# design 1

Fig. 1: design 1, routing congestion map
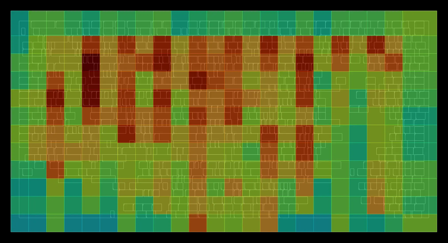

$ cat config.mk
export PLATFORM = sky130hd
export DESIGN_NAME = riscv_mem_arbiter
export DESIGN_NICKNAME = d
export VERILOG_FILES = /design/src/rtl/riscv_mem_arbiter.sv
export SDC_FILE = /design/constraint.sdc
export NUM_CORES = 1
export LEC_CHECK = 0
export CAP_MARGIN = 25
export CORE_ASPECT_RATIO = 0.5
export CORE_MARGIN = 3
export CORE_UTILIZATION = 39
export DETAILED_ROUTE_END_ITERATION = 10
export PLACE_DENSITY = 0.84
export SETUP_SLACK_MARGIN = 0.5
export SYNTH_ARGS = -nofsm -noshare
export SYNTH_HDL_FRONTEND = slang
export SYNTH_SLANG_ARGS = --single-unit
$ cat constraint.sdc
create_clock -name clock -period 3.27 [get_ports clock]
set_input_delay 0.327 -clock clock [delete_from_list [all_inputs] [get_ports clock]]
set_output_delay 0.327 -clock clock [all_outputs]
set_load 0.005 [all_outputs]
$ cat src/rtl/riscv_mem_arbiter.sv
// riscv_mem_arbiter: shares one single-ported memory bus between the core's
// instruction-fetch port and data port, one transaction at a time.
//
//   state   | meaning
//   --------+-------------------------------------------------------------
//   IDLE    | no transaction; arbitrate and latch the winner's payload
//   REQ     | mem_req_o asserted with latched payload, waiting for mem_gnt_i
//   RESP    | request accepted, waiting for mem_rvalid_i
//   ERR     | one-cycle error response (misaligned access or timeout)
module riscv_mem_arbiter #(
  parameter int STARVE_LIMIT   = 4,
  parameter int TIMEOUT_CYCLES = 64
) (
  input  logic        clock,
  input  logic        reset,
  input  logic        ireq_i,
  input  logic [31:0] iaddr_i,
  output logic        igrant_o,
  output logic        irvalid_o,
  output logic [31:0] irdata_o,
  output logic        ierr_o,
  input  logic        dreq_i,
  input  logic        dwe_i,
  input  logic [31:0] daddr_i,
  input  logic [31:0] dwdata_i,
  input  logic [1:0]  dsize_i,
  output logic        dgrant_o,
  output logic        drvalid_o,
  output logic [31:0] drdata_o,
  output logic        derr_o,
  output logic        mem_req_o,
  output logic        mem_we_o,
  output logic [31:0] mem_addr_o,
  output logic [31:0] mem_wdata_o,
  output logic [3:0]  mem_be_o,
  input  logic        mem_gnt_i,
  input  logic        mem_rvalid_i,
  input  logic [31:0] mem_rdata_i,
  output logic        busy_o,
  output logic        owner_o
);

  localparam logic [1:0] ST_IDLE = 2'd0;
  localparam logic [1:0] ST_REQ  = 2'd1;
  localparam logic [1:0] ST_RESP = 2'd2;
  localparam logic [1:0] ST_ERR  = 2'd3;

  localparam logic [3:0] STARVE_MAX = 4'(STARVE_LIMIT);
  localparam logic [7:0] TMO_LAST   = 8'(TIMEOUT_CYCLES - 1);

  logic [1:0]  state_q, state_d;
  logic [3:0]  starve_q, starve_d;
  logic [7:0]  tmo_q, tmo_d;
  logic        owner_q, owner_d;
  logic [31:0] addr_q, addr_d;
  logic        we_q, we_d;
  logic [31:0] wdata_q, wdata_d;
  logic [3:0]  be_q, be_d;

  logic        idle;
  logic        i_win;
  logic        d_win;
  logic        i_misalign;
  logic        d_misalign;
  logic [3:0]  d_be;
  logic [31:0] d_wdata;
  logic        resp_hit;
  logic        err_st;
  logic        in_req;

  // Arbitration: data wins by default, instruction wins once starved long enough.
  always_comb begin
    idle     = (state_q == ST_IDLE);
    i_win    = idle & ireq_i & (~dreq_i | (starve_q == STARVE_MAX));
    d_win    = idle & dreq_i & ~i_win;
    // Grants are gated by reset so every output reads 0 while reset is held.
    igrant_o = i_win & ~reset;
    dgrant_o = d_win & ~reset;
  end

  // Alignment checks and store lane encoding for the data port.
  always_comb begin
    i_misalign = (iaddr_i[1:0] != 2'b00);
    d_be       = 4'b1111;
    d_wdata    = 32'h0;
    case (dsize_i)
      2'b00:   d_misalign = 1'b0;
      2'b01:   d_misalign = daddr_i[0];
      2'b10:   d_misalign = (daddr_i[1:0] != 2'b00);
      default: d_misalign = 1'b1;
    endcase
    if (dwe_i) begin
      case (dsize_i)
        2'b00: begin
          d_be    = 4'b0001 << daddr_i[1:0];
          d_wdata = {4{dwdata_i[7:0]}};
        end
        2'b01: begin
          d_be    = daddr_i[1] ? 4'b1100 : 4'b0011;
          d_wdata = {2{dwdata_i[15:0]}};
        end
        default: begin
          d_be    = 4'b1111;
          d_wdata = dwdata_i;
        end
      endcase
    end
  end

  // Next-state, payload latch, starvation and timeout counters.
  always_comb begin
    state_d  = state_q;
    starve_d = starve_q;
    tmo_d    = tmo_q;
    owner_d  = owner_q;
    addr_d   = addr_q;
    we_d     = we_q;
    wdata_d  = wdata_q;
    be_d     = be_q;
    case (state_q)
      ST_IDLE: begin
        if (!ireq_i) begin
          starve_d = 4'd0;
        end
        if (i_win) begin
          owner_d  = 1'b0;
          addr_d   = {iaddr_i[31:2], 2'b00};
          we_d     = 1'b0;
          be_d     = 4'b1111;
          wdata_d  = 32'h0;
          starve_d = 4'd0;
          tmo_d    = 8'd0;
          state_d  = i_misalign ? ST_ERR : ST_REQ;
        end else if (d_win) begin
          owner_d = 1'b1;
          addr_d  = {daddr_i[31:2], 2'b00};
          we_d    = dwe_i;
          be_d    = d_be;
          wdata_d = d_wdata;
          tmo_d   = 8'd0;
          if (ireq_i) begin
            starve_d = starve_q + 4'd1;
          end
          state_d = d_misalign ? ST_ERR : ST_REQ;
        end
      end
      ST_REQ: begin
        tmo_d = tmo_q + 8'd1;
        // Timeout takes priority over a late grant; any response is then dropped.
        if (tmo_q == TMO_LAST) begin
          state_d = ST_ERR;
        end else if (mem_gnt_i) begin
          state_d = ST_RESP;
        end
      end
      ST_RESP: begin
        tmo_d = tmo_q + 8'd1;
        if (mem_rvalid_i) begin
          state_d = ST_IDLE;
        end else if (tmo_q == TMO_LAST) begin
          state_d = ST_ERR;
        end
      end
      default: begin
        state_d = ST_IDLE;
      end
    endcase
  end

  // State and payload registers.
  always_ff @(posedge clock or posedge reset) begin
    if (reset) begin
      state_q  <= ST_IDLE;
      starve_q <= 4'd0;
      tmo_q    <= 8'd0;
      owner_q  <= 1'b0;
      addr_q   <= 32'h0;
      we_q     <= 1'b0;
      wdata_q  <= 32'h0;
      be_q     <= 4'b0000;
    end else begin
      state_q  <= state_d;
      starve_q <= starve_d;
      tmo_q    <= tmo_d;
      owner_q  <= owner_d;
      addr_q   <= addr_d;
      we_q     <= we_d;
      wdata_q  <= wdata_d;
      be_q     <= be_d;
    end
  end

  // Memory-side outputs: payload is only driven while a request is presented.
  always_comb begin
    in_req      = (state_q == ST_REQ);
    mem_req_o   = in_req;
    mem_we_o    = in_req & we_q;
    mem_addr_o  = in_req ? addr_q  : 32'h0;
    mem_wdata_o = in_req ? wdata_q : 32'h0;
    mem_be_o    = in_req ? be_q    : 4'b0000;
  end

  // Core-side responses: pass-through on completion, zero data on error.
  always_comb begin
    resp_hit  = (state_q == ST_RESP) & mem_rvalid_i;
    err_st    = (state_q == ST_ERR);
    irvalid_o = (resp_hit | err_st) & ~owner_q;
    drvalid_o = (resp_hit | err_st) & owner_q;
    ierr_o    = err_st & ~owner_q;
    derr_o    = err_st & owner_q;
    irdata_o  = (resp_hit & ~owner_q) ? mem_rdata_i : 32'h0;
    drdata_o  = (resp_hit & owner_q)  ? mem_rdata_i : 32'h0;
    busy_o    = (state_q != ST_IDLE);
    owner_o   = owner_q;
  end

endmodule

# design 2

[config.mk]
export PLATFORM = sky130hd
export DESIGN_NAME = key_search_ctrl
export DESIGN_NICKNAME = d
export VERILOG_FILES = /design/src/rtl/key_search_ctrl.sv
export SDC_FILE = /design/constraint.sdc
export NUM_CORES = 1
export LEC_CHECK = 0
export CORE_AREA = 2 2 424 426
export CTS_CLUSTER_DIAMETER = 120
export DETAILED_ROUTE_END_ITERATION = 8
export DIE_AREA = 0 0 426 428
export SLEW_MARGIN = 20
export SYNTH_ARGS = -nofsm -noshare
export SYNTH_HDL_FRONTEND = slang
export SYNTH_SLANG_ARGS = --single-unit
[constraint.sdc]
create_clock -name clk -period 7.25 [get_ports clk]
set_input_delay 1.45 -clock clk [delete_from_list [all_inputs] [get_ports clk]]
set_output_delay 1.45 -clock clk [all_outputs]
set_load 0.005 [all_outputs]
[src/rtl/key_search_ctrl.sv]
// Round-robin arbiter sharing one AES engine among keygen lanes.
// Compares each ciphertext with the target and advances lanes on miss.
module key_search_ctrl #(
  parameter int LANES = 4,
  parameter int LW    = 2
) (
  input  logic                 clk,
  input  logic                 rst,
  input  logic                 start,
  input  logic                 abort,
  input  logic [0:127]         target,
  input  logic [LANES*128-1:0] kg_key,
  input  logic [LANES-1:0]     kg_done,
  output logic [LANES-1:0]     kg_ena,
  output logic [0:127]         aes_key,
  output logic                 aes_start,
  input  logic                 aes_ready,
  input  logic                 aes_valid,
  input  logic [0:127]         aes_out,
  output logic                 busy,
  output logic                 found,
  output logic [0:127]         found_key,
  output logic [LW-1:0]        found_lane,
  output logic                 exhausted,
  output logic [31:0]          tried_cnt
);

  typedef enum logic [2:0] {
    IDLE, SELECT, ISSUE, WAIT, CHECK, FOUND, EXHAUSTED
  } state_t;

  state_t          state;
  state_t          state_nx;
  logic [LW-1:0]   ptr;
  logic [LW-1:0]   cur_lane;
  logic [LW-1:0]   sel_lane;
  logic            sel_ok;
  logic [127:0]    sel_key;
  logic [LANES-1:0] rot;
  logic [0:127]    result;
  logic            match;

  function automatic logic [LW-1:0] nxt(
    input logic [LW-1:0] l
  );
    if (int'(l) >= LANES - 1) return '0;
    return l + 1'b1;
  endfunction

  function automatic logic [LANES-1:0] oh(
    input logic [LW-1:0] l
  );
    logic [LANES-1:0] v;
    v = '0;
    for (int i = 0; i < LANES; i++)
      if (LW'(i) == l) v[i] = 1'b1;
    return v;
  endfunction

  assign match = (result == target);

  // Rotate so bit k is lane ptr+k; the lowest clear bit wins.
  assign rot = LANES'({kg_done, kg_done} >> ptr);

  always_comb begin
    sel_ok   = 1'b0;
    sel_lane = '0;
    for (int k = LANES - 1; k >= 0; k--) begin
      if (!rot[k]) begin
        sel_ok   = 1'b1;
        sel_lane = (int'(ptr) + k >= LANES) ?
                   LW'(int'(ptr) + k - LANES) :
                   LW'(int'(ptr) + k);
      end
    end
  end

  always_comb begin
    sel_key = '0;
    for (int i = 0; i < LANES; i++)
      if (LW'(i) == sel_lane) sel_key = kg_key[i*128 +: 128];
  end

  always_ff @(posedge clk) begin
    if (rst) state <= IDLE;
    else     state <= state_nx;
  end

  always_comb begin
    state_nx = state;
    if (abort) begin
      state_nx = IDLE;
    end else begin
      unique case (state)
        IDLE, FOUND, EXHAUSTED:
          if (start) state_nx = SELECT;
        SELECT:
          state_nx = sel_ok ? ISSUE : EXHAUSTED;
        ISSUE:
          if (aes_ready) state_nx = WAIT;
        WAIT:
          if (aes_valid) state_nx = CHECK;
        CHECK:
          state_nx = match ? FOUND : SELECT;
        default:
          state_nx = IDLE;
      endcase
    end
  end

  always_comb begin
    kg_ena    = '0;
    aes_start = 1'b0;
    busy      = (state == SELECT) || (state == ISSUE) ||
                (state == WAIT)   || (state == CHECK);
    if (!abort) begin
      unique case (1'b1)
        state == ISSUE:
          aes_start = 1'b1;
        state == CHECK && !match:
          kg_ena = oh(cur_lane);
        state == FOUND && start:
          kg_ena = oh(found_lane);
        default: ;
      endcase
    end
  end

  always_ff @(posedge clk) begin
    if (rst) begin
      ptr        <= '0;
      cur_lane   <= '0;
      aes_key    <= '0;
      result     <= '0;
      found      <= 1'b0;
      found_key  <= '0;
      found_lane <= '0;
      exhausted  <= 1'b0;
      tried_cnt  <= '0;
    end else if (abort) begin
      found     <= 1'b0;
      exhausted <= 1'b0;
    end else begin
      unique case (state)
        IDLE, EXHAUSTED:
          if (start) begin
            found     <= 1'b0;
            exhausted <= 1'b0;
            tried_cnt <= '0;
            ptr       <= '0;
          end
        FOUND:
          if (start) begin
            found     <= 1'b0;
            tried_cnt <= '0;
            ptr       <= nxt(found_lane);
          end
        SELECT:
          if (sel_ok) begin
            cur_lane <= sel_lane;
            aes_key  <= sel_key;
          end else begin
            exhausted <= 1'b1;
          end
        WAIT:
          if (aes_valid) result <= aes_out;
        CHECK: begin
          if (tried_cnt != '1) tried_cnt <= tried_cnt + 1'b1;
          if (match) begin
            found      <= 1'b1;
            found_key  <= aes_key;
            found_lane <= cur_lane;
          end else begin
            ptr <= nxt(cur_lane);
          end
        end
        default: ;
      endcase
    end
  end

endmodule

Fig. 2: design 1, metal 1
Scale bar: 50 um. Supply wires on this layer in grey.
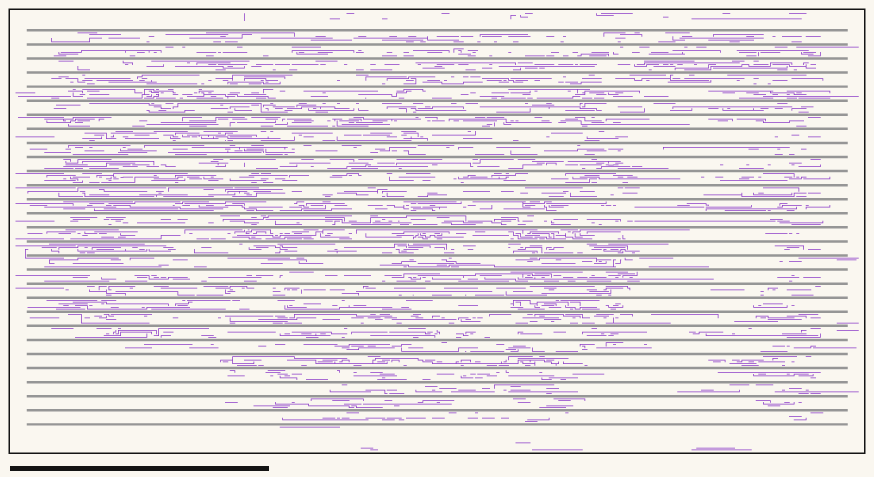
nets with wire on the layer: 832
share of all routed wire: 40%
wire length on this layer: 6,710 um
met1 Use GR: 28.18%
Routed WL: 16.66 mm
Vias: 4,930

Notes on Fig. 1 above:
layer with the highest usage: met2
grt met2 use: 41.70%
Tot GR Track Use: 23.05%

==> results.txt, design 1 <==
yosys + openroad results -> CTS H-tree depth 3, main flop type dfrtp_1, Critical Path Slowest Stage Cell clkdlybuf4s50_1, mux share 11.56%, worst hold path class input pin to asynchronous set/reset pin, initial antenna violation count 1, core footprint 12,090 sq um, CP Capture Type primary output, combinational gate area 2675 sq um, FF/Latch Area between 2000 and 2500 sq um, fin crit share 80.37%, crit path kind flip-flop to primary output, Seq. pwr 1.64 mW, CP endpoint igrant_o, clock buffer depth 2, Final WS setup 641.9 ps, placed cell area 7812 sq um, GR Overflow Total 0, Die H 85.53 um, status completed, Final #Nets between 900 and 1k, clk ins delay skew pair 330 ps, RSZ-0062 raised after global routing false, comb area leader simple AND/OR/NAND/NOR gates, Pwr Density 615.4 nW/um^2, vias in the first global route 4,929
design 1: flip-flops by register name (all words and copies together) (netlist names):
signal / flops
wdata_q: 32
addr_q: 30
tmo_q: 8
be_q: 4
starve_q: 4
state_q: 2
owner_o: 1
we_q: 1
design 1: cell type report:
type                    count  area share, %
repair buffers            286          35.25
multi-input cells         424          32.81
flip-flops and latches     82          25.16
clock buffers              13          3.314
well taps                 165          2.532
inverters                  10         0.4757
clock inverters             2         0.4296
diodes                      1        0.03069
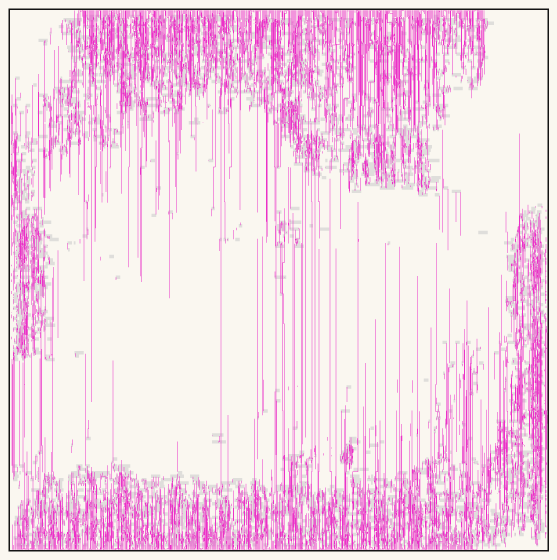
Fig. 3. Met2 routing (design 2).
Cells faint in the background.
longest straight run: 328 um
wire length on this layer: 72.6 mm
share of all routed wire: 47%
main direction: vertical
Routed WL: 155.0 mm
Vias: 25.06k
grt met2 use: 26.64%

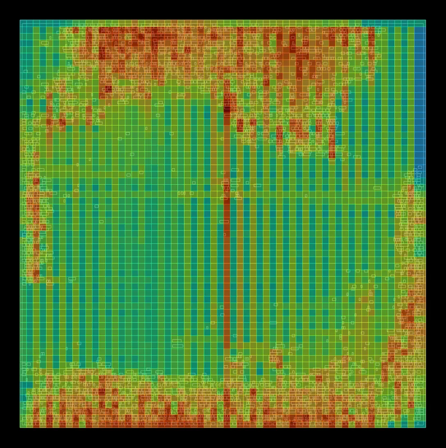
Fig. 4. Routing congestion map (design 2).
met1 Use GR: 21.09%
average wire per standard cell: 24.43 um

==> results.txt, design 2 <==
yosys + openroad results -> Fin Setup TNS 0 ps, # IOs 1,076, Yosys reg bits 427, status completed, fin crit share 85.55%, Layout non-clock buf frac 30.65%, most common logic cell in the routed design nand2_1, fill count ~20k, worst hold path class flip-flop to flip-flop, hold worst-path end found_key[60]$_SDFFE_PP0P_, combinational gate area 11,820 sq um, f_max 161.2 MHz, Max-area cell class logic gates, Seq area share a little under a quarter, Die H between 400 and 500 um
[design 2: metrics by stage]
| step | hold WS (ps) | instances |
|---|---|---|
| after detailed placement | 447.9 | 6236 |
| after global routing | 463.1 | 6339 |
| after CTS | 455.9 | 6335 |
| after global placement | 441.8 | 6236 |
| final | 453.5 | 6345 |
| after floorplan | 436.3 | 2998 |
[design 2: routing by layer]
layer  track usage [%]  up-vias  share of wire [%]
met4             3.522       32                2.0
met2             26.64     1050                 47
met3             3.905      158                7.5
met1             21.09    12046                 43
li1                  -    11776                  -
met5                 0        -               0.14

# design 3

## config.mk

```make
export PLATFORM = sky130hd
export DESIGN_NAME = game_sequencer
export DESIGN_NICKNAME = d
export VERILOG_FILES = /design/src/rtl/game_sequencer.sv
export SDC_FILE = /design/constraint.sdc
export NUM_CORES = 1
export LEC_CHECK = 0
export CORE_AREA = 2 2 100 102
export CTS_CLUSTER_SIZE = 8
export DETAILED_ROUTE_END_ITERATION = 16
export DIE_AREA = 0 0 102 104
export PLACE_DENSITY = 0.77
export SLEW_MARGIN = 30
export SYNTH_ARGS = -nofsm -noshare
export SYNTH_HDL_FRONTEND = slang
export SYNTH_SLANG_ARGS = --single-unit
```

## constraint.sdc

```tcl
create_clock -name clk -period 4.3 [get_ports clk]
set_clock_uncertainty 0.1 [all_clocks]
set_input_delay 0.645 -clock clk [delete_from_list [all_inputs] [get_ports clk]]
set_output_delay 0.645 -clock clk [all_outputs]
set_load 0.1 [all_outputs]
```

## src/rtl/game_sequencer.sv

```systemverilog
// game_sequencer: Breakout play controller.
// Sequences serve / play / life-loss / end states, owns the brick map,
// tracks lives and a three-digit BCD score, and gates ball motion.
// Every output comes straight from a register.
module game_sequencer #(
    parameter int NUM_BRICKS   = 50,
    parameter int LIVES        = 3,
    parameter int SERVE_FRAMES = 60
) (
    input  logic                  clk,
    input  logic                  rst,
    input  logic                  frame_tick,
    input  logic                  start,
    input  logic                  brick_hit,
    input  logic [5:0]            brick_idx,
    input  logic                  ball_lost,
    output logic [NUM_BRICKS-1:0] brick_state,
    output logic                  ball_run,
    output logic                  ball_reset,
    output logic [1:0]            lives,
    output logic [11:0]           score,
    output logic [2:0]            state
);

    typedef enum logic [2:0] {
        S_IDLE  = 3'd0,
        S_SERVE = 3'd1,
        S_PLAY  = 3'd2,
        S_LOST  = 3'd3,
        S_WIN   = 3'd4,
        S_OVER  = 3'd5
    } state_t;

    localparam logic [NUM_BRICKS-1:0] ALL_BRICKS  = '1;
    localparam logic [1:0]            LIVES_INIT  = 2'(LIVES);
    localparam logic [7:0]            SERVE_LAST  = 8'(SERVE_FRAMES);
    localparam logic [6:0]            BRICK_COUNT = 7'(NUM_BRICKS);

    // ------------------------------------------------------------------
    // Registers
    // ------------------------------------------------------------------
    state_t                  r_state;
    logic                    r_start_d;
    logic [7:0]              r_serve_cnt;
    logic                    r_ball_run;
    logic                    r_ball_reset;
    logic [NUM_BRICKS-1:0]   r_brick_state;
    logic [1:0]              r_lives;
    logic [11:0]             r_score;

    // ------------------------------------------------------------------
    // Combinational helpers
    // ------------------------------------------------------------------
    state_t                  w_next_state;
    logic                    w_start_rise;
    logic [7:0]              w_serve_cnt_inc;
    logic                    w_serve_done;
    logic [63:0]             w_bricks_wide;
    logic [63:0]             w_hit_mask_wide;
    logic [NUM_BRICKS-1:0]   w_hit_mask;
    logic [NUM_BRICKS-1:0]   w_bricks_after;
    logic                    w_idx_in_range;
    logic                    w_hit_accept;
    logic                    w_last_cleared;
    logic                    w_new_game;
    logic                    w_enter_serve;

    // Saturating BCD increment of a three-digit score (999 holds).
    function automatic logic [11:0] bcd_inc(input logic [11:0] value);
        logic [3:0] hund;
        logic [3:0] tens;
        logic [3:0] unit;
        hund = value[11:8];
        tens = value[7:4];
        unit = value[3:0];
        if (value == 12'h999) begin
            return value;
        end
        if (unit == 4'd9) begin
            unit = 4'd0;
            if (tens == 4'd9) begin
                tens = 4'd0;
                hund = hund + 4'd1;
            end else begin
                tens = tens + 4'd1;
            end
        end else begin
            unit = unit + 4'd1;
        end
        return {hund, tens, unit};
    endfunction

    // A button already held when reset releases must not count as a press,
    // which is why r_start_d comes out of reset at 1.
    assign w_start_rise    = start & ~r_start_d;

    assign w_serve_cnt_inc = r_serve_cnt + 8'd1;
    assign w_serve_done    = (r_state == S_SERVE) && frame_tick &&
                             (w_serve_cnt_inc == SERVE_LAST);

    // Widen the map to the full 6-bit index space so any brick_idx can be
    // looked up; indices at or above NUM_BRICKS read as zero.
    assign w_bricks_wide   = 64'(r_brick_state);
    assign w_hit_mask_wide = 64'd1 << brick_idx;
    assign w_hit_mask      = w_hit_mask_wide[NUM_BRICKS-1:0];
    assign w_bricks_after  = r_brick_state & ~w_hit_mask;
    assign w_idx_in_range  = ({1'b0, brick_idx} < BRICK_COUNT);

    assign w_hit_accept    = (r_state == S_PLAY) && brick_hit &&
                             w_idx_in_range && w_bricks_wide[brick_idx];
    assign w_last_cleared  = w_hit_accept && (w_bricks_after == '0);

    assign w_new_game      = w_start_rise &&
                             ((r_state == S_WIN) || (r_state == S_OVER));
    assign w_enter_serve   = (w_next_state == S_SERVE) && (r_state != S_SERVE);

    // Next-state decode; unused codes fall back to IDLE.
    always_comb begin
        // NOTE: assigning a default first keeps every path driven, so no latch is inferred.
        w_next_state = r_state;
        case (r_state)
            S_IDLE: begin
                if (w_start_rise) begin
                    w_next_state = S_SERVE;
                end
            end
            S_SERVE: begin
                if (w_serve_done) begin
                    w_next_state = S_PLAY;
                end
            end
            S_PLAY: begin
                // The hit is resolved first: clearing the last brick beats
                // a simultaneous ball loss.
                if (w_last_cleared) begin
                    w_next_state = S_WIN;
                end else if (ball_lost) begin
                    w_next_state = S_LOST;
                end
            end
            S_LOST: begin
                if (r_lives <= 2'd1) begin
                    w_next_state = S_OVER;
                end else begin
                    w_next_state = S_SERVE;
                end
            end
            S_WIN, S_OVER: begin
                if (w_start_rise) begin
                    w_next_state = S_SERVE;
                end
            end
            default: begin
                w_next_state = S_IDLE;
            end
        endcase
    end

    // State register and start-button edge history.
    always_ff @(posedge clk or negedge rst) begin
        if (!rst) begin
            r_state   <= S_IDLE;
            r_start_d <= 1'b1;
        end else begin
            // NOTE: non-blocking assignments make every register sample pre-edge values.
            r_state   <= w_next_state;
            r_start_d <= start;
        end
    end

    // Serve hold counter: cleared on SERVE entry, counts frames while serving.
    always_ff @(posedge clk or negedge rst) begin
        if (!rst) begin
            r_serve_cnt <= 8'd0;
        end else if (w_enter_serve) begin
            r_serve_cnt <= 8'd0;
        end else if ((r_state == S_SERVE) && frame_tick) begin
            r_serve_cnt <= w_serve_cnt_inc;
        end
    end

    // Ball control: run only in PLAY, pulse reset on the first SERVE cycle.
    always_ff @(posedge clk or negedge rst) begin
        if (!rst) begin
            r_ball_run   <= 1'b0;
            r_ball_reset <= 1'b0;
        end else begin
            r_ball_run   <= (w_next_state == S_PLAY);
            r_ball_reset <= w_enter_serve;
        end
    end

    // Brick map: refilled on a new game, one bit cleared per accepted hit.
    always_ff @(posedge clk or negedge rst) begin
        if (!rst) begin
            // NOTE: the map is a plain flop vector, so it can and must reset to all bricks present.
            r_brick_state <= ALL_BRICKS;
        end else if (w_new_game) begin
            r_brick_state <= ALL_BRICKS;
        end else if (w_hit_accept) begin
            r_brick_state <= w_bricks_after;
        end
    end

    // Score: cleared on a new game, BCD increment per accepted hit.
    always_ff @(posedge clk or negedge rst) begin
        if (!rst) begin
            r_score <= 12'h000;
        end else if (w_new_game) begin
            r_score <= 12'h000;
        end else if (w_hit_accept) begin
            r_score <= bcd_inc(r_score);
        end
    end

    // Lives: reloaded on a new game, decremented during the LOST cycle.
    always_ff @(posedge clk or negedge rst) begin
        if (!rst) begin
            r_lives <= LIVES_INIT;
        end else if (w_new_game) begin
            r_lives <= LIVES_INIT;
        end else if ((r_state == S_LOST) && (r_lives != 2'd0)) begin
            r_lives <= r_lives - 2'd1;
        end
    end

    assign brick_state = r_brick_state;
    assign ball_run    = r_ball_run;
    assign ball_reset  = r_ball_reset;
    assign lives       = r_lives;
    assign score       = r_score;
    assign state       = r_state;

endmodule

```

# design 4

$ cat src/rtl/overcurrent_monitor.sv
// Multi-channel overcurrent monitor: per-window high-time accumulation, shared trip/hold.
// Optional consecutive-trip lockout enabled by defining OCP_LOCKOUT_EN.
module overcurrent_monitor #(
  parameter int unsigned N_CH        = 2,
  parameter int unsigned CNT_W       = 32,
  parameter int unsigned WINDOW      = 1_000_000_000,
  parameter int unsigned THRESH      = 700_000_000,
  parameter int unsigned HOLD_CYCLES = 200_000_000,
  parameter int unsigned MAX_RETRY   = 3
) (
  input  logic            clk,
  input  logic            rst,
  input  logic [N_CH-1:0] sense_in,
  input  logic            clear,
  output logic            trip,
  output logic            led,
  output logic [N_CH-1:0] trip_ch,
  output logic            lockout,
  output logic            window_done
);

  localparam logic [CNT_W-1:0] WinLast  = CNT_W'(WINDOW - 1);
  localparam logic [CNT_W-1:0] ThreshC  = CNT_W'(THRESH);
  localparam logic [CNT_W-1:0] HoldLast = CNT_W'(HOLD_CYCLES - 1);

  typedef enum logic [1:0] {
    StMeasure,
    StEval,
    StHold
`ifdef OCP_LOCKOUT_EN
    , StLockout
`endif
  } state_e;

  state_e            state;
  logic [N_CH-1:0]   sync1;
  logic [N_CH-1:0]   s;
  logic [CNT_W-1:0]  win_cnt;
  logic [CNT_W-1:0]  hold_cnt;
  logic [CNT_W-1:0]  hi_cnt [N_CH];
  logic [N_CH-1:0]   over_thr;

`ifdef OCP_LOCKOUT_EN
  localparam logic [CNT_W-1:0] RetryMax = CNT_W'(MAX_RETRY);
  logic [CNT_W-1:0] retry_cnt;
  logic             lockout_q;
  assign lockout = lockout_q;
`else
  logic unused_cfg;
  assign unused_cfg = clear ^ MAX_RETRY[0];
  assign lockout    = 1'b0;
`endif

  always_comb begin
    over_thr = '0;
    for (int i = 0; i < N_CH; i++) begin
      over_thr[i] = (hi_cnt[i] >= ThreshC);
    end
  end

  always_ff @(posedge clk) begin
    if (rst) begin
      state       <= StMeasure;
      sync1       <= '0;
      s           <= '0;
      win_cnt     <= '0;
      hold_cnt    <= '0;
      trip        <= 1'b0;
      led         <= 1'b0;
      trip_ch     <= '0;
      window_done <= 1'b0;
      for (int i = 0; i < N_CH; i++) hi_cnt[i] <= '0;
`ifdef OCP_LOCKOUT_EN
      retry_cnt   <= '0;
      lockout_q   <= 1'b0;
`endif
    end else begin
      sync1       <= sense_in;
      s           <= sync1;
      window_done <= 1'b0;
      case (state)
        StMeasure: begin
          for (int i = 0; i < N_CH; i++) hi_cnt[i] <= hi_cnt[i] + CNT_W'(s[i]);
          if (win_cnt == WinLast) begin
            win_cnt     <= '0;
            window_done <= 1'b1;
            state       <= StEval;
          end else begin
            win_cnt <= win_cnt + CNT_W'(1);
          end
        end
        StEval: begin
          trip_ch <= over_thr;
          for (int i = 0; i < N_CH; i++) hi_cnt[i] <= '0;
          if (|over_thr) begin
            trip <= 1'b1;
            led  <= 1'b1;
`ifdef OCP_LOCKOUT_EN
            retry_cnt <= retry_cnt + CNT_W'(1);
            if (retry_cnt + CNT_W'(1) == RetryMax) begin
              lockout_q <= 1'b1;
              state     <= StLockout;
            end else begin
              state <= StHold;
            end
`else
            state <= StHold;
`endif
          end else begin
`ifdef OCP_LOCKOUT_EN
            retry_cnt <= '0;
`endif
            state <= StMeasure;
          end
        end
        StHold: begin
          if (hold_cnt == HoldLast) begin
            hold_cnt <= '0;
            trip     <= 1'b0;
            led      <= 1'b0;
            state    <= StMeasure;
          end else begin
            hold_cnt <= hold_cnt + CNT_W'(1);
          end
        end
`ifdef OCP_LOCKOUT_EN
        StLockout: begin
          if (clear) begin
            trip      <= 1'b0;
            led       <= 1'b0;
            lockout_q <= 1'b0;
            trip_ch   <= '0;
            retry_cnt <= '0;
            win_cnt   <= '0;
            hold_cnt  <= '0;
            for (int i = 0; i < N_CH; i++) hi_cnt[i] <= '0;
            state     <= StMeasure;
          end else begin
            trip      <= 1'b1;
            led       <= 1'b1;
            lockout_q <= 1'b1;
          end
        end
`endif
        default: state <= StMeasure;
      endcase
    end
  end

endmodule

$ cat config.mk
export PLATFORM = sky130hd
export DESIGN_NAME = overcurrent_monitor
export DESIGN_NICKNAME = d
export VERILOG_FILES = /design/src/rtl/overcurrent_monitor.sv
export SDC_FILE = /design/constraint.sdc
export NUM_CORES = 1
export LEC_CHECK = 0
export ABC_AREA = 1
export CAP_MARGIN = 15
export CORE_UTILIZATION = 55
export CTS_CLUSTER_DIAMETER = 150
export DETAILED_ROUTE_END_ITERATION = 8
export PLACE_DENSITY = 0.71
export SYNTH_ARGS = -nofsm -noshare
export SYNTH_HDL_FRONTEND = slang
export SYNTH_SLANG_ARGS = --single-unit
$ cat constraint.sdc
create_clock -name clk -period 6.3 [get_ports clk]
set_input_delay 1.26 -clock clk [delete_from_list [all_inputs] [get_ports clk]]
set_output_delay 1.26 -clock clk [all_outputs]
set_load 0.02 [all_outputs]
# design 5

**src/rtl/func_sweep_pkg.sv**
```systemverilog
// Shared types and default sizing for the truth-table sweep controller.
// The wait-counter width helper keeps at least one bit when LAT is zero.
package func_sweep_pkg;

    typedef enum logic [1:0] {
        IDLE = 2'd0,
        EVAL = 2'd1,
        FIN  = 2'd2
    } state_e;

    localparam int DEF_N_IN  = 6;
    localparam int DEF_TT_W  = 1 << DEF_N_IN;
    localparam int DEF_CNT_W = DEF_N_IN + 1;
    localparam int DEF_LAT   = 0;

    function automatic int lat_cnt_w(input int lat);
        return (lat < 1) ? 1 : $clog2(lat + 1);
    endfunction

    localparam int DEF_LAT_W = lat_cnt_w(DEF_LAT);

endpackage

```
**src/rtl/func_sweep_ctrl_if.sv**
```systemverilog
// Request/result bundle between a sweep requester and func_sweep_ctrl,
// plus the two wires that reach the function under test.
import func_sweep_pkg::*;

interface func_sweep_ctrl_if #(parameter int N_IN = DEF_N_IN);

    localparam int TT_W = 1 << N_IN;

    logic              start;
    logic [TT_W-1:0]   expect_tt;
    logic [N_IN-1:0]   func_x;
    logic              func_y;
    logic              busy;
    logic              done;
    logic [TT_W-1:0]   tt;
    logic [N_IN:0]     mismatch_cnt;
    logic [N_IN-1:0]   first_bad;
    logic              any_bad;

    modport master (
        output start, expect_tt, func_y,
        input  func_x, busy, done, tt, mismatch_cnt, first_bad, any_bad
    );

    modport slave (
        input  start, expect_tt, func_y,
        output func_x, busy, done, tt, mismatch_cnt, first_bad, any_bad
    );

endinterface

```
**src/rtl/func_sweep_ctrl_sweep_counter.sv**
```systemverilog
// Vector/wait counter: holds each vector for LAT+1 cycles and flags the
// sampling cycle. vec wraps to zero after the last vector so func_x idles at 0.
import func_sweep_pkg::*;

module sweep_counter #(
    parameter int N_IN = DEF_N_IN,
    parameter int LAT  = DEF_LAT
) (
    input  logic            clk,
    input  logic            rst_n,
    input  logic            clear_i,
    input  logic            run_i,
    output logic [N_IN-1:0] vec_o,
    output logic            sample_now_o,
    output logic            last_vec_o
);

    localparam int LAT_W = lat_cnt_w(LAT);

    logic [N_IN-1:0]  vec_q, vec_d;
    logic [LAT_W-1:0] wait_q, wait_d;

    assign sample_now_o = run_i && (wait_q == LAT_W'(LAT));
    assign last_vec_o   = (vec_q == {N_IN{1'b1}});
    assign vec_o        = vec_q;

    // Next vector/wait value: clear on accept, advance only while evaluating.
    always_comb begin
        vec_d  = vec_q;
        wait_d = wait_q;
        if (clear_i) begin
            vec_d  = '0;
            wait_d = '0;
        end else if (sample_now_o) begin
            vec_d  = vec_q + N_IN'(1);
            wait_d = '0;
        end else if (run_i) begin
            wait_d = wait_q + LAT_W'(1);
        end else begin
            vec_d  = vec_q;
            wait_d = wait_q;
        end
    end

    // Counter state registers.
    always_ff @(posedge clk or negedge rst_n) begin
        if (!rst_n) begin
            vec_q  <= '0;
            wait_q <= '0;
        end else begin
            vec_q  <= vec_d;
            wait_q <= wait_d;
        end
    end

endmodule

```
**src/rtl/func_sweep_ctrl.sv**
```systemverilog
// Sweeps all 2^N_IN input vectors through an external function, captures the
// observed truth table and scores it against the expected one.
import func_sweep_pkg::*;

module func_sweep_ctrl #(
    parameter int N_IN = DEF_N_IN,
    parameter int LAT  = DEF_LAT
) (
    input  logic             clk,
    input  logic             rst_n,
    func_sweep_ctrl_if.slave sw
);

    localparam int TT_W  = 1 << N_IN;
    localparam int CNT_W = N_IN + 1;

    state_e            state_q, state_d;
    logic              accept_s, run_s, sample_now_s, last_vec_s;
    logic [N_IN-1:0]   vec_s;
    logic              busy_q, busy_d, done_q, done_d;
    logic [TT_W-1:0]   exp_q, exp_d, tt_q, tt_d;
    logic [CNT_W-1:0]  cnt_q, cnt_d;
    logic [N_IN-1:0]   first_q, first_d;
    logic              any_q, any_d;

    // A start is taken whenever no sweep is running, including in FIN.
    assign accept_s = sw.start && (state_q != EVAL);
    assign run_s    = (state_q == EVAL);

    sweep_counter #(.N_IN(N_IN), .LAT(LAT)) u_counter (
        .clk          (clk),
        .rst_n        (rst_n),
        .clear_i      (accept_s),
        .run_i        (run_s),
        .vec_o        (vec_s),
        .sample_now_o (sample_now_s),
        .last_vec_o   (last_vec_s)
    );

    // Next-state and registered status decode.
    always_comb begin
        state_d = state_q;
        case (state_q)
            IDLE:    if (accept_s) state_d = EVAL; else state_d = IDLE;
            EVAL:    if (sample_now_s && last_vec_s) state_d = FIN; else state_d = EVAL;
            FIN:     if (accept_s) state_d = EVAL; else state_d = IDLE;
            default: state_d = IDLE;
        endcase
        busy_d = (state_d == EVAL);
        done_d = (state_d == FIN);
    end

    // Capture and compare: only the last cycle of each vector window counts.
    always_comb begin
        exp_d   = exp_q;
        tt_d    = tt_q;
        cnt_d   = cnt_q;
        first_d = first_q;
        any_d   = any_q;
        if (accept_s) begin
            exp_d   = sw.expect_tt;
            tt_d    = '0;
            cnt_d   = '0;
            first_d = '0;
            any_d   = 1'b0;
        end else if (sample_now_s) begin
            tt_d[vec_s] = sw.func_y;
            if (sw.func_y != exp_q[vec_s]) begin
                cnt_d = cnt_q + CNT_W'(1);
                if (!any_q) begin
                    first_d = vec_s;
                    any_d   = 1'b1;
                end else begin
                    first_d = first_q;
                end
            end else begin
                cnt_d = cnt_q;
            end
        end else begin
            tt_d = tt_q;
        end
    end

    // State and result registers.
    always_ff @(posedge clk or negedge rst_n) begin
        if (!rst_n) begin
            state_q <= IDLE;
            busy_q  <= 1'b0;
            done_q  <= 1'b0;
            exp_q   <= '0;
            tt_q    <= '0;
            cnt_q   <= '0;
            first_q <= '0;
            any_q   <= 1'b0;
        end else begin
            state_q <= state_d;
            busy_q  <= busy_d;
            done_q  <= done_d;
            exp_q   <= exp_d;
            tt_q    <= tt_d;
            cnt_q   <= cnt_d;
            first_q <= first_d;
            any_q   <= any_d;
        end
    end

    assign sw.func_x       = vec_s;
    assign sw.busy         = busy_q;
    assign sw.done         = done_q;
    assign sw.tt           = tt_q;
    assign sw.mismatch_cnt = cnt_q;
    assign sw.first_bad    = first_q;
    assign sw.any_bad      = any_q;

endmodule

```
**src/flat_wrapper.sv**
```systemverilog
// flat-port wrapper written by rule: the top's interface ports become plain ports
module func_sweep_ctrl_flat 
#(
    parameter int N_IN = DEF_N_IN,
    parameter int LAT  = DEF_LAT
)
  (clk, rst_n, sw_start, sw_expect_tt, sw_func_y, sw_func_x, sw_busy, sw_done, sw_tt, sw_mismatch_cnt, sw_first_bad, sw_any_bad);
  func_sweep_ctrl_if #(.N_IN(N_IN)) sw_i ();
  input  logic clk;
  input  logic rst_n;
  input wire logic [$bits(sw_i.start)-1:0] sw_start;
  input wire logic [$bits(sw_i.expect_tt)-1:0] sw_expect_tt;
  input wire logic [$bits(sw_i.func_y)-1:0] sw_func_y;
  output wire logic [$bits(sw_i.func_x)-1:0] sw_func_x;
  output wire logic [$bits(sw_i.busy)-1:0] sw_busy;
  output wire logic [$bits(sw_i.done)-1:0] sw_done;
  output wire logic [$bits(sw_i.tt)-1:0] sw_tt;
  output wire logic [$bits(sw_i.mismatch_cnt)-1:0] sw_mismatch_cnt;
  output wire logic [$bits(sw_i.first_bad)-1:0] sw_first_bad;
  output wire logic [$bits(sw_i.any_bad)-1:0] sw_any_bad;
  assign sw_i.start = sw_start;
  assign sw_i.expect_tt = sw_expect_tt;
  assign sw_i.func_y = sw_func_y;
  assign sw_func_x = sw_i.func_x;
  assign sw_busy = sw_i.busy;
  assign sw_done = sw_i.done;
  assign sw_tt = sw_i.tt;
  assign sw_mismatch_cnt = sw_i.mismatch_cnt;
  assign sw_first_bad = sw_i.first_bad;
  assign sw_any_bad = sw_i.any_bad;
  func_sweep_ctrl #(.N_IN(N_IN), .LAT(LAT)) u_core (.clk(clk), .rst_n(rst_n), .sw(sw_i));
endmodule
```
**config.mk**
```make
export PLATFORM = sky130hd
export DESIGN_NAME = func_sweep_ctrl_flat
export DESIGN_NICKNAME = d
export VERILOG_FILES = /design/src/rtl/func_sweep_pkg.sv /design/src/rtl/func_sweep_ctrl_if.sv /design/src/rtl/func_sweep_ctrl_sweep_counter.sv /design/src/rtl/func_sweep_ctrl.sv /design/src/flat_wrapper.sv
export SDC_FILE = /design/constraint.sdc
export NUM_CORES = 1
export LEC_CHECK = 0
export ABC_CLOCK_PERIOD_IN_PS = 4200
export CORE_UTILIZATION = 45
export DETAILED_ROUTE_END_ITERATION = 10
export GPL_TIMING_DRIVEN = 0
export HOLD_SLACK_MARGIN = 0.12
export PLACE_DENSITY = 0.77
export SYNTH_ARGS = -nofsm -noshare
export SYNTH_HDL_FRONTEND = slang
export SYNTH_SLANG_ARGS = --single-unit
```
**constraint.sdc**
```tcl
create_clock -name clk -period 4.2 [get_ports clk]
set_input_delay 0.84 -clock clk [delete_from_list [all_inputs] [get_ports clk]]
set_output_delay 0.84 -clock clk [all_outputs]
set_load 0.01 [all_outputs]
```

==> screenshots <==
Metal 1.
image #1
Scale bar: 50 um. Supply wires on this layer in grey.
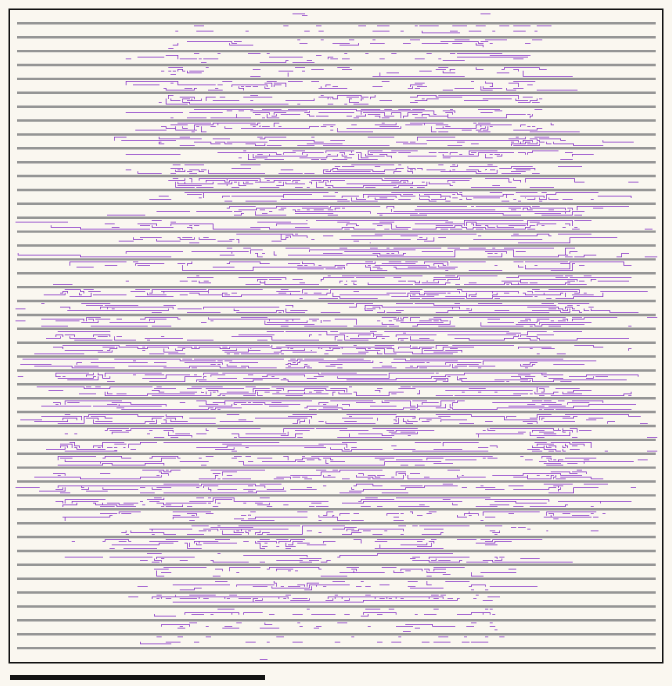
image #2
Scale bar: 20 um. Supply wires on this layer in grey.
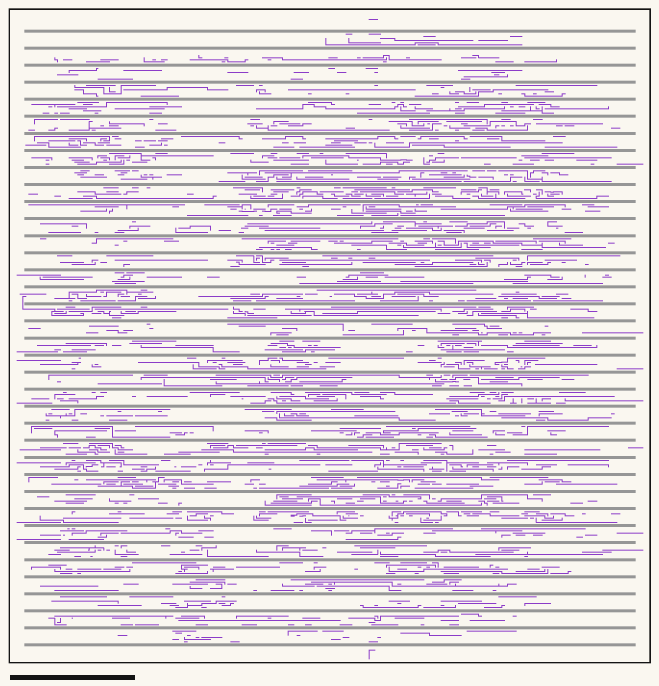
image #3
Scale bar: 50 um. Supply wires on this layer in grey.
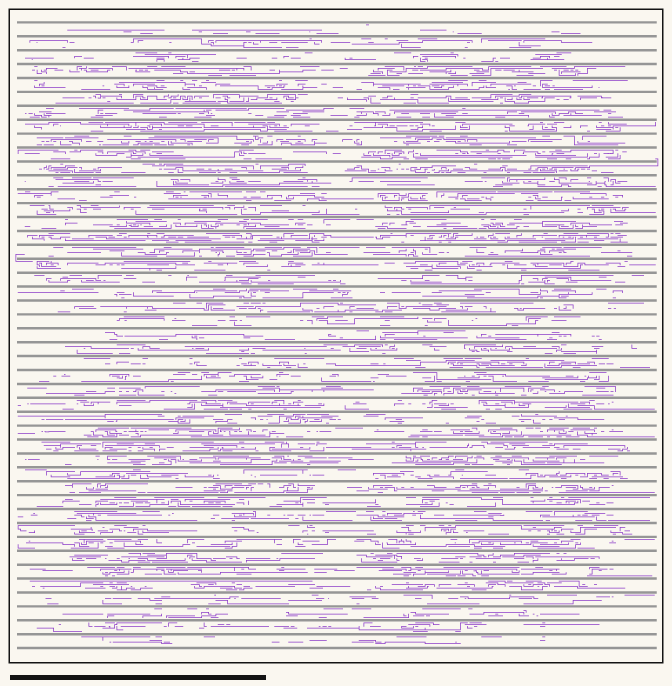
Of these, smallest die: image #2
| picture | from |
|---|---|
| image #3 | design 4 |
| image #2 | design 3 |
| image #1 | design 5 |

Fig. 5: design 5, met3 routing
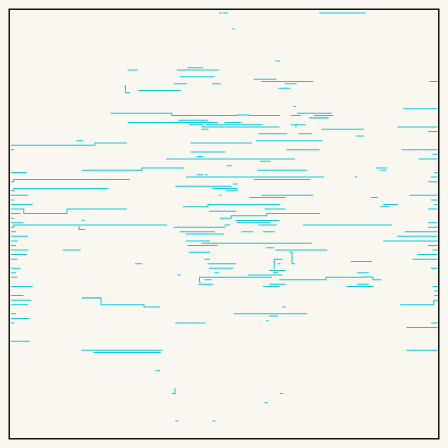
nets with wire on the layer: 144
share of all routed wire: 7.4%
wire length on this layer: 1,480 um
Routed WL: 20.08 mm
Vias: 6,409

==> results.txt, design 5 <==
yosys + openroad results -> status completed, top post-synthesis cells by count nand2_1 (328), dfrtp_1 (153), nand3_1 (64), a21oi_1 (57), clkbuf_1 (51), ClkCell Share 6.816%, ant diodes 0, Max-area cell class flip-flops and latches, # Post-CTS Setup Buffers 0, RSZ-0062 raised after global routing false, CP Capture Type flip-flop, clk ins delay skew pair between 400 and 500 ps, register area share after synthesis 53.82%, Hold Vio Cnt, Final 0, CTS tree done, crit-path max FO 10, Die Width 127.7 um, crit path from u_core.u_counter.vec_o[2]$_DFFE_PN0P_, area leader, netlist dfrtp_1, dpl cells 1,165, Yosys reg bits approximately 150, Final WS setup 360.0 ps, Combinational Power Share between 30% and 40%, average wire per standard cell 16.77 um, largest net degree at the start of global routing ~85, Power Combinational around 2.3 mW, r2r startpoint u_core.u_counter.vec_o[2]$_DFFE_PN0P_, synth warn 0, first-pass GRT wire length 31.65 mm, layer with the highest usage met2, combinational share of cell area 31.52%, pre-CTS WS 421.6 ps, FF-to-FF End u_core.sw.first_bad[1]$_DFFE_PN0P_, Pleak approximately 4.3 nW
design 5: cell usage in the layout, fill, tap and decap left out, types with 9 or more instances in the layout:
cell type and count:
a21oi_1 57, nand3_1 64, dfrtp_1 153, nor2_1 28, nor3_1 12, mux2i_1 30, clkdlybuf4s50_1 151, clkbuf_1 52
clkbuf_16 17, inv_1 9, nand2_1 328, mux4_2 16
design 5: cell families after synthesis:
logic type,count (synthesis),synth area share [%]
mux,48,9.603
xor+xnor,3,0.3694
flops,153,53.82
fa+ha+maj,2,0.3517
compound gates,70,5.311
buf+inv,68,3.728
simple gates,457,26.82
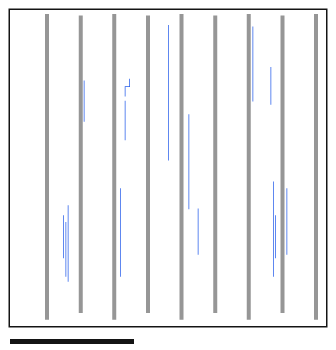
Fig. 6. Signal wires on met4 (design 4).
Scale bar: 50 um. Supply wires on this layer in grey.
main direction: vertical
share of all routed wire: 1.8%
wire length on this layer: 383 um
Routed WL: 20.73 mm
Vias: 8,199

==> results.txt, design 4 <==
yosys + openroad results -> combinational share of cell area between 40% and 50%, Hold Vio Cnt, Final 0, hold worst-path end s[1]$_SDFF_PP0_, most frequent cell after synthesis nand2_1, status completed, crit path time final 3744 ps, # IOs 11, CTS H-tree depth 4, syn_area_per_cell 6.612 sq um, Worst Clk Skew 8.460 ps, area grow syn2layout 9.902%, hold_ws approximately 400 ps, f_max 267.1 MHz, Worst EP required 6370 ps, Max Slew Vio Count 0, async set or reset register ratio after synthesis 0%, Cell Type Count between 40 and 50, synth warn 0, Clk pwr share 51.0%, combinational gate area 4577 sq um, clk ins delay skew pair 430 ps, Top cells by area edfxtp_1 (22%), dfxtp_1 (17%), nand2_1 (17%), nor2_1 (11%), inv_1 (6.5%), CP endpoint hi_cnt[0][5]$_SDFFCE_PP0P_, r2r worst-path depth 6, met3 Use GR under 10%
==> design 4: power by group through the flow <==
stage / Sequential (mW) / Clock, mW / Combinational (mW)
after CTS: 0.935 / 1.02 / 0.0311
after global placement: 0.955 / 0 / 0.0303
after floorplan: 0.954 / 0 / 0.0226
after global routing: 0.936 / 1.06 / 0.0352
after detailed placement: 0.955 / 0 / 0.0310
final: 0.936 / 1.01 / 0.0303
==> design 4: registers in the layout, summed over array words and instances, names as in the netlist, 2 cells and up <==
signal and cells:
trip_ch 2, sync1 2, state 2, s 2, hi_cnt 64, hold_cnt 32
win_cnt 32
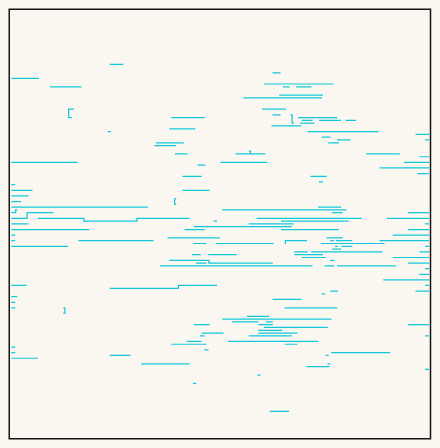
Fig. 7. Met3 routing (design 3).
main direction: horizontal
wire length on this layer: 1,030 um
nets with wire on the layer: 110
share of all routed wire: 6.9%
Vias: 4,542
Routed WL: 14.99 mm
met3 Use GR: 4.099%

==> results.txt, design 3 <==
yosys + openroad results -> status completed, final cell count without fillers 732, CP Cell Sequence clkdlybuf4s50_1 > buf_4 > nor4b_1 > a32oi_1 > o22ai_1 > nand4_1 > and4bb_1 > nand4_2 > a31o_1, max reg flops 50, worst hold path class input pin to asynchronous set/reset pin, Fin Setup TNS 0 ps, clk ins delay skew pair 370 ps, First-pass DRT Iterations 5, clock buffers 14, Nets at Floorplan 545, root buf cell clkbuf_8, Slew Limit Headroom 32.84%, combinational gate area 2584 sq um, Final WS setup about 1000 ps, Hold Vio Cnt, Final 0, Clk. pwr 0.623 mW, cts repair resizes 0, Final setup viols 0, Seq. pwr roughly 0.95 mW, AO/OA Area Share a little under a fifth, nonclk buf count 95, clock buffer depth 2, clk slew on worst S/H paths 80 ps, Seq area share 33.64%, fp_density around half, area leader, netlist dfstp_2, pre-CTS WS 697.7 ps, Crit. path cell count 9
-- design 3: cell usage after synthesis, drive strengths merged, types with 12 or more instances --
master,count
dfstp,53
nor3,15
nand3,16
mux2i,12
o21ai,64
nand2,71
clkbuf,19
inv,20
dfrtp,25
buf,16
nor2,35
a21oi,13
o22ai,12
-- design 3: metal layers --
| layer | share of wire [%] | global-route usage [%] | vias up |
|---|---|---|---|
| li1 | - | - | 2060 |
| met1 | 41 | 37.62 | 2209 |
| met2 | 48 | 45.77 | 222 |
| met3 | 6.9 | 4.099 | 51 |
| met4 | 4.6 | 15.90 | 0 |
| met5 | 0 | 0 | - |

# design 6

Fig. 8: design 6, met2 routing
Cells faint in the background.
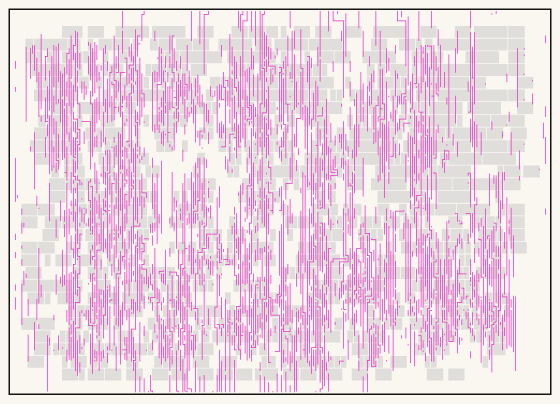

==> config.mk <==
export PLATFORM = sky130hd
export DESIGN_NAME = traffic_intersection_ctrl
export DESIGN_NICKNAME = d
export VERILOG_FILES = /design/src/rtl/traffic_intersection_ctrl.sv
export SDC_FILE = /design/constraint.sdc
export NUM_CORES = 1
export LEC_CHECK = 0
export ABC_AREA = 1
export CORE_ASPECT_RATIO = 0.7
export CORE_MARGIN = 2
export CORE_UTILIZATION = 52
export CTS_CLUSTER_SIZE = 25
export DETAILED_ROUTE_END_ITERATION = 12
export HOLD_SLACK_MARGIN = 0.03
export PLACE_DENSITY_LB_ADDON = 0.2
export SLEW_MARGIN = 20
export SYNTH_ARGS = -nofsm -noshare
export SYNTH_HDL_FRONTEND = slang
export SYNTH_SLANG_ARGS = --single-unit
==> constraint.sdc <==
create_clock -name clk -period 5.1 [get_ports clk]
set_input_delay 0.51 -clock clk [delete_from_list [all_inputs] [get_ports clk]]
set_output_delay 0.51 -clock clk [all_outputs]
set_load 0.02 [all_outputs]
==> src/rtl/traffic_intersection_ctrl.sv <==
// N-lane intersection light controller: demand-driven day cycle, flashing night mode,
// pedestrian all-red walk and pre-emptive emergency green, all timed on a 1 Hz tick enable.
module traffic_intersection_ctrl #(
    parameter int unsigned NUM_LANES   = 8,
    parameter int unsigned CNT_W       = 8,
    parameter int unsigned TMR_W       = 7,
    parameter int unsigned MIN_GREEN   = 5,
    parameter int unsigned MAX_GREEN   = 60,
    parameter int unsigned YELLOW_TIME = 3,
    parameter int unsigned ALLRED_TIME = 2,
    parameter int unsigned PED_TIME    = 20,
    parameter int unsigned EMG_TIME    = 10
) (
    input  logic                          clk,
    input  logic                          rst,
    input  logic                          tick,
    input  logic                          time_signal,
    input  logic                          ped_request,
    input  logic                          emg_request,
    input  logic [$clog2(NUM_LANES)-1:0]  emg_lane,
    input  logic [NUM_LANES*CNT_W-1:0]    lane_count,
    output logic [NUM_LANES-1:0]          green,
    output logic [NUM_LANES-1:0]          yellow,
    output logic [NUM_LANES-1:0]          red,
    output logic                          walk,
    output logic [1:0]                    mode,
    output logic [TMR_W-1:0]              time_left
);

    localparam int unsigned LW = $clog2(NUM_LANES);

    localparam logic [TMR_W-1:0] YellowLoad = TMR_W'(YELLOW_TIME - 1);
    localparam logic [TMR_W-1:0] AllRedLoad = TMR_W'(ALLRED_TIME - 1);
    localparam logic [TMR_W-1:0] PedLoad    = TMR_W'(PED_TIME - 1);
    localparam logic [TMR_W-1:0] EmgLoad    = TMR_W'(EMG_TIME - 1);

    localparam logic [1:0] ModeDay   = 2'd0;
    localparam logic [1:0] ModeNight = 2'd1;
    localparam logic [1:0] ModePed   = 2'd2;
    localparam logic [1:0] ModeEmg   = 2'd3;

    typedef enum logic [2:0] {
        StAllRed,
        StGreen,
        StYellow,
        StWalk,
        StEmg,
        StNight
    } state_e;

    state_e               state_q, state_d;
    logic [TMR_W-1:0]     timer_q, timer_d;
    logic [LW-1:0]        cur_lane_q, cur_lane_d;
    logic                 ped_pending_q, ped_pending_d;
    logic                 flash_q, flash_d;
    logic [1:0]           mode_q, mode_d;
    logic [NUM_LANES-1:0] green_q, green_d;
    logic [NUM_LANES-1:0] yellow_q, yellow_d;
    logic [NUM_LANES-1:0] red_q, red_d;
    logic                 walk_q, walk_d;

    logic [CNT_W-1:0]     lane_cnt [NUM_LANES];
    logic                 emg_valid;
    logic                 ped_now;
    logic                 timer_done;
    logic [LW-1:0]        next_lane;
    logic [31:0]          cand;
    logic [31:0]          sel_cnt;
    logic [31:0]          green_dur;
    logic [TMR_W-1:0]     green_load;
    logic [NUM_LANES-1:0] lane_oh;

    for (genvar g = 0; g < NUM_LANES; g++) begin : g_cnt
        assign lane_cnt[g] = lane_count[g*CNT_W +: CNT_W];
    end

    // A press on the deciding cycle already counts as pending.
    assign emg_valid  = emg_request && (32'(emg_lane) < NUM_LANES);
    assign ped_now    = ped_pending_q | ped_request;
    assign timer_done = (timer_q == '0);

    // Nearest demanding lane after cur_lane wins; the lowest offset is assigned last.
    always_comb begin
        next_lane = LW'((32'(cur_lane_q) + 32'd1) % NUM_LANES);
        cand      = '0;
        for (int i = NUM_LANES; i > 0; i--) begin
            cand = (32'(cur_lane_q) + 32'(i)) % NUM_LANES;
            if (lane_cnt[LW'(cand)] != '0) begin
                next_lane = LW'(cand);
            end
        end
    end

    always_comb begin
        sel_cnt = 32'(lane_cnt[next_lane]);
        if (sel_cnt < MIN_GREEN) begin
            green_dur = MIN_GREEN;
        end else if (sel_cnt > MAX_GREEN) begin
            green_dur = MAX_GREEN;
        end else begin
            green_dur = sel_cnt;
        end
        green_load = TMR_W'(green_dur - 32'd1);
    end

    always_comb begin
        state_d       = state_q;
        timer_d       = timer_q;
        cur_lane_d    = cur_lane_q;
        ped_pending_d = ped_now;
        flash_d       = flash_q;
        mode_d        = mode_q;

        case (state_q)
            StAllRed: begin
                if (tick) begin
                    if (timer_done) begin
                        if (emg_valid) begin
                            state_d    = StEmg;
                            cur_lane_d = emg_lane;
                            timer_d    = EmgLoad;
                            mode_d     = ModeEmg;
                        end else if (ped_now) begin
                            state_d       = StWalk;
                            timer_d       = PedLoad;
                            ped_pending_d = 1'b0;
                            mode_d        = ModePed;
                        end else if (time_signal) begin
                            state_d = StNight;
                            timer_d = '0;
                            flash_d = 1'b1;
                            mode_d  = ModeNight;
                        end else begin
                            state_d    = StGreen;
                            cur_lane_d = next_lane;
                            timer_d    = green_load;
                            mode_d     = ModeDay;
                        end
                    end else begin
                        timer_d = timer_q - TMR_W'(1);
                    end
                end
            end
            StGreen: begin
                if (emg_valid) begin
                    if (emg_lane == cur_lane_q) begin
                        state_d = StEmg;
                        timer_d = EmgLoad;
                        mode_d  = ModeEmg;
                    end else begin
                        state_d = StYellow;
                        timer_d = YellowLoad;
                    end
                end else if (tick) begin
                    if (timer_done) begin
                        state_d = StYellow;
                        timer_d = YellowLoad;
                    end else begin
                        timer_d = timer_q - TMR_W'(1);
                    end
                end
            end
            StYellow: begin
                if (tick) begin
                    if (timer_done) begin
                        state_d = StAllRed;
                        timer_d = AllRedLoad;
                    end else begin
                        timer_d = timer_q - TMR_W'(1);
                    end
                end
            end
            StWalk: begin
                if (emg_valid) begin
                    state_d = StAllRed;
                    timer_d = AllRedLoad;
                end else if (tick) begin
                    if (timer_done) begin
                        state_d = StAllRed;
                        timer_d = AllRedLoad;
                    end else begin
                        timer_d = timer_q - TMR_W'(1);
                    end
                end
            end
            StEmg: begin
                // The hold keys off the raw request level, not the latched lane.
                if (emg_request) begin
                    timer_d = EmgLoad;
                end else if (tick) begin
                    if (timer_done) begin
                        state_d = StYellow;
                        timer_d = YellowLoad;
                    end else begin
                        timer_d = timer_q - TMR_W'(1);
                    end
                end
            end
            StNight: begin
                if (!time_signal || ped_now || emg_valid) begin
                    state_d = StAllRed;
                    timer_d = AllRedLoad;
                end else if (tick) begin
                    flash_d = ~flash_q;
                end
            end
            default: begin
                state_d = StAllRed;
                timer_d = AllRedLoad;
            end
        endcase
    end

    // Lights are decoded from the next state so every output leaves a flop.
    always_comb begin
        lane_oh  = NUM_LANES'(1) << cur_lane_d;
        green_d  = '0;
        yellow_d = '0;
        red_d    = '1;
        walk_d   = 1'b0;
        case (state_d)
            StGreen, StEmg: begin
                green_d = lane_oh;
                red_d   = ~lane_oh;
            end
            StYellow: begin
                yellow_d = lane_oh;
                red_d    = ~lane_oh;
            end
            StWalk: begin
                walk_d = 1'b1;
            end
            StNight: begin
                red_d    = '0;
                yellow_d = {NUM_LANES{flash_d}};
            end
            default: begin
                red_d = '1;
            end
        endcase
    end

    always_ff @(posedge clk) begin
        if (rst) begin
            state_q       <= StAllRed;
            timer_q       <= AllRedLoad;
            cur_lane_q    <= LW'(NUM_LANES - 1);
            ped_pending_q <= 1'b0;
            flash_q       <= 1'b0;
            mode_q        <= ModeDay;
            green_q       <= '0;
            yellow_q      <= '0;
            red_q         <= '1;
            walk_q        <= 1'b0;
        end else begin
            state_q       <= state_d;
            timer_q       <= timer_d;
            cur_lane_q    <= cur_lane_d;
            ped_pending_q <= ped_pending_d;
            flash_q       <= flash_d;
            mode_q        <= mode_d;
            green_q       <= green_d;
            yellow_q      <= yellow_d;
            red_q         <= red_d;
            walk_q        <= walk_d;
        end
    end

    assign green     = green_q;
    assign yellow    = yellow_q;
    assign red       = red_q;
    assign walk      = walk_q;
    assign mode      = mode_q;
    assign time_left = timer_q;

endmodule

# design 7

## config.mk

```make
export PLATFORM = sky130hd
export DESIGN_NAME = pc_fetch_ctrl
export DESIGN_NICKNAME = d
export VERILOG_FILES = /design/src/rtl/mips_fetch_pkg.sv /design/src/rtl/pc_fetch_ctrl_fetch_timer.sv /design/src/rtl/pc_fetch_ctrl.sv
export SDC_FILE = /design/constraint.sdc
export NUM_CORES = 1
export LEC_CHECK = 0
export ABC_AREA = 1
export CORE_ASPECT_RATIO = 0.8
export CORE_MARGIN = 4
export CORE_UTILIZATION = 30
export DETAILED_ROUTE_END_ITERATION = 6
export MAX_ROUTING_LAYER = met4
export SYNTH_ARGS = -nofsm -noshare
export SYNTH_HDL_FRONTEND = slang
export SYNTH_HIERARCHICAL = 1
export SYNTH_SLANG_ARGS = --single-unit
```

## constraint.sdc

```tcl
create_clock -name clk_i -period 5.65 [get_ports clk_i]
set_input_delay 1.13 -clock clk_i [delete_from_list [all_inputs] [get_ports clk_i]]
set_output_delay 1.13 -clock clk_i [all_outputs]
set_load 0.01 [all_outputs]
```

## src/rtl/mips_fetch_pkg.sv

```systemverilog
// Shared definitions for the fetch stage: FSM states, redirect sources and
// default vectors.
package mips_fetch_pkg;

  localparam logic [31:0] RESET_VEC_DEF = 32'h0000_0000;
  localparam logic [31:0] EXC_VEC_DEF   = 32'h0000_0180;
  localparam int unsigned TIMEOUT_DEF   = 15;
  localparam int unsigned TIMER_W       = 8;

  typedef enum logic [1:0] {
    ST_IDLE,
    ST_FETCH,
    ST_DRAIN,
    ST_HOLD
  } fetch_state_e;

  // Ordered so that a larger encoding means a higher-priority redirect.
  typedef enum logic [1:0] {
    REDIR_NONE,
    REDIR_BR,
    REDIR_JUMP,
    REDIR_EXC
  } redir_src_e;

  function automatic redir_src_e redir_source(input logic exc, input logic jmp, input logic br);
    if (exc)      return REDIR_EXC;
    else if (jmp) return REDIR_JUMP;
    else if (br)  return REDIR_BR;
    else          return REDIR_NONE;
  endfunction

  function automatic logic [31:0] word_align(input logic [31:0] addr);
    return {addr[31:2], 2'b00};
  endfunction

endpackage

```

## src/rtl/pc_fetch_ctrl_fetch_timer.sv

```systemverilog
// Ack-wait watchdog: counts waiting cycles and flags the cycle in which the
// TIMEOUT-th consecutive cycle without an ack is reached.
module fetch_timer
  import mips_fetch_pkg::*;
#(
  parameter int unsigned TIMEOUT = TIMEOUT_DEF
) (
  input  logic clk_i,
  input  logic rst_i,
  input  logic clr_i,
  input  logic en_i,
  output logic expire_o
);

  localparam logic [TIMER_W-1:0] LAST = TIMER_W'(TIMEOUT - 1);

  logic [TIMER_W-1:0] cnt_q, cnt_d;

  assign expire_o = en_i && (cnt_q == LAST);

  always_comb begin
    cnt_d = cnt_q;
    if (clr_i)
      cnt_d = '0;
    else if (en_i && !expire_o)
      cnt_d = cnt_q + 1'b1;
  end

  always_ff @(posedge clk_i or posedge rst_i) begin
    if (rst_i) cnt_q <= '0;
    else       cnt_q <= cnt_d;
  end

endmodule

```

## src/rtl/pc_fetch_ctrl.sv

```systemverilog
// Fetch-stage controller: owns the PC, runs the imem req/ack handshake and
// presents fetched words to decode, discarding wrong-path fetches on redirect.
module pc_fetch_ctrl
  import mips_fetch_pkg::*;
#(
  parameter logic [31:0] RESET_VEC = RESET_VEC_DEF,
  parameter logic [31:0] EXC_VEC   = EXC_VEC_DEF,
  parameter int unsigned TIMEOUT   = TIMEOUT_DEF
) (
  input  logic        clk_i,
  input  logic        rst_i,
  output logic        imem_req_o,
  output logic [31:0] imem_addr_o,
  input  logic        imem_ack_i,
  input  logic [31:0] imem_rdata_i,
  output logic        inst_valid_o,
  input  logic        inst_ready_i,
  output logic [31:0] inst_o,
  output logic [31:0] inst_pc_o,
  input  logic        exc_valid_i,
  input  logic        j_valid_i,
  input  logic [31:0] j_target_i,
  input  logic        br_valid_i,
  input  logic [31:0] br_target_i,
  output logic        bus_err_o
);

  fetch_state_e state_q, state_d;
  logic [31:0]  fetch_pc_q, fetch_pc_d;
  logic [31:0]  pend_pc_q, pend_pc_d;
  logic [31:0]  inst_q, inst_d;
  logic [31:0]  inst_pc_q, inst_pc_d;
  logic         req_q, req_d;
  logic         bus_err_q, bus_err_d;

  redir_src_e   src;
  logic         redir;
  logic         redir_wins;
  logic [31:0]  redir_pc;
  logic         waiting;
  logic         expire;
  logic         timer_clr;

  always_comb begin
    src   = redir_source(exc_valid_i, j_valid_i, br_valid_i);
    redir = (src != REDIR_NONE);
    case (src)
      REDIR_EXC:  redir_pc = word_align(EXC_VEC);
      REDIR_JUMP: redir_pc = word_align(j_target_i);
      default:    redir_pc = word_align(br_target_i);
    endcase
  end

  // An exception pre-empts a timeout; a timeout pre-empts jump/branch.
  assign redir_wins = redir && ((src == REDIR_EXC) || !expire);
  assign waiting    = (state_q == ST_FETCH) || (state_q == ST_DRAIN);

  fetch_timer #(.TIMEOUT(TIMEOUT)) u_timer (
    .clk_i    (clk_i),
    .rst_i    (rst_i),
    .clr_i    (timer_clr),
    .en_i     (waiting && !imem_ack_i),
    .expire_o (expire)
  );

  always_comb begin
    state_d    = state_q;
    fetch_pc_d = fetch_pc_q;
    pend_pc_d  = pend_pc_q;
    inst_d     = inst_q;
    inst_pc_d  = inst_pc_q;
    bus_err_d  = 1'b0;
    timer_clr  = 1'b0;
    case (state_q)
      ST_IDLE: begin
        state_d    = ST_FETCH;
        fetch_pc_d = word_align(RESET_VEC);
        timer_clr  = 1'b1;
      end
      ST_FETCH: begin
        if (redir_wins) begin
          timer_clr = 1'b1;
          if (imem_ack_i) begin
            fetch_pc_d = redir_pc;
          end else begin
            pend_pc_d = redir_pc;
            state_d   = ST_DRAIN;
          end
        end else if (expire) begin
          bus_err_d  = 1'b1;
          fetch_pc_d = word_align(EXC_VEC);
          timer_clr  = 1'b1;
        end else if (imem_ack_i) begin
          inst_d    = imem_rdata_i;
          inst_pc_d = fetch_pc_q;
          state_d   = ST_HOLD;
        end
      end
      ST_DRAIN: begin
        // The outstanding word is wrong-path; a same-cycle redirect is newer than pend_pc.
        if (imem_ack_i) begin
          fetch_pc_d = redir ? redir_pc : pend_pc_q;
          state_d    = ST_FETCH;
          timer_clr  = 1'b1;
        end else if (redir_wins) begin
          pend_pc_d = redir_pc;
        end else if (expire) begin
          bus_err_d  = 1'b1;
          fetch_pc_d = word_align(EXC_VEC);
          state_d    = ST_FETCH;
          timer_clr  = 1'b1;
        end
      end
      ST_HOLD: begin
        if (redir) begin
          fetch_pc_d = redir_pc;
          state_d    = ST_FETCH;
          timer_clr  = 1'b1;
        end else if (inst_ready_i) begin
          fetch_pc_d = fetch_pc_q + 32'd4;
          state_d    = ST_FETCH;
          timer_clr  = 1'b1;
        end
      end
      default: state_d = ST_IDLE;
    endcase
    req_d = (state_d == ST_FETCH) || (state_d == ST_DRAIN);
  end

  always_ff @(posedge clk_i or posedge rst_i) begin
    if (rst_i) begin
      state_q    <= ST_IDLE;
      fetch_pc_q <= word_align(RESET_VEC);
      pend_pc_q  <= '0;
      inst_q     <= '0;
      inst_pc_q  <= '0;
      req_q      <= 1'b0;
      bus_err_q  <= 1'b0;
    end else begin
      state_q    <= state_d;
      fetch_pc_q <= fetch_pc_d;
      pend_pc_q  <= pend_pc_d;
      inst_q     <= inst_d;
      inst_pc_q  <= inst_pc_d;
      req_q      <= req_d;
      bus_err_q  <= bus_err_d;
    end
  end

  assign imem_req_o   = req_q;
  assign imem_addr_o  = fetch_pc_q;
  assign inst_o       = inst_q;
  assign inst_pc_o    = inst_pc_q;
  assign bus_err_o    = bus_err_q;
  assign inst_valid_o = (state_q == ST_HOLD) && !redir;

endmodule

```


## Gallery

Signal wires on met4.
panel A
Scale bar: 50 um. Supply wires on this layer in grey.
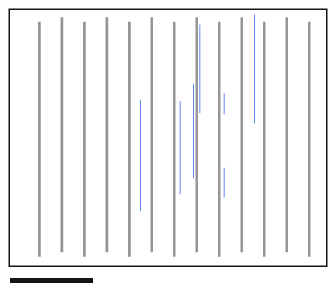
panel B
Scale bar: 20 um. Supply wires on this layer in grey.
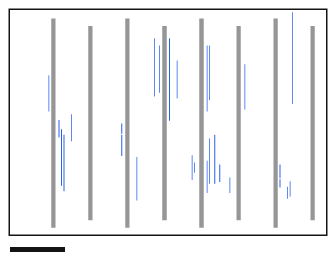
panel B: design 6
panel A: design 7

Fig. 9: design 6, routing congestion map
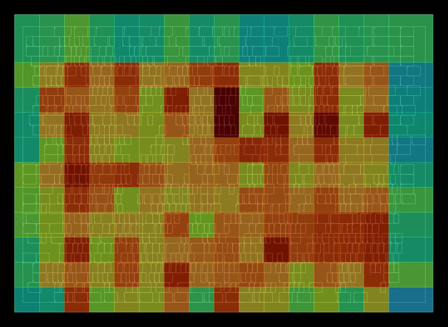
average wire per standard cell: 15.55 um
met3 Use GR: 6.861%
Tot GR Track Use: 34.02%
layer with the highest usage: met2
met1 Use GR: 48.10%

About Fig. 8:
main direction: vertical
wire length on this layer: 7,040 um
share of all routed wire: 43%
nets with wire on the layer: 830
grt met2 use: 53.74%
Vias: 6,171
Routed WL: 16.46 mm

==> results.txt, design 6 <==
yosys + openroad results -> status completed, area grow syn2layout 27.26%, DR DRC count 0, Num CTS Buffers 5, syn_area_per_cell 5.384 sq um, vias in the first global route 5,280, combinational share of cell area 53.22%, placer congestion estimate 1.065, clock buffer depth 2, core footprint between 8000 and 9000 sq um, CP endpoint time_left[2]$_SDFFE_PP0P_, hold buffer count at cts 0, Chip Area, Yosys between 4000 and 5000 sq um, clock buffers 5, Seq. pwr 0.486 mW, Hold Path Depth 2, ClkCell Share 2.575%, mux share 0.2203%, EDFF count, synth 0, flop-to-flop setup slack about 390 ps, ant diodes 0, area leader, netlist nand2_1, Fin Setup TNS 0 ps, Layout non-clock buf frac between 10% and 20%, Die Width 115.7 um, Via density 5.833, CTS tree done, f_max 212.3 MHz, Nets at Floorplan 921, largest net degree at the start of global routing 29, Met2 Wirelength 7.042 mm, crit path kind input pin to flip-flop, Cell Area, Synth 4544 sq um, worst hold path class flip-flop to flip-flop, critical path arrival 4850 ps, most common logic cell in the routed design nand2_1, root buf cell clkbuf_16, combinational gate area 3078 sq um, Worst Clk Skew 9.522 ps, clk ins delay skew pair between 200 and 300 ps, FF/Latch Area 842.1 sq um, Sw Ratio 56.72%, crit path time final between 4000 and 5000 ps, fp_density 53.60%, r2r worst-path depth 26
-- design 6: critical path, stage by stage --
cell and delay [ps]:
clkdlybuf4s50_1 490, nor2_1 70, o21ai_0 540, mux2i_1 200
nand3_1 130, nand2_1 160, nand2_1 120, clkinv_1 100
nand2_1 80, nand2_1 40, nand2_1 50, nand2_1 100
a21oi_4 450, nand3_1 230, nand3_1 170, nand3_1 150
nor2_2 170, nand2_1 120, nand3_1 110, ha_1 210
inv_1 60, or2_1 220, nand3_1 70, a21oi_1 60
o21ai_0 160, a21oi_1 90
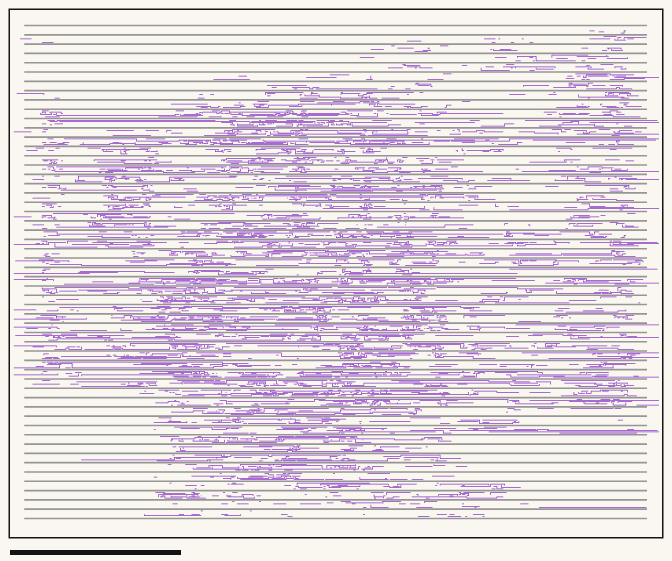
Fig. 10. Metal 1 (design 7).
Scale bar: 50 um. Supply wires on this layer in grey.
longest straight run: 55.7 um
share of all routed wire: 50%
Vias: 8,184
Routed WL: 27.06 mm

==> results.txt, design 7 <==
yosys + openroad results -> Cells after Synth 1,182, status completed, First-pass DRT Iterations 5, clock buffer depth 2, final core utilization 41.60%, CTS tree done, post-route met1 wirelength between 10 and 15 mm, EDFF count, synth 0, Seq. pwr 1.63 mW, Tot GR Track Use 18.72%, mux share 0%, vias in the first global route around 7.6k, # Post-CTS Setup Buffers 0, fin area ~11,000 sq um, n_taps ~360, flop-to-flop setup slack 2280 ps, # IOs 202, r2r worst-path depth 13, comb area leader simple AND/OR/NAND/NOR gates, hold_ws 467.6 ps, CTS H-tree depth 4, layer with the highest usage met1, ClkCell Share 5.486%, num rows approximately 53, Top cells by area dfrtp_1 (43%), nand2_1 (23%), nor2_1 (5.6%), inv_1 (5.5%), o21ai_0 (5.2%)
[design 7: logic make-up (layout without fill, tap and decap cells)]
family / Yosys count / in the layout
AOI/OAI and AO/OA: 175 / 175
buffers and inverters: 164 / 365
xor gates and xnor gates: 2 / 2
DFF: 138 / 138
and+or+nand+nor: 696 / 696
adders and majority gates: 7 / 7
[design 7: state kept, by name, summed over array words and instances, names as in the netlist]
name / flops
imem_addr_o: 32
inst_o: 32
inst_pc_o: 32
pend_pc_q: 30
u_timer/cnt_q: 8
state_q: 2
bus_err_o: 1
imem_req_o: 1

# design 8

Fig. 11: design 8, metal 1
Scale bar: 100 um. Supply wires on this layer in grey.
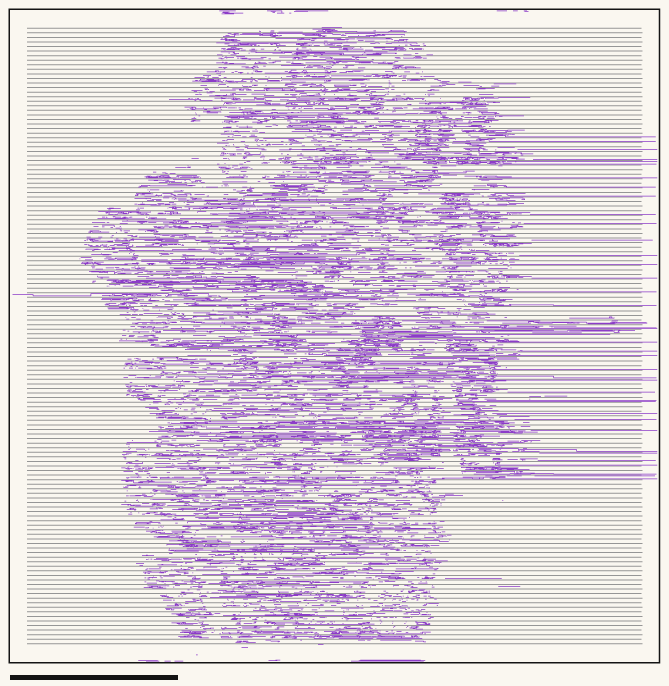

**config.mk**
```make
export PLATFORM = sky130hd
export DESIGN_NAME = bicubic_wvec_pmat_pipe_flat
export DESIGN_NICKNAME = d
export VERILOG_FILES = /design/src/rtl/bicubic_wvec_pmat_pipe_if.sv /design/src/rtl/bicubic_wvec_pmat_pipe.sv /design/src/flat_wrapper.sv
export SDC_FILE = /design/constraint.sdc
export NUM_CORES = 2
export LEC_CHECK = 0
export CAP_MARGIN = 20
export CORE_AREA = 10 10 377 379
export DETAILED_ROUTE_END_ITERATION = 10
export DIE_AREA = 0 0 387 389
export DONT_BUFFER_PORTS = 1
export MAX_ROUTING_LAYER = met4
export PLACE_DENSITY = 0.47
export SLEW_MARGIN = 20
export SYNTH_ARGS = -nofsm -noshare
export SYNTH_HDL_FRONTEND = slang
export SYNTH_SLANG_ARGS = --single-unit
```
**constraint.sdc**
```tcl
create_clock -name clk -period 15.8 [get_ports clk]
set_clock_uncertainty 0.05 [all_clocks]
set_input_delay 3.16 -clock clk [delete_from_list [all_inputs] [get_ports clk]]
set_output_delay 3.16 -clock clk [all_outputs]
set_load 0.01 [all_outputs]
```
**src/rtl/bicubic_wvec_pmat_pipe_if.sv**
```systemverilog
// Handshake and payload bundle for the weight-vector x pixel-matrix pipeline.
// The master drives input payload and out_ready; the slave is the datapath.
interface bicubic_wvec_pmat_pipe_if #(
  parameter int unsigned CHANNEL_WIDTH = 8,
  parameter int unsigned WEIGHT_WIDTH  = 3,
  parameter int unsigned TAPS          = 4,
  parameter int unsigned ROWS          = 4,
  parameter int unsigned PRODUCT_WIDTH = 24
);
  logic                                          in_valid;
  logic                                          in_ready;
  logic                                          clamp_en;
  logic [TAPS*WEIGHT_WIDTH-1:0]                  weights;
  logic [ROWS*TAPS*(CHANNEL_WIDTH+1)-1:0]        pixels;
  logic                                          out_valid;
  logic                                          out_ready;
  logic [ROWS*PRODUCT_WIDTH-1:0]                 inner_products;

  modport master (
    output in_valid, clamp_en, weights, pixels, out_ready,
    input  in_ready, out_valid, inner_products
  );

  modport slave (
    input  in_valid, clamp_en, weights, pixels, out_ready,
    output in_ready, out_valid, inner_products
  );
endinterface

```
**src/rtl/bicubic_wvec_pmat_pipe.sv**
```systemverilog
// Three-stage valid/ready pipeline: ROWS signed inner products of a TAPS weight
// vector against each pixel row, with optional round-shift-clamp to pixel range.
module bicubic_wvec_pmat_pipe #(
  parameter int unsigned CHANNEL_WIDTH = 8,
  parameter int unsigned WEIGHT_WIDTH  = 3,
  parameter int unsigned TAPS          = 4,
  parameter int unsigned ROWS          = 4,
  parameter int unsigned PRODUCT_WIDTH = 24,
  parameter int unsigned SHIFT         = 2
) (
  input  logic                         clk,
  input  logic                         rst,
  bicubic_wvec_pmat_pipe_if.slave      bus
);
  localparam int unsigned PIX_W     = CHANNEL_WIDTH + 1;
  localparam int unsigned MUL_W     = WEIGHT_WIDTH + PIX_W;
  localparam int unsigned PAIR_W    = MUL_W + 1;
  localparam int unsigned SUM_W     = MUL_W + $clog2(TAPS);
  localparam int unsigned RND_W     = SUM_W + 1;
  localparam int unsigned HALF_TAPS = TAPS / 2;
  localparam int unsigned NPROD     = ROWS * TAPS;
  localparam int unsigned NPAIR     = ROWS * HALF_TAPS;

  localparam logic signed [RND_W-1:0] HALF_C = RND_W'(2 ** (SHIFT - 1));
  localparam logic signed [RND_W-1:0] MAXV_C = RND_W'(2 ** CHANNEL_WIDTH - 1);

  logic adv1, adv2, adv3;

  logic                       s1_valid_q;
  logic                       s1_clamp_q;
  logic signed [MUL_W-1:0]    s1_prod_q [NPROD];
  logic signed [MUL_W-1:0]    s1_prod_d [NPROD];

  logic                       s2_valid_q;
  logic                       s2_clamp_q;
  logic signed [PAIR_W-1:0]   s2_pair_q [NPAIR];
  logic signed [PAIR_W-1:0]   s2_pair_d [NPAIR];

  logic                       s3_valid_q;
  logic [ROWS*PRODUCT_WIDTH-1:0] s3_out_q;
  logic [ROWS*PRODUCT_WIDTH-1:0] s3_out_d;

  logic signed [SUM_W-1:0]    row_sum;
  logic signed [RND_W-1:0]    row_rnd;
  logic signed [RND_W-1:0]    row_shr;
  logic [CHANNEL_WIDTH-1:0]   row_pix;

  // Each stage refills whenever it is empty, so bubbles collapse under stall.
  assign adv3 = !s3_valid_q || bus.out_ready;
  assign adv2 = !s2_valid_q || adv3;
  assign adv1 = !s1_valid_q || adv2;

  assign bus.in_ready       = adv1;
  assign bus.out_valid      = s3_valid_q;
  assign bus.inner_products = s3_out_q;

  always_comb begin
    for (int unsigned r = 0; r < ROWS; r++) begin
      for (int unsigned t = 0; t < TAPS; t++) begin
        s1_prod_d[r*TAPS+t] =
          MUL_W'($signed(bus.weights[t*WEIGHT_WIDTH +: WEIGHT_WIDTH])) *
          MUL_W'($signed(bus.pixels[(r*TAPS+t)*PIX_W +: PIX_W]));
      end
    end
  end

  always_comb begin
    for (int unsigned r = 0; r < ROWS; r++) begin
      for (int unsigned k = 0; k < HALF_TAPS; k++) begin
        s2_pair_d[r*HALF_TAPS+k] = PAIR_W'(s1_prod_q[r*TAPS+2*k]) +
                                   PAIR_W'(s1_prod_q[r*TAPS+2*k+1]);
      end
    end
  end

  always_comb begin
    s3_out_d = '0;
    row_sum  = '0;
    row_rnd  = '0;
    row_shr  = '0;
    row_pix  = '0;
    for (int unsigned r = 0; r < ROWS; r++) begin
      row_sum = '0;
      for (int unsigned k = 0; k < HALF_TAPS; k++) begin
        row_sum = row_sum + SUM_W'(s2_pair_q[r*HALF_TAPS+k]);
      end
      row_rnd = RND_W'(row_sum) + HALF_C;
      row_shr = row_rnd >>> SHIFT;
      if (row_shr[RND_W-1]) begin
        row_pix = '0;
      end else if (row_shr > MAXV_C) begin
        row_pix = '1;
      end else begin
        row_pix = row_shr[CHANNEL_WIDTH-1:0];
      end
      if (s2_clamp_q) begin
        s3_out_d[r*PRODUCT_WIDTH +: PRODUCT_WIDTH] = PRODUCT_WIDTH'(row_pix);
      end else begin
        s3_out_d[r*PRODUCT_WIDTH +: PRODUCT_WIDTH] = PRODUCT_WIDTH'(row_sum);
      end
    end
  end

  // Payload registers load only alongside a valid token so idle X never moves.
  always_ff @(posedge clk or posedge rst) begin
    if (rst) begin
      s1_valid_q <= 1'b0;
      s1_clamp_q <= 1'b0;
      s2_valid_q <= 1'b0;
      s2_clamp_q <= 1'b0;
      s3_valid_q <= 1'b0;
      s3_out_q   <= '0;
      for (int unsigned i = 0; i < NPROD; i++) s1_prod_q[i] <= '0;
      for (int unsigned i = 0; i < NPAIR; i++) s2_pair_q[i] <= '0;
    end else begin
      if (adv1) begin
        s1_valid_q <= bus.in_valid;
        if (bus.in_valid) begin
          s1_prod_q  <= s1_prod_d;
          s1_clamp_q <= bus.clamp_en;
        end
      end
      if (adv2) begin
        s2_valid_q <= s1_valid_q;
        if (s1_valid_q) begin
          s2_pair_q  <= s2_pair_d;
          s2_clamp_q <= s1_clamp_q;
        end
      end
      if (adv3) begin
        s3_valid_q <= s2_valid_q;
        if (s2_valid_q) begin
          s3_out_q <= s3_out_d;
        end
      end
    end
  end
endmodule
```
**src/flat_wrapper.sv**
```systemverilog
// flat-port wrapper written by rule: the top's interface ports become plain ports
module bicubic_wvec_pmat_pipe_flat 
#(
  parameter int unsigned CHANNEL_WIDTH = 8,
  parameter int unsigned WEIGHT_WIDTH  = 3,
  parameter int unsigned TAPS          = 4,
  parameter int unsigned ROWS          = 4,
  parameter int unsigned PRODUCT_WIDTH = 24,
  parameter int unsigned SHIFT         = 2
)
  (clk, rst, bus_in_valid, bus_clamp_en, bus_weights, bus_pixels, bus_out_ready, bus_in_ready, bus_out_valid, bus_inner_products);
  bicubic_wvec_pmat_pipe_if #(.CHANNEL_WIDTH(CHANNEL_WIDTH), .WEIGHT_WIDTH(WEIGHT_WIDTH), .TAPS(TAPS), .ROWS(ROWS), .PRODUCT_WIDTH(PRODUCT_WIDTH)) bus_i ();
  input  logic clk;
  input  logic rst;
  input wire logic [$bits(bus_i.in_valid)-1:0] bus_in_valid;
  input wire logic [$bits(bus_i.clamp_en)-1:0] bus_clamp_en;
  input wire logic [$bits(bus_i.weights)-1:0] bus_weights;
  input wire logic [$bits(bus_i.pixels)-1:0] bus_pixels;
  input wire logic [$bits(bus_i.out_ready)-1:0] bus_out_ready;
  output wire logic [$bits(bus_i.in_ready)-1:0] bus_in_ready;
  output wire logic [$bits(bus_i.out_valid)-1:0] bus_out_valid;
  output wire logic [$bits(bus_i.inner_products)-1:0] bus_inner_products;
  assign bus_i.in_valid = bus_in_valid;
  assign bus_i.clamp_en = bus_clamp_en;
  assign bus_i.weights = bus_weights;
  assign bus_i.pixels = bus_pixels;
  assign bus_i.out_ready = bus_out_ready;
  assign bus_in_ready = bus_i.in_ready;
  assign bus_out_valid = bus_i.out_valid;
  assign bus_inner_products = bus_i.inner_products;
  bicubic_wvec_pmat_pipe #(.CHANNEL_WIDTH(CHANNEL_WIDTH), .WEIGHT_WIDTH(WEIGHT_WIDTH), .TAPS(TAPS), .ROWS(ROWS), .PRODUCT_WIDTH(PRODUCT_WIDTH), .SHIFT(SHIFT)) u_core (.clk(clk), .rst(rst), .bus(bus_i));
endmodule
```
# design 9

File: src/rtl/sad_pkg.sv
// Shared types and default constants for the parallel sum-of-absolute-differences block.
package sad_pkg;

  typedef enum logic [1:0] {
    ST_IDLE,
    ST_ACCUM,
    ST_DONE
  } sad_state_e;

  localparam int unsigned SAD_DATA_W    = 8;
  localparam int unsigned SAD_LANES     = 4;
  localparam int unsigned SAD_BLOCK_LEN = 16;
  localparam int unsigned SAD_ACC_W     = 32;

  // Width of one beat's lane sum: an abs-diff needs DATA_W+1 bits, plus growth over LANES.
  function automatic int unsigned sad_sum_w(input int unsigned data_w, input int unsigned lanes);
    return data_w + $clog2(lanes) + 1;
  endfunction

endpackage

File: src/rtl/sad_par_if.sv
// Sample-beat bus: valid strobe plus packed operand A/B lanes (lane i at [i*DATA_W +: DATA_W]).
interface sad_par_if
  import sad_pkg::*;
#(
  parameter int unsigned DATA_W = SAD_DATA_W,
  parameter int unsigned LANES  = SAD_LANES
);

  logic                    vld;
  logic [LANES*DATA_W-1:0] dta;
  logic [LANES*DATA_W-1:0] dtb;

  modport master (output vld, dta, dtb);
  modport slave  (input  vld, dta, dtb);

endinterface

File: src/rtl/sad_absdiff.sv
// Combinational per-beat SAD: sum over lanes of |a_i - b_i|, zero when the beat is not valid.
module sad_absdiff
  import sad_pkg::*;
#(
  parameter int unsigned DATA_W = SAD_DATA_W,
  parameter int unsigned LANES  = SAD_LANES,
  localparam int unsigned SUM_W = sad_sum_w(DATA_W, LANES)
) (
  sad_par_if.slave         bus,
  output logic [SUM_W-1:0] sum_o
);

  logic [DATA_W:0]  a_ext;
  logic [DATA_W:0]  b_ext;
  logic [DATA_W:0]  diff;
  logic [SUM_W-1:0] sum;

  // Operands are zero-extended by one bit so the difference never wraps.
  always_comb begin
    a_ext = '0;
    b_ext = '0;
    diff  = '0;
    sum   = '0;
    for (int unsigned i = 0; i < LANES; i++) begin
      a_ext = {1'b0, bus.dta[i*DATA_W +: DATA_W]};
      b_ext = {1'b0, bus.dtb[i*DATA_W +: DATA_W]};
      diff  = (a_ext >= b_ext) ? (a_ext - b_ext) : (b_ext - a_ext);
      sum   = sum + SUM_W'(diff);
    end
  end

  always_comb begin
    sum_o = bus.vld ? sum : '0;
  end

endmodule

File: src/rtl/sad_par.sv
// Block SAD engine: accumulates BLOCK_LEN valid beats, then reports the sum with a done pulse.
// Define SAD_SAT_EN to saturate the accumulator instead of wrapping modulo 2**ACC_W.
module sad_par
  import sad_pkg::*;
#(
  parameter int unsigned DATA_W    = SAD_DATA_W,
  parameter int unsigned LANES     = SAD_LANES,
  parameter int unsigned BLOCK_LEN = SAD_BLOCK_LEN,
  parameter int unsigned ACC_W     = SAD_ACC_W
) (
  input  logic                    clk,
  input  logic                    rst,
  input  logic                    enb,
  input  logic                    din_vld,
  input  logic [LANES*DATA_W-1:0] dta_in,
  input  logic [LANES*DATA_W-1:0] dtb_in,
  output logic [ACC_W-1:0]        dt_o,
  output logic                    done_o,
  output logic                    busy_o
);

  localparam int unsigned SUM_W = sad_sum_w(DATA_W, LANES);
  localparam int unsigned CNT_W = $clog2(BLOCK_LEN + 1);

  sad_state_e       state_q, state_d;
  logic [CNT_W-1:0] cnt_q, cnt_d;
  logic [ACC_W-1:0] acc_q, acc_d;
  logic [ACC_W-1:0] dt_q, dt_d;
  logic [SUM_W-1:0] beat_sum;
  logic [ACC_W-1:0] acc_next;

  sad_par_if #(.DATA_W(DATA_W), .LANES(LANES)) beat_if ();

  assign beat_if.vld = din_vld;
  assign beat_if.dta = dta_in;
  assign beat_if.dtb = dtb_in;

  sad_absdiff #(.DATA_W(DATA_W), .LANES(LANES)) u_absdiff (
    .bus   (beat_if.slave),
    .sum_o (beat_sum)
  );

`ifdef SAD_SAT_EN
  logic [ACC_W:0] acc_sum;

  // Carry out of the accumulator pins it at all-ones; further adds keep it there.
  always_comb begin
    acc_sum  = {1'b0, acc_q} + (ACC_W + 1)'(beat_sum);
    acc_next = acc_sum[ACC_W] ? '1 : acc_sum[ACC_W-1:0];
  end
`else
  always_comb begin
    acc_next = acc_q + ACC_W'(beat_sum);
  end
`endif

  always_comb begin
    state_d = state_q;
    cnt_d   = cnt_q;
    acc_d   = acc_q;
    dt_d    = dt_q;
    unique case (state_q)
      ST_IDLE: begin
        if (enb) begin
          state_d = ST_ACCUM;
          cnt_d   = '0;
          acc_d   = '0;
        end
      end
      ST_ACCUM: begin
        if (din_vld) begin
          acc_d = acc_next;
          cnt_d = cnt_q + CNT_W'(1);
          if (cnt_q == CNT_W'(BLOCK_LEN - 1)) begin
            dt_d    = acc_next;
            state_d = ST_DONE;
          end
        end
      end
      ST_DONE: begin
        if (enb) begin
          state_d = ST_ACCUM;
          cnt_d   = '0;
          acc_d   = '0;
        end else begin
          state_d = ST_IDLE;
        end
      end
      default: state_d = ST_IDLE;
    endcase
  end

  always_ff @(posedge clk or negedge rst) begin
    if (!rst) begin
      state_q <= ST_IDLE;
      cnt_q   <= '0;
      acc_q   <= '0;
      dt_q    <= '0;
    end else begin
      state_q <= state_d;
      cnt_q   <= cnt_d;
      acc_q   <= acc_d;
      dt_q    <= dt_d;
    end
  end

  assign dt_o   = dt_q;
  assign busy_o = (state_q == ST_ACCUM);
  assign done_o = (state_q == ST_DONE);

endmodule

File: config.mk
export PLATFORM = sky130hd
export DESIGN_NAME = sad_par
export DESIGN_NICKNAME = d
export VERILOG_FILES = /design/src/rtl/sad_pkg.sv /design/src/rtl/sad_par_if.sv /design/src/rtl/sad_absdiff.sv /design/src/rtl/sad_par.sv
export SDC_FILE = /design/constraint.sdc
export NUM_CORES = 1
export LEC_CHECK = 0
export CORE_MARGIN = 2
export CORE_UTILIZATION = 25
export DETAILED_ROUTE_END_ITERATION = 8
export GPL_ROUTABILITY_DRIVEN = 1
export HOLD_SLACK_MARGIN = 0.02
export PLACE_DENSITY = 0.54
export REMOVE_ABC_BUFFERS = 1
export SKIP_CTS_REPAIR_TIMING = 1
export SYNTH_ARGS = -nofsm -noshare
export SYNTH_HDL_FRONTEND = slang
export SYNTH_SLANG_ARGS = --single-unit
File: constraint.sdc
create_clock -name clk -period 2.42 [get_ports clk]
set_input_delay 0.363 -clock clk [delete_from_list [all_inputs] [get_ports clk]]
set_output_delay 0.363 -clock clk [all_outputs]
set_load 0.01 [all_outputs]
# design 10

===== config.mk =====
export PLATFORM = sky130hd
export DESIGN_NAME = and_unit_arbiter_flat
export DESIGN_NICKNAME = d
export VERILOG_FILES = /design/src/rtl/and_unit_arbiter_if.sv /design/src/rtl/and_unit_arbiter.sv /design/src/flat_wrapper.sv
export SDC_FILE = /design/constraint.sdc
export NUM_CORES = 1
export LEC_CHECK = 0
export ABC_CLOCK_PERIOD_IN_PS = 1850
export CAP_MARGIN = 5
export CORE_UTILIZATION = 27
export DETAILED_ROUTE_END_ITERATION = 8
export SETUP_SLACK_MARGIN = 0.15
export SLEW_MARGIN = 30
export SYNTH_ARGS = -nofsm -noshare
export SYNTH_HDL_FRONTEND = slang
export SYNTH_SLANG_ARGS = --single-unit

===== constraint.sdc =====
create_clock -name clk -period 1.85 [get_ports clk]
set_input_delay 0.185 -clock clk [delete_from_list [all_inputs] [get_ports clk]]
set_output_delay 0.185 -clock clk [all_outputs]
set_load 0.01 [all_outputs]

===== src/rtl/and_unit_arbiter_if.sv =====
// Bundle between the requester blocks, the shared AND unit and and_unit_arbiter.
// slave is the arbiter side, master is the requester/unit side.
interface and_unit_arbiter_if #(
  parameter int N    = 4,
  parameter int A_W  = 2,
  parameter int B_W  = 3,
  parameter int C_W  = 4,
  parameter int ID_W = 2
);
  logic [N-1:0]     pi_req;
  logic [N*A_W-1:0] pi_a_bus;
  logic [N*B_W-1:0] pi_b_bus;
  logic [N-1:0]     po_gnt;
  logic [A_W-1:0]   po_unit_a;
  logic [B_W-1:0]   po_unit_b;
  logic [C_W-1:0]   pi_unit_c;
  logic             po_rsp_valid;
  logic             pi_rsp_ready;
  logic [C_W-1:0]   po_rsp_data;
  logic [ID_W-1:0]  po_rsp_id;
  logic             po_busy;

  modport slave (
    input  pi_req, pi_a_bus, pi_b_bus, pi_unit_c, pi_rsp_ready,
    output po_gnt, po_unit_a, po_unit_b, po_rsp_valid, po_rsp_data, po_rsp_id, po_busy
  );

  modport master (
    output pi_req, pi_a_bus, pi_b_bus, pi_unit_c, pi_rsp_ready,
    input  po_gnt, po_unit_a, po_unit_b, po_rsp_valid, po_rsp_data, po_rsp_id, po_busy
  );
endinterface


===== src/rtl/and_unit_arbiter.sv =====
// Shares one registered AND unit among N requesters with one transaction in flight.
// Define AND_ARB_RR_EN for round-robin arbitration; otherwise fixed priority, lowest index wins.
module and_unit_arbiter #(
  parameter int N        = 4,
  parameter int A_W      = 2,
  parameter int B_W      = 3,
  parameter int C_W      = 4,
  parameter int UNIT_LAT = 1,
  parameter int ID_W     = 2
) (
  input logic               clk,
  input logic               rst,
  and_unit_arbiter_if.slave arb_if
);

  localparam int CNT_W = 3;

  typedef enum logic [1:0] {IDLE, ISSUE, WAIT, RESP} state_e;

  state_e           state_q, state_d;
  logic [CNT_W-1:0] cnt_q, cnt_d;
  logic [N-1:0]     gnt_q, gnt_d;
  logic [A_W-1:0]   unit_a_q, unit_a_d;
  logic [B_W-1:0]   unit_b_q, unit_b_d;
  logic [ID_W-1:0]  id_q, id_d;
  logic [C_W-1:0]   data_q, data_d;
  logic [ID_W-1:0]  win;
  logic             found;

`ifdef AND_ARB_RR_EN
  logic [ID_W-1:0] ptr_q, ptr_d;
  logic [ID_W-1:0] cand;
  int              sum;

  // Search upward from the pointer, wrapping N-1 -> 0.
  always_comb begin
    win   = '0;
    found = 1'b0;
    cand  = '0;
    sum   = 0;
    for (int off = 0; off < N; off++) begin
      sum = int'(ptr_q) + off;
      if (sum >= N) sum = sum - N;
      cand = ID_W'(sum);
      if (!found && arb_if.pi_req[cand]) begin
        found = 1'b1;
        win   = cand;
      end
    end
  end

  always_comb begin
    ptr_d = ptr_q;
    if (state_q == IDLE && found) ptr_d = (int'(win) == N - 1) ? '0 : win + 1'b1;
  end

  always_ff @(posedge clk) begin
    if (rst) ptr_q <= '0;
    else     ptr_q <= ptr_d;
  end
`else
  always_comb begin
    win   = '0;
    found = 1'b0;
    for (int i = N - 1; i >= 0; i--) begin
      if (arb_if.pi_req[i]) begin
        found = 1'b1;
        win   = ID_W'(i);
      end
    end
  end
`endif

  always_comb begin
    state_d  = state_q;
    cnt_d    = cnt_q;
    gnt_d    = '0;
    unit_a_d = unit_a_q;
    unit_b_d = unit_b_q;
    id_d     = id_q;
    data_d   = data_q;
    case (state_q)
      IDLE: begin
        if (found) begin
          unit_a_d   = arb_if.pi_a_bus[win*A_W +: A_W];
          unit_b_d   = arb_if.pi_b_bus[win*B_W +: B_W];
          id_d       = win;
          gnt_d[win] = 1'b1;
          state_d    = ISSUE;
        end
      end
      ISSUE: begin
        cnt_d   = CNT_W'(UNIT_LAT - 1);
        state_d = WAIT;
      end
      WAIT: begin
        // The unit result is valid on the edge where the count has reached zero.
        if (cnt_q == '0) begin
          data_d  = arb_if.pi_unit_c;
          state_d = RESP;
        end else begin
          cnt_d = cnt_q - 1'b1;
        end
      end
      RESP: begin
        if (arb_if.pi_rsp_ready) state_d = IDLE;
      end
      default: state_d = IDLE;
    endcase
  end

  always_ff @(posedge clk) begin
    if (rst) begin
      state_q  <= IDLE;
      cnt_q    <= '0;
      gnt_q    <= '0;
      unit_a_q <= '0;
      unit_b_q <= '0;
      id_q     <= '0;
      data_q   <= '0;
    end else begin
      state_q  <= state_d;
      cnt_q    <= cnt_d;
      gnt_q    <= gnt_d;
      unit_a_q <= unit_a_d;
      unit_b_q <= unit_b_d;
      id_q     <= id_d;
      data_q   <= data_d;
    end
  end

  assign arb_if.po_gnt       = gnt_q;
  assign arb_if.po_unit_a    = unit_a_q;
  assign arb_if.po_unit_b    = unit_b_q;
  assign arb_if.po_rsp_valid = (state_q == RESP);
  assign arb_if.po_rsp_data  = data_q;
  assign arb_if.po_rsp_id    = id_q;
  assign arb_if.po_busy      = (state_q != IDLE);

endmodule


===== src/flat_wrapper.sv =====
// flat-port wrapper written by rule: the top's interface ports become plain ports
module and_unit_arbiter_flat 
#(
  parameter int N        = 4,
  parameter int A_W      = 2,
  parameter int B_W      = 3,
  parameter int C_W      = 4,
  parameter int UNIT_LAT = 1,
  parameter int ID_W     = 2
)
  (clk, rst, arb_if_pi_req, arb_if_pi_a_bus, arb_if_pi_b_bus, arb_if_pi_unit_c, arb_if_pi_rsp_ready, arb_if_po_gnt, arb_if_po_unit_a, arb_if_po_unit_b, arb_if_po_rsp_valid, arb_if_po_rsp_data, arb_if_po_rsp_id, arb_if_po_busy);
  and_unit_arbiter_if #(.N(N), .A_W(A_W), .B_W(B_W), .C_W(C_W), .ID_W(ID_W)) arb_if_i ();
  input logic clk;
  input logic rst;
  input wire logic [$bits(arb_if_i.pi_req)-1:0] arb_if_pi_req;
  input wire logic [$bits(arb_if_i.pi_a_bus)-1:0] arb_if_pi_a_bus;
  input wire logic [$bits(arb_if_i.pi_b_bus)-1:0] arb_if_pi_b_bus;
  input wire logic [$bits(arb_if_i.pi_unit_c)-1:0] arb_if_pi_unit_c;
  input wire logic [$bits(arb_if_i.pi_rsp_ready)-1:0] arb_if_pi_rsp_ready;
  output wire logic [$bits(arb_if_i.po_gnt)-1:0] arb_if_po_gnt;
  output wire logic [$bits(arb_if_i.po_unit_a)-1:0] arb_if_po_unit_a;
  output wire logic [$bits(arb_if_i.po_unit_b)-1:0] arb_if_po_unit_b;
  output wire logic [$bits(arb_if_i.po_rsp_valid)-1:0] arb_if_po_rsp_valid;
  output wire logic [$bits(arb_if_i.po_rsp_data)-1:0] arb_if_po_rsp_data;
  output wire logic [$bits(arb_if_i.po_rsp_id)-1:0] arb_if_po_rsp_id;
  output wire logic [$bits(arb_if_i.po_busy)-1:0] arb_if_po_busy;
  assign arb_if_i.pi_req = arb_if_pi_req;
  assign arb_if_i.pi_a_bus = arb_if_pi_a_bus;
  assign arb_if_i.pi_b_bus = arb_if_pi_b_bus;
  assign arb_if_i.pi_unit_c = arb_if_pi_unit_c;
  assign arb_if_i.pi_rsp_ready = arb_if_pi_rsp_ready;
  assign arb_if_po_gnt = arb_if_i.po_gnt;
  assign arb_if_po_unit_a = arb_if_i.po_unit_a;
  assign arb_if_po_unit_b = arb_if_i.po_unit_b;
  assign arb_if_po_rsp_valid = arb_if_i.po_rsp_valid;
  assign arb_if_po_rsp_data = arb_if_i.po_rsp_data;
  assign arb_if_po_rsp_id = arb_if_i.po_rsp_id;
  assign arb_if_po_busy = arb_if_i.po_busy;
  and_unit_arbiter #(.N(N), .A_W(A_W), .B_W(B_W), .C_W(C_W), .UNIT_LAT(UNIT_LAT), .ID_W(ID_W)) u_core (.clk(clk), .rst(rst), .arb_if(arb_if_i));
endmodule

Fig. 12: design 8, signal wires on met4
Scale bar: 100 um. Supply wires on this layer in grey.
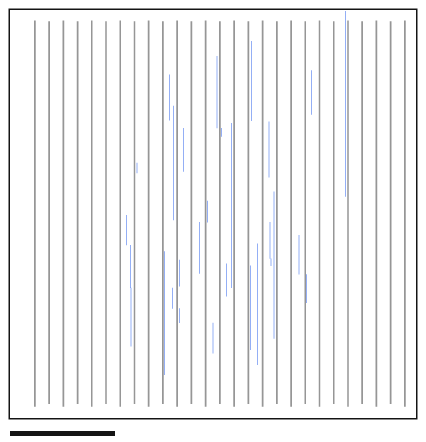
share of all routed wire: 1.7%
longest straight run: 177 um
main direction: vertical
nets with wire on the layer: 10
Vias: 24.51k
Routed WL: 96.50 mm

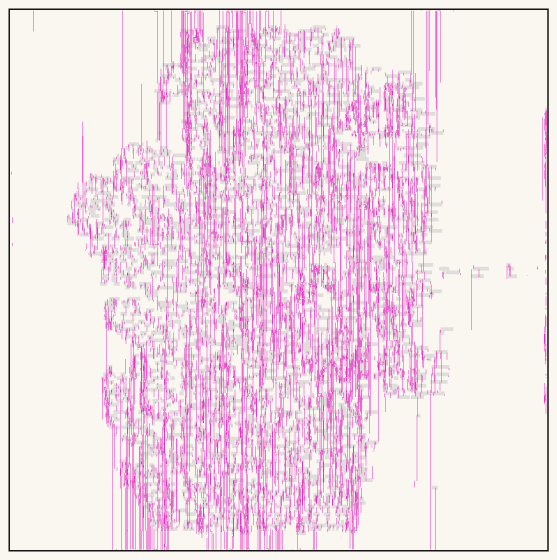
Fig. 13. Met2 routing (design 8).
Cells faint in the background.
main direction: vertical
longest straight run: 150 um
share of all routed wire: 45%
wire length on this layer: 43.9 mm
nets with wire on the layer: 3,570
grt met2 use: 20.96%

Notes on Fig. 11 above:
nets with wire on the layer: 4,187
main direction: horizontal
met1 Use GR: 16.59%

==> results.txt, design 8 <==
yosys + openroad results -> status completed, Pleak between 15 and 20 nW, clk sinks 357, placer congestion estimate 0.8387, fin crit share 42.79%, area leader, netlist dfrtp_1, register area share after synthesis a little over a quarter, comb area leader adder cells, Die ar. 150,500 sq um, ant diodes 13, port buffer count 0, largest net degree at the start of global routing 141, Top-area cell share 26.68%, average wire per standard cell 17.64 um, mux share 2.579%, DR DRC count 0, worst hold path class flip-flop to flip-flop, # Post-CTS Setup Buffers 0, Clk. pwr 1.07 mW, r2r startpoint u_core.s1_valid_q$_DFFE_PP0N_, fp_density 24.87%, Num CTS Buffers between 40 and 50, crit path kind input pin to primary output, Clk pwr share 16.8%, total power 6.376 mW, Seq. pwr about 1.7 mW
==> design 8: layer usage <==
metal  routed length (um)  track usage [%]
met2                43880            20.96
met5                    0                -
met1                44910            16.59
met4                 1658            2.423
met3                 6053            3.548
==> design 8: state kept, by name (all words and copies together), names as in the netlist <==
register / cells
u_core.s1_clamp_q: 1
u_core.s2_pair_q: 104
u_core.s1_prod_q: 192
u_core.bus.inner_products: 56
u_core.s1_valid_q: 1
u_core.s2_clamp_q: 1
u_core.bus.out_valid: 1
u_core.s2_valid_q: 1
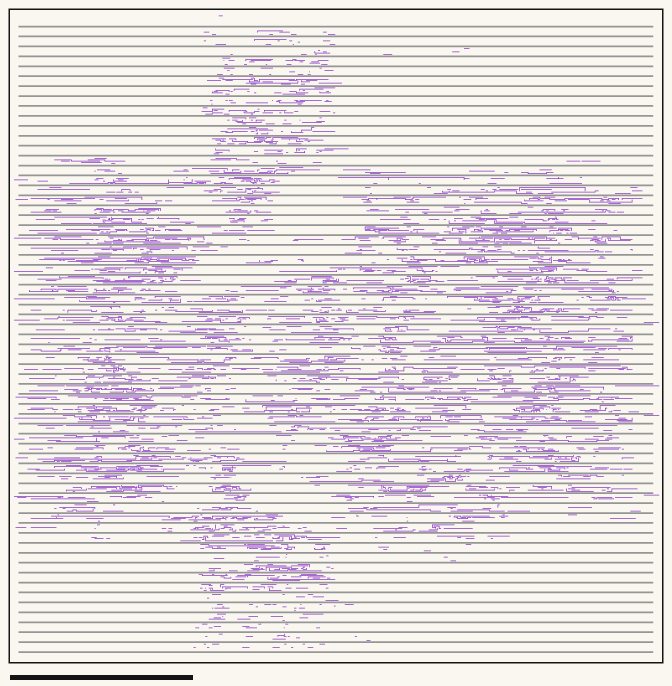
Fig. 14. Metal 1 (design 9).
Scale bar: 50 um. Supply wires on this layer in grey.
share of all routed wire: 45%
longest straight run: 36.3 um
nets with wire on the layer: 1,282
wire length on this layer: 9,540 um
main direction: horizontal
met1 Use GR: 15.56%
Vias: 7,385

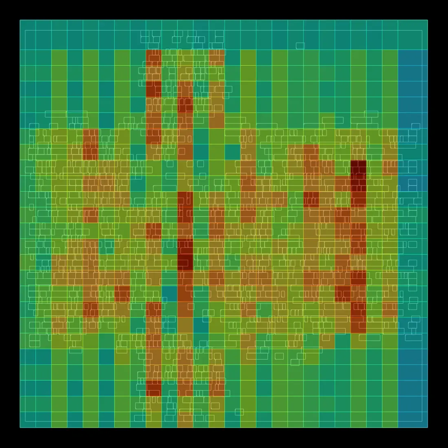
Fig. 15. Routing congestion map (design 9).
grt met2 use: 22.70%
final core utilization: 41.03%

==> results.txt, design 9 <==
yosys + openroad results -> status finished with violations, failing checks setup timing, met3 Use GR under 10%, Hold Vio Cnt, Final 0, final cell count without fillers between 1.5k and 2k, Final setup viols 62, layout cells sized above 1 35.41%, initial antenna violation count 0, first-pass GRT wire length 32.66 mm, async set or reset register ratio after synthesis 100.0%, Tot GR Track Use 12.41%, CTS tree done, fin crit share 249.1%, Cells after Synth 928, Die ar. about 32,000 sq um, met3 routed WL 560 um, Max Cap Viol 0, Max Slew Vio Count 0, Final WS setup -3608 ps, Yosys reg bits 71
-- design 9: cells in the mapped netlist (20+ instances only) --
library cell  instances  area [sq um]
a21oi_1              74         370.4
dfrtp_1              71          1777
fa_1                 20         400.4
ha_1                 95          1189
inv_1               127         476.7
mux2i_1              22         220.2
nand2_1              87         326.6
nand3_1              22         110.1
nor2_1               20         75.07
o21ai_0              93         465.5
xnor2_1              30         262.8
xor2_1               32         280.3
-- design 9: state kept, by name, summed over array words and instances, names as in the netlist --
| name | cells |
|---|---|
| state_q | 2 |
| cnt_q | 5 |
| acc_q | 32 |
| dt_o | 32 |
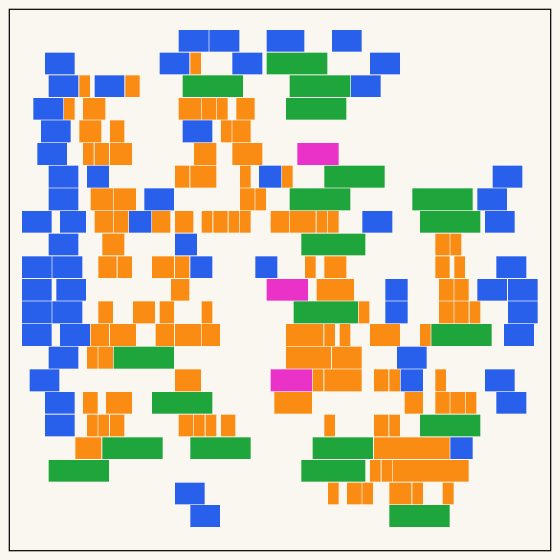
Fig. 16. Cell classes on the final placement (design 10).
[other buffers and delay cells] blue | cells: 57
[clock drivers] magenta | cells: 3
[flops] green | cells: 20
[combinational and other logic] orange | cells: 109
Seq area share: 23.58%
fin area: 1714 sq um

==> results.txt, design 10 <==
yosys + openroad results -> placed cell area 1625 sq um, Routed WL 2.879 mm, Crit. path cell count 7, first-pass GRT wire length 4.726 mm, clock buffer depth 2, status completed, DR DRC count 0, vias in the first global route 1,096, crit path kind flip-flop to flip-flop, post-DP HPWL 2.282 mm, CTS H-tree depth 1, CP Cell Sequence inv_2 > ha_4 > ha_4 > inv_2 > a222oi_1 > mux2i_1 > nor2_1, largest net degree at the start of global routing 20, final core utilization 46.13%, most frequent cell after synthesis dfxtp_1, async set or reset register ratio after synthesis 0%, Log Warnings 31, CP endpoint u_core.state_q[1]$_SDFFE_PP0P_, Cell Area, Synth 1069 sq um, area fraction in and, or, nand and nor cells between 20% and 30%, Top cells by area dfxtp_1 (37%), ha_1 (8.2%), a21oi_1 (8.0%), nand3b_1 (7.0%), nor2_1 (6.7%), FF-to-FF End u_core.state_q[1]$_SDFFE_PP0P_, CP Buf/Inv Count 2, layout cells sized above 1 12.17%, flop-to-flop setup slack 250 ps, post-route met1 wirelength around 1.2 mm, area leader, netlist dfxtp_1
-- design 10: where the power goes --
part	total [mW]	switching (mW)	internal, mW
Sequential	0.613	0.0667	0.546
Clock	0.273	0.128	0.145
Combinational	0.846	0.408	0.439
-- design 10: cell type report --
class	count	area (sq um)
Tap cell	48	60.06
Fill cell	382	2002
Sequential cell	20	404.1
Clock buffer	3	41.29
Timing Repair Buffer	57	546.8
Inverter	11	41.29
Multi-Input combinational cell	98	620.6

==> layout pictures side by side <==
Met3 routing.
shot_01.png
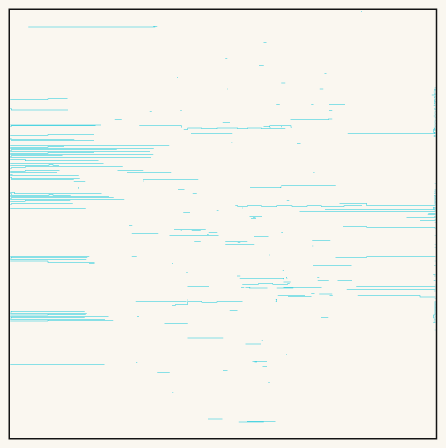
shot_02.png
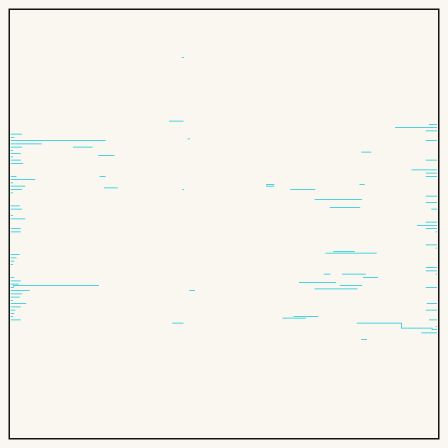
shot_03.png
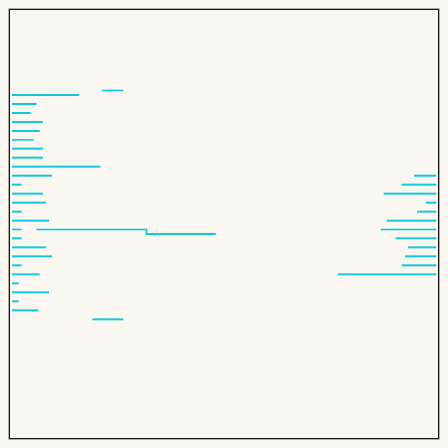
shot_02.png comes from design 9.
shot_01.png comes from design 8.
shot_03.png comes from design 10.


# design 11

Fig. 17: design 11, metal 1
Scale bar: 50 um. Supply wires on this layer in grey.
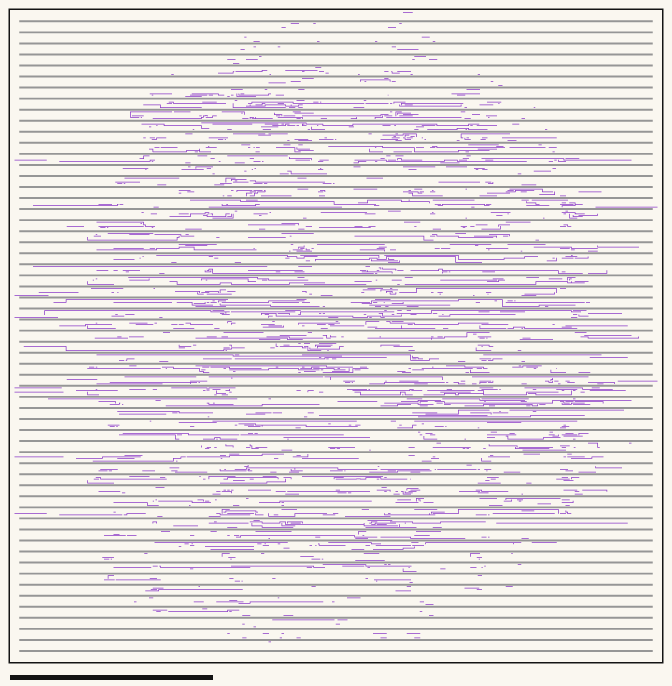
`src/rtl/wb_pkg.sv`:
```
// Shared types and default sizes for the writeback commit queue.
// Optional forwarding lookup is enabled by defining WB_COMMIT_FWD_EN.
package wb_pkg;

    localparam int WB_DEPTH = 4;
    localparam int WB_AW    = 5;
    localparam int WB_DW    = 32;

    // One queued register write at default widths.
    typedef struct packed {
        logic [WB_AW-1:0] dest;
        logic [WB_DW-1:0] data;
    } wb_entry_t;

endpackage

```
`src/rtl/wb_fifo_mem.sv`:
```
// Entry storage and read/write pointers for the writeback queue.
// Lookup taps (pointer and full array) exist only with WB_COMMIT_FWD_EN.
module wb_fifo_mem
    import wb_pkg::*;
#(
    parameter int DEPTH = WB_DEPTH,
    parameter int W     = WB_AW + WB_DW,
    parameter int PW    = $clog2(DEPTH)
) (
    input  logic                    clk,
    input  logic                    rst,
    input  logic                    i_clr,
    input  logic                    i_wr_en,
    input  logic [W-1:0]            i_wr_data,
    input  logic                    i_rd_en,
    output logic [W-1:0]            o_rd_data
`ifdef WB_COMMIT_FWD_EN
    ,
    output logic [PW-1:0]           o_rd_ptr,
    output logic [DEPTH-1:0][W-1:0] o_mem
`endif
);

    logic [DEPTH-1:0][W-1:0] r_mem;
    logic [PW-1:0]           r_wr_ptr;
    logic [PW-1:0]           r_rd_ptr;

    // Storage write; contents need no reset since count gates validity.
    always_ff @(posedge clk) begin
        if (i_wr_en) begin
            r_mem[r_wr_ptr] <= i_wr_data;
        end
    end

    // Pointers wrap naturally at DEPTH; clear drops everything queued.
    always_ff @(posedge clk) begin
        if (rst || i_clr) begin
            r_wr_ptr <= '0;
            r_rd_ptr <= '0;
        end else begin
            if (i_wr_en) r_wr_ptr <= r_wr_ptr + 1'b1;
            if (i_rd_en) r_rd_ptr <= r_rd_ptr + 1'b1;
        end
    end

    assign o_rd_data = r_mem[r_rd_ptr];

`ifdef WB_COMMIT_FWD_EN
    assign o_rd_ptr = r_rd_ptr;
    assign o_mem    = r_mem;
`endif

endmodule

```
`src/rtl/wb_commit_queue.sv`:
```
// Writeback commit queue: buffers ALU results and retires one per cycle.
// Define WB_COMMIT_FWD_EN to add the lk_* pending-write lookup ports.
module wb_commit_queue
    import wb_pkg::*;
#(
    parameter int DEPTH = WB_DEPTH,
    parameter int AW    = WB_AW,
    parameter int DW    = WB_DW
) (
    input  logic          clk,
    input  logic          rst,
    input  logic          in_valid,
    output logic          in_ready,
    input  logic [AW-1:0] in_dest,
    input  logic [DW-1:0] in_data,
    input  logic          flush,
    output logic [AW-1:0] wb_dest,
    output logic [DW-1:0] wb_data,
    output logic          wb_en,
    output logic          busy
`ifdef WB_COMMIT_FWD_EN
    ,
    input  logic [AW-1:0] lk_reg,
    output logic          lk_hit,
    output logic [DW-1:0] lk_data
`endif
);

    localparam int PW = $clog2(DEPTH);
    localparam int EW = AW + DW;

    logic [PW:0]     r_count;
    logic            r_wb_en;
    logic [AW-1:0]   r_wb_dest;
    logic [DW-1:0]   r_wb_data;

    logic            w_push;
    logic            w_store;
    logic            w_pop;
    logic [EW-1:0]   w_head;

    assign in_ready = (r_count != (PW+1)'(DEPTH));
    assign w_push   = in_valid && in_ready;
    assign w_store  = w_push && (in_dest != '0);
    assign w_pop    = (r_count != '0);

`ifdef WB_COMMIT_FWD_EN
    logic [PW-1:0]            w_rd_ptr;
    logic [DEPTH-1:0][EW-1:0] w_mem;
`endif

    wb_fifo_mem #(
        .DEPTH (DEPTH),
        .W     (EW),
        .PW    (PW)
    ) u_mem (
        .clk       (clk),
        .rst       (rst),
        .i_clr     (flush),
        .i_wr_en   (w_store && !flush),
        .i_wr_data ({in_dest, in_data}),
        .i_rd_en   (w_pop && !flush),
        .o_rd_data (w_head)
`ifdef WB_COMMIT_FWD_EN
        ,
        .o_rd_ptr  (w_rd_ptr),
        .o_mem     (w_mem)
`endif
    );

    // Occupancy and the registered bank write port; flush cancels issue.
    always_ff @(posedge clk) begin
        if (rst) begin
            r_count   <= '0;
            r_wb_en   <= 1'b0;
            r_wb_dest <= '0;
            r_wb_data <= '0;
        end else if (flush) begin
            r_count   <= '0;
            r_wb_en   <= 1'b0;
        end else begin
            r_count <= r_count + (PW+1)'(w_store) - (PW+1)'(w_pop);
            r_wb_en <= w_pop;
            if (w_pop) begin
                r_wb_dest <= w_head[EW-1 -: AW];
                r_wb_data <= w_head[DW-1:0];
            end
        end
    end

    assign wb_en   = r_wb_en;
    assign wb_dest = r_wb_dest;
    assign wb_data = r_wb_data;
    assign busy    = (r_count != '0) || r_wb_en;

`ifdef WB_COMMIT_FWD_EN
    logic          w_hit;
    logic [DW-1:0] w_ldata;
    logic [PW-1:0] w_idx;

    // Youngest match wins: in-flight first, then queue oldest to newest.
    always_comb begin
        w_hit   = 1'b0;
        w_ldata = '0;
        w_idx   = '0;
        if (lk_reg != '0) begin
            if (r_wb_en && (r_wb_dest == lk_reg)) begin
                w_hit   = 1'b1;
                w_ldata = r_wb_data;
            end
            for (int i = 0; i < DEPTH; i++) begin
                w_idx = w_rd_ptr + PW'(i);
                if (((PW+1)'(i) < r_count) &&
                    (w_mem[w_idx][EW-1 -: AW] == lk_reg)) begin
                    w_hit   = 1'b1;
                    w_ldata = w_mem[w_idx][DW-1:0];
                end
            end
        end
    end

    assign lk_hit  = w_hit;
    assign lk_data = w_ldata;
`endif

endmodule

```
`config.mk`:
```
export PLATFORM = sky130hd
export DESIGN_NAME = wb_commit_queue
export DESIGN_NICKNAME = d
export VERILOG_FILES = /design/src/rtl/wb_pkg.sv /design/src/rtl/wb_fifo_mem.sv /design/src/rtl/wb_commit_queue.sv
export SDC_FILE = /design/constraint.sdc
export NUM_CORES = 1
export LEC_CHECK = 0
export CAP_MARGIN = 20
export CORE_MARGIN = 2
export CORE_UTILIZATION = 30
export DETAILED_ROUTE_END_ITERATION = 8
export GPL_TIMING_DRIVEN = 0
export HOLD_SLACK_MARGIN = 0.06
export PLACE_DENSITY = 0.53
export RECOVER_POWER = 50
export SYNTH_ARGS = -nofsm -noshare
export SYNTH_HDL_FRONTEND = slang
export SYNTH_HIERARCHICAL = 1
export SYNTH_SLANG_ARGS = --single-unit
```
`constraint.sdc`:
```
create_clock -name clk -period 3.4 [get_ports clk]
set_clock_uncertainty 0.15 [all_clocks]
set_input_delay 0.68 -clock clk [delete_from_list [all_inputs] [get_ports clk]]
set_output_delay 0.68 -clock clk [all_outputs]
set_load 0.02 [all_outputs]
```
==> results.txt <==
yosys + openroad results -> status completed, Final #Nets 561, hold buffer count at cts 0, met1 Use GR 16.43%, first-pass GRT wire length 25.24 mm, layer with the highest usage met2, dpl cells a little over 800, worst hold path class flip-flop to flip-flop, hold worst-path end wb_dest[3]$_SDFFE_PP0P_, Slew @ Worst Pin 558.5 ps, layout cells sized above 1 between 10% and 20%, FF/Latch Area between 5000 and 6000 sq um, XOR-XNOR Cells, Area Fraction less than 1%, main flop type edfxtp_1, CP Capture Type flip-flop, placed cell area 8643 sq um, synth warn 6, most frequent cell after synthesis edfxtp_1, Adder-Cell Fraction of Synth Area 1.293%, startpoint types input pin, area grow syn2layout 25.89%, ClkCell Share ~6.6%, AO/OA Area Share 5.446%, DR DRC count 0, Worst EP required 3580 ps, FF-to-FF End r_count[2]$_SDFF_PP0_
## Picture notes: Fig. 17
share of all routed wire: 42%
main direction: horizontal
wire length on this layer: 6,880 um
Vias: 3,949
Routed WL: 16.34 mm

## state kept, by name, summed over array words and instances, names as in the netlist
signal and flops:
r_count 3, u_mem/r_mem 148, u_mem/r_rd_ptr 2, u_mem/r_wr_ptr 2, wb_data 32, wb_dest 5
wb_en 1
## power by group
part / internal [mW] / total, mW / switching (mW) / leakage [nW]
registers: 2.68 / 2.76 / 0.0787 / 1.71
clock network: 1.24 / 2.06 / 0.821 / 0.293
logic: 0.522 / 1.21 / 0.683 / 0.886
total: 4.45 / 6.03 / 1.58 / 2.89


## Gallery

Routing congestion map.
Plate I
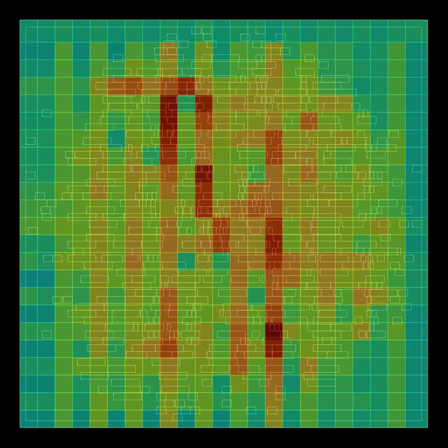
Plate II
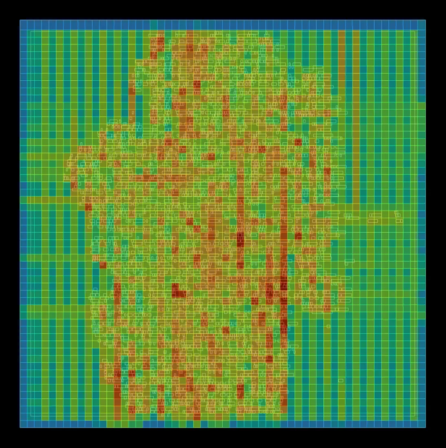
Plate III
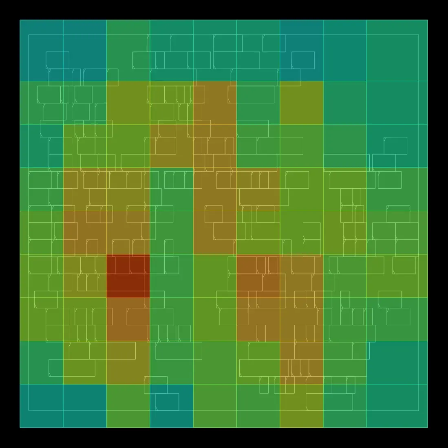
Plate IV
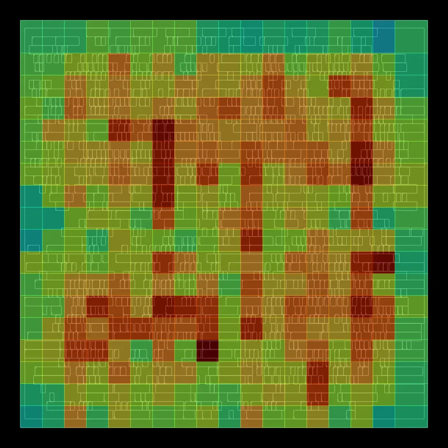
Plate V
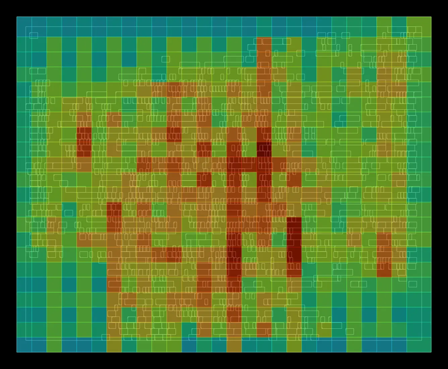
Plate VI
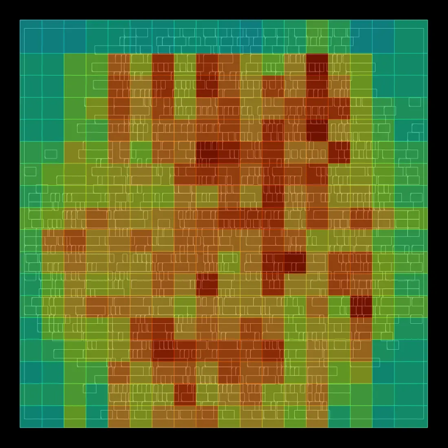
Plate V is design 7.
Plate I is design 11.
Plate III is design 10.
Plate VI is design 5.
Plate II is design 8.
Plate IV is design 4.
- lowest utilization: Plate II


==> gallery <==
Metal 1.
(a)
Scale bar: 20 um. Supply wires on this layer in grey.
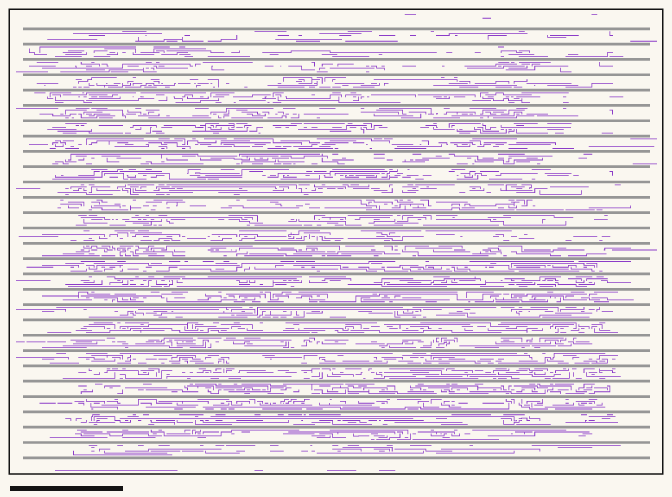
(b)
Scale bar: 20 um. Supply wires on this layer in grey.
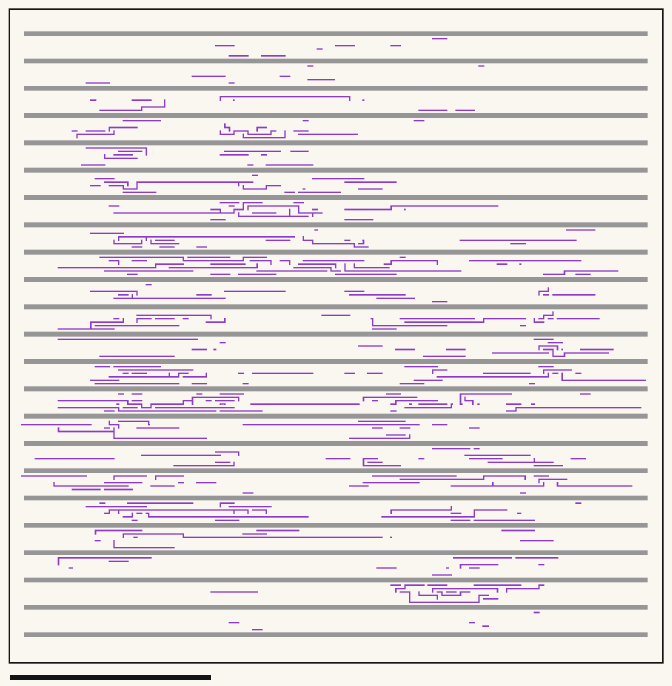
(c)
Scale bar: 100 um. Supply wires on this layer in grey.
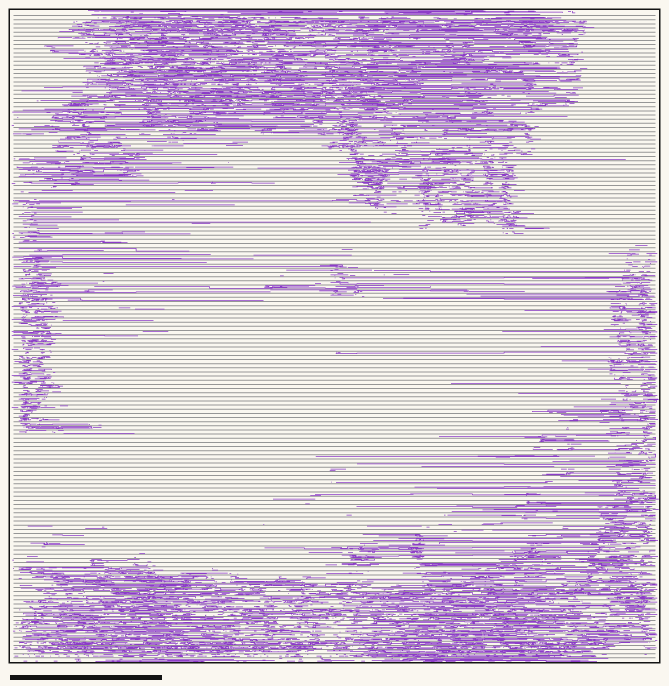
(c) is design 2.
(b) is design 10.
(a) is design 6.

Power figures rest on the tool's default switching activity, not on a simulated workload.
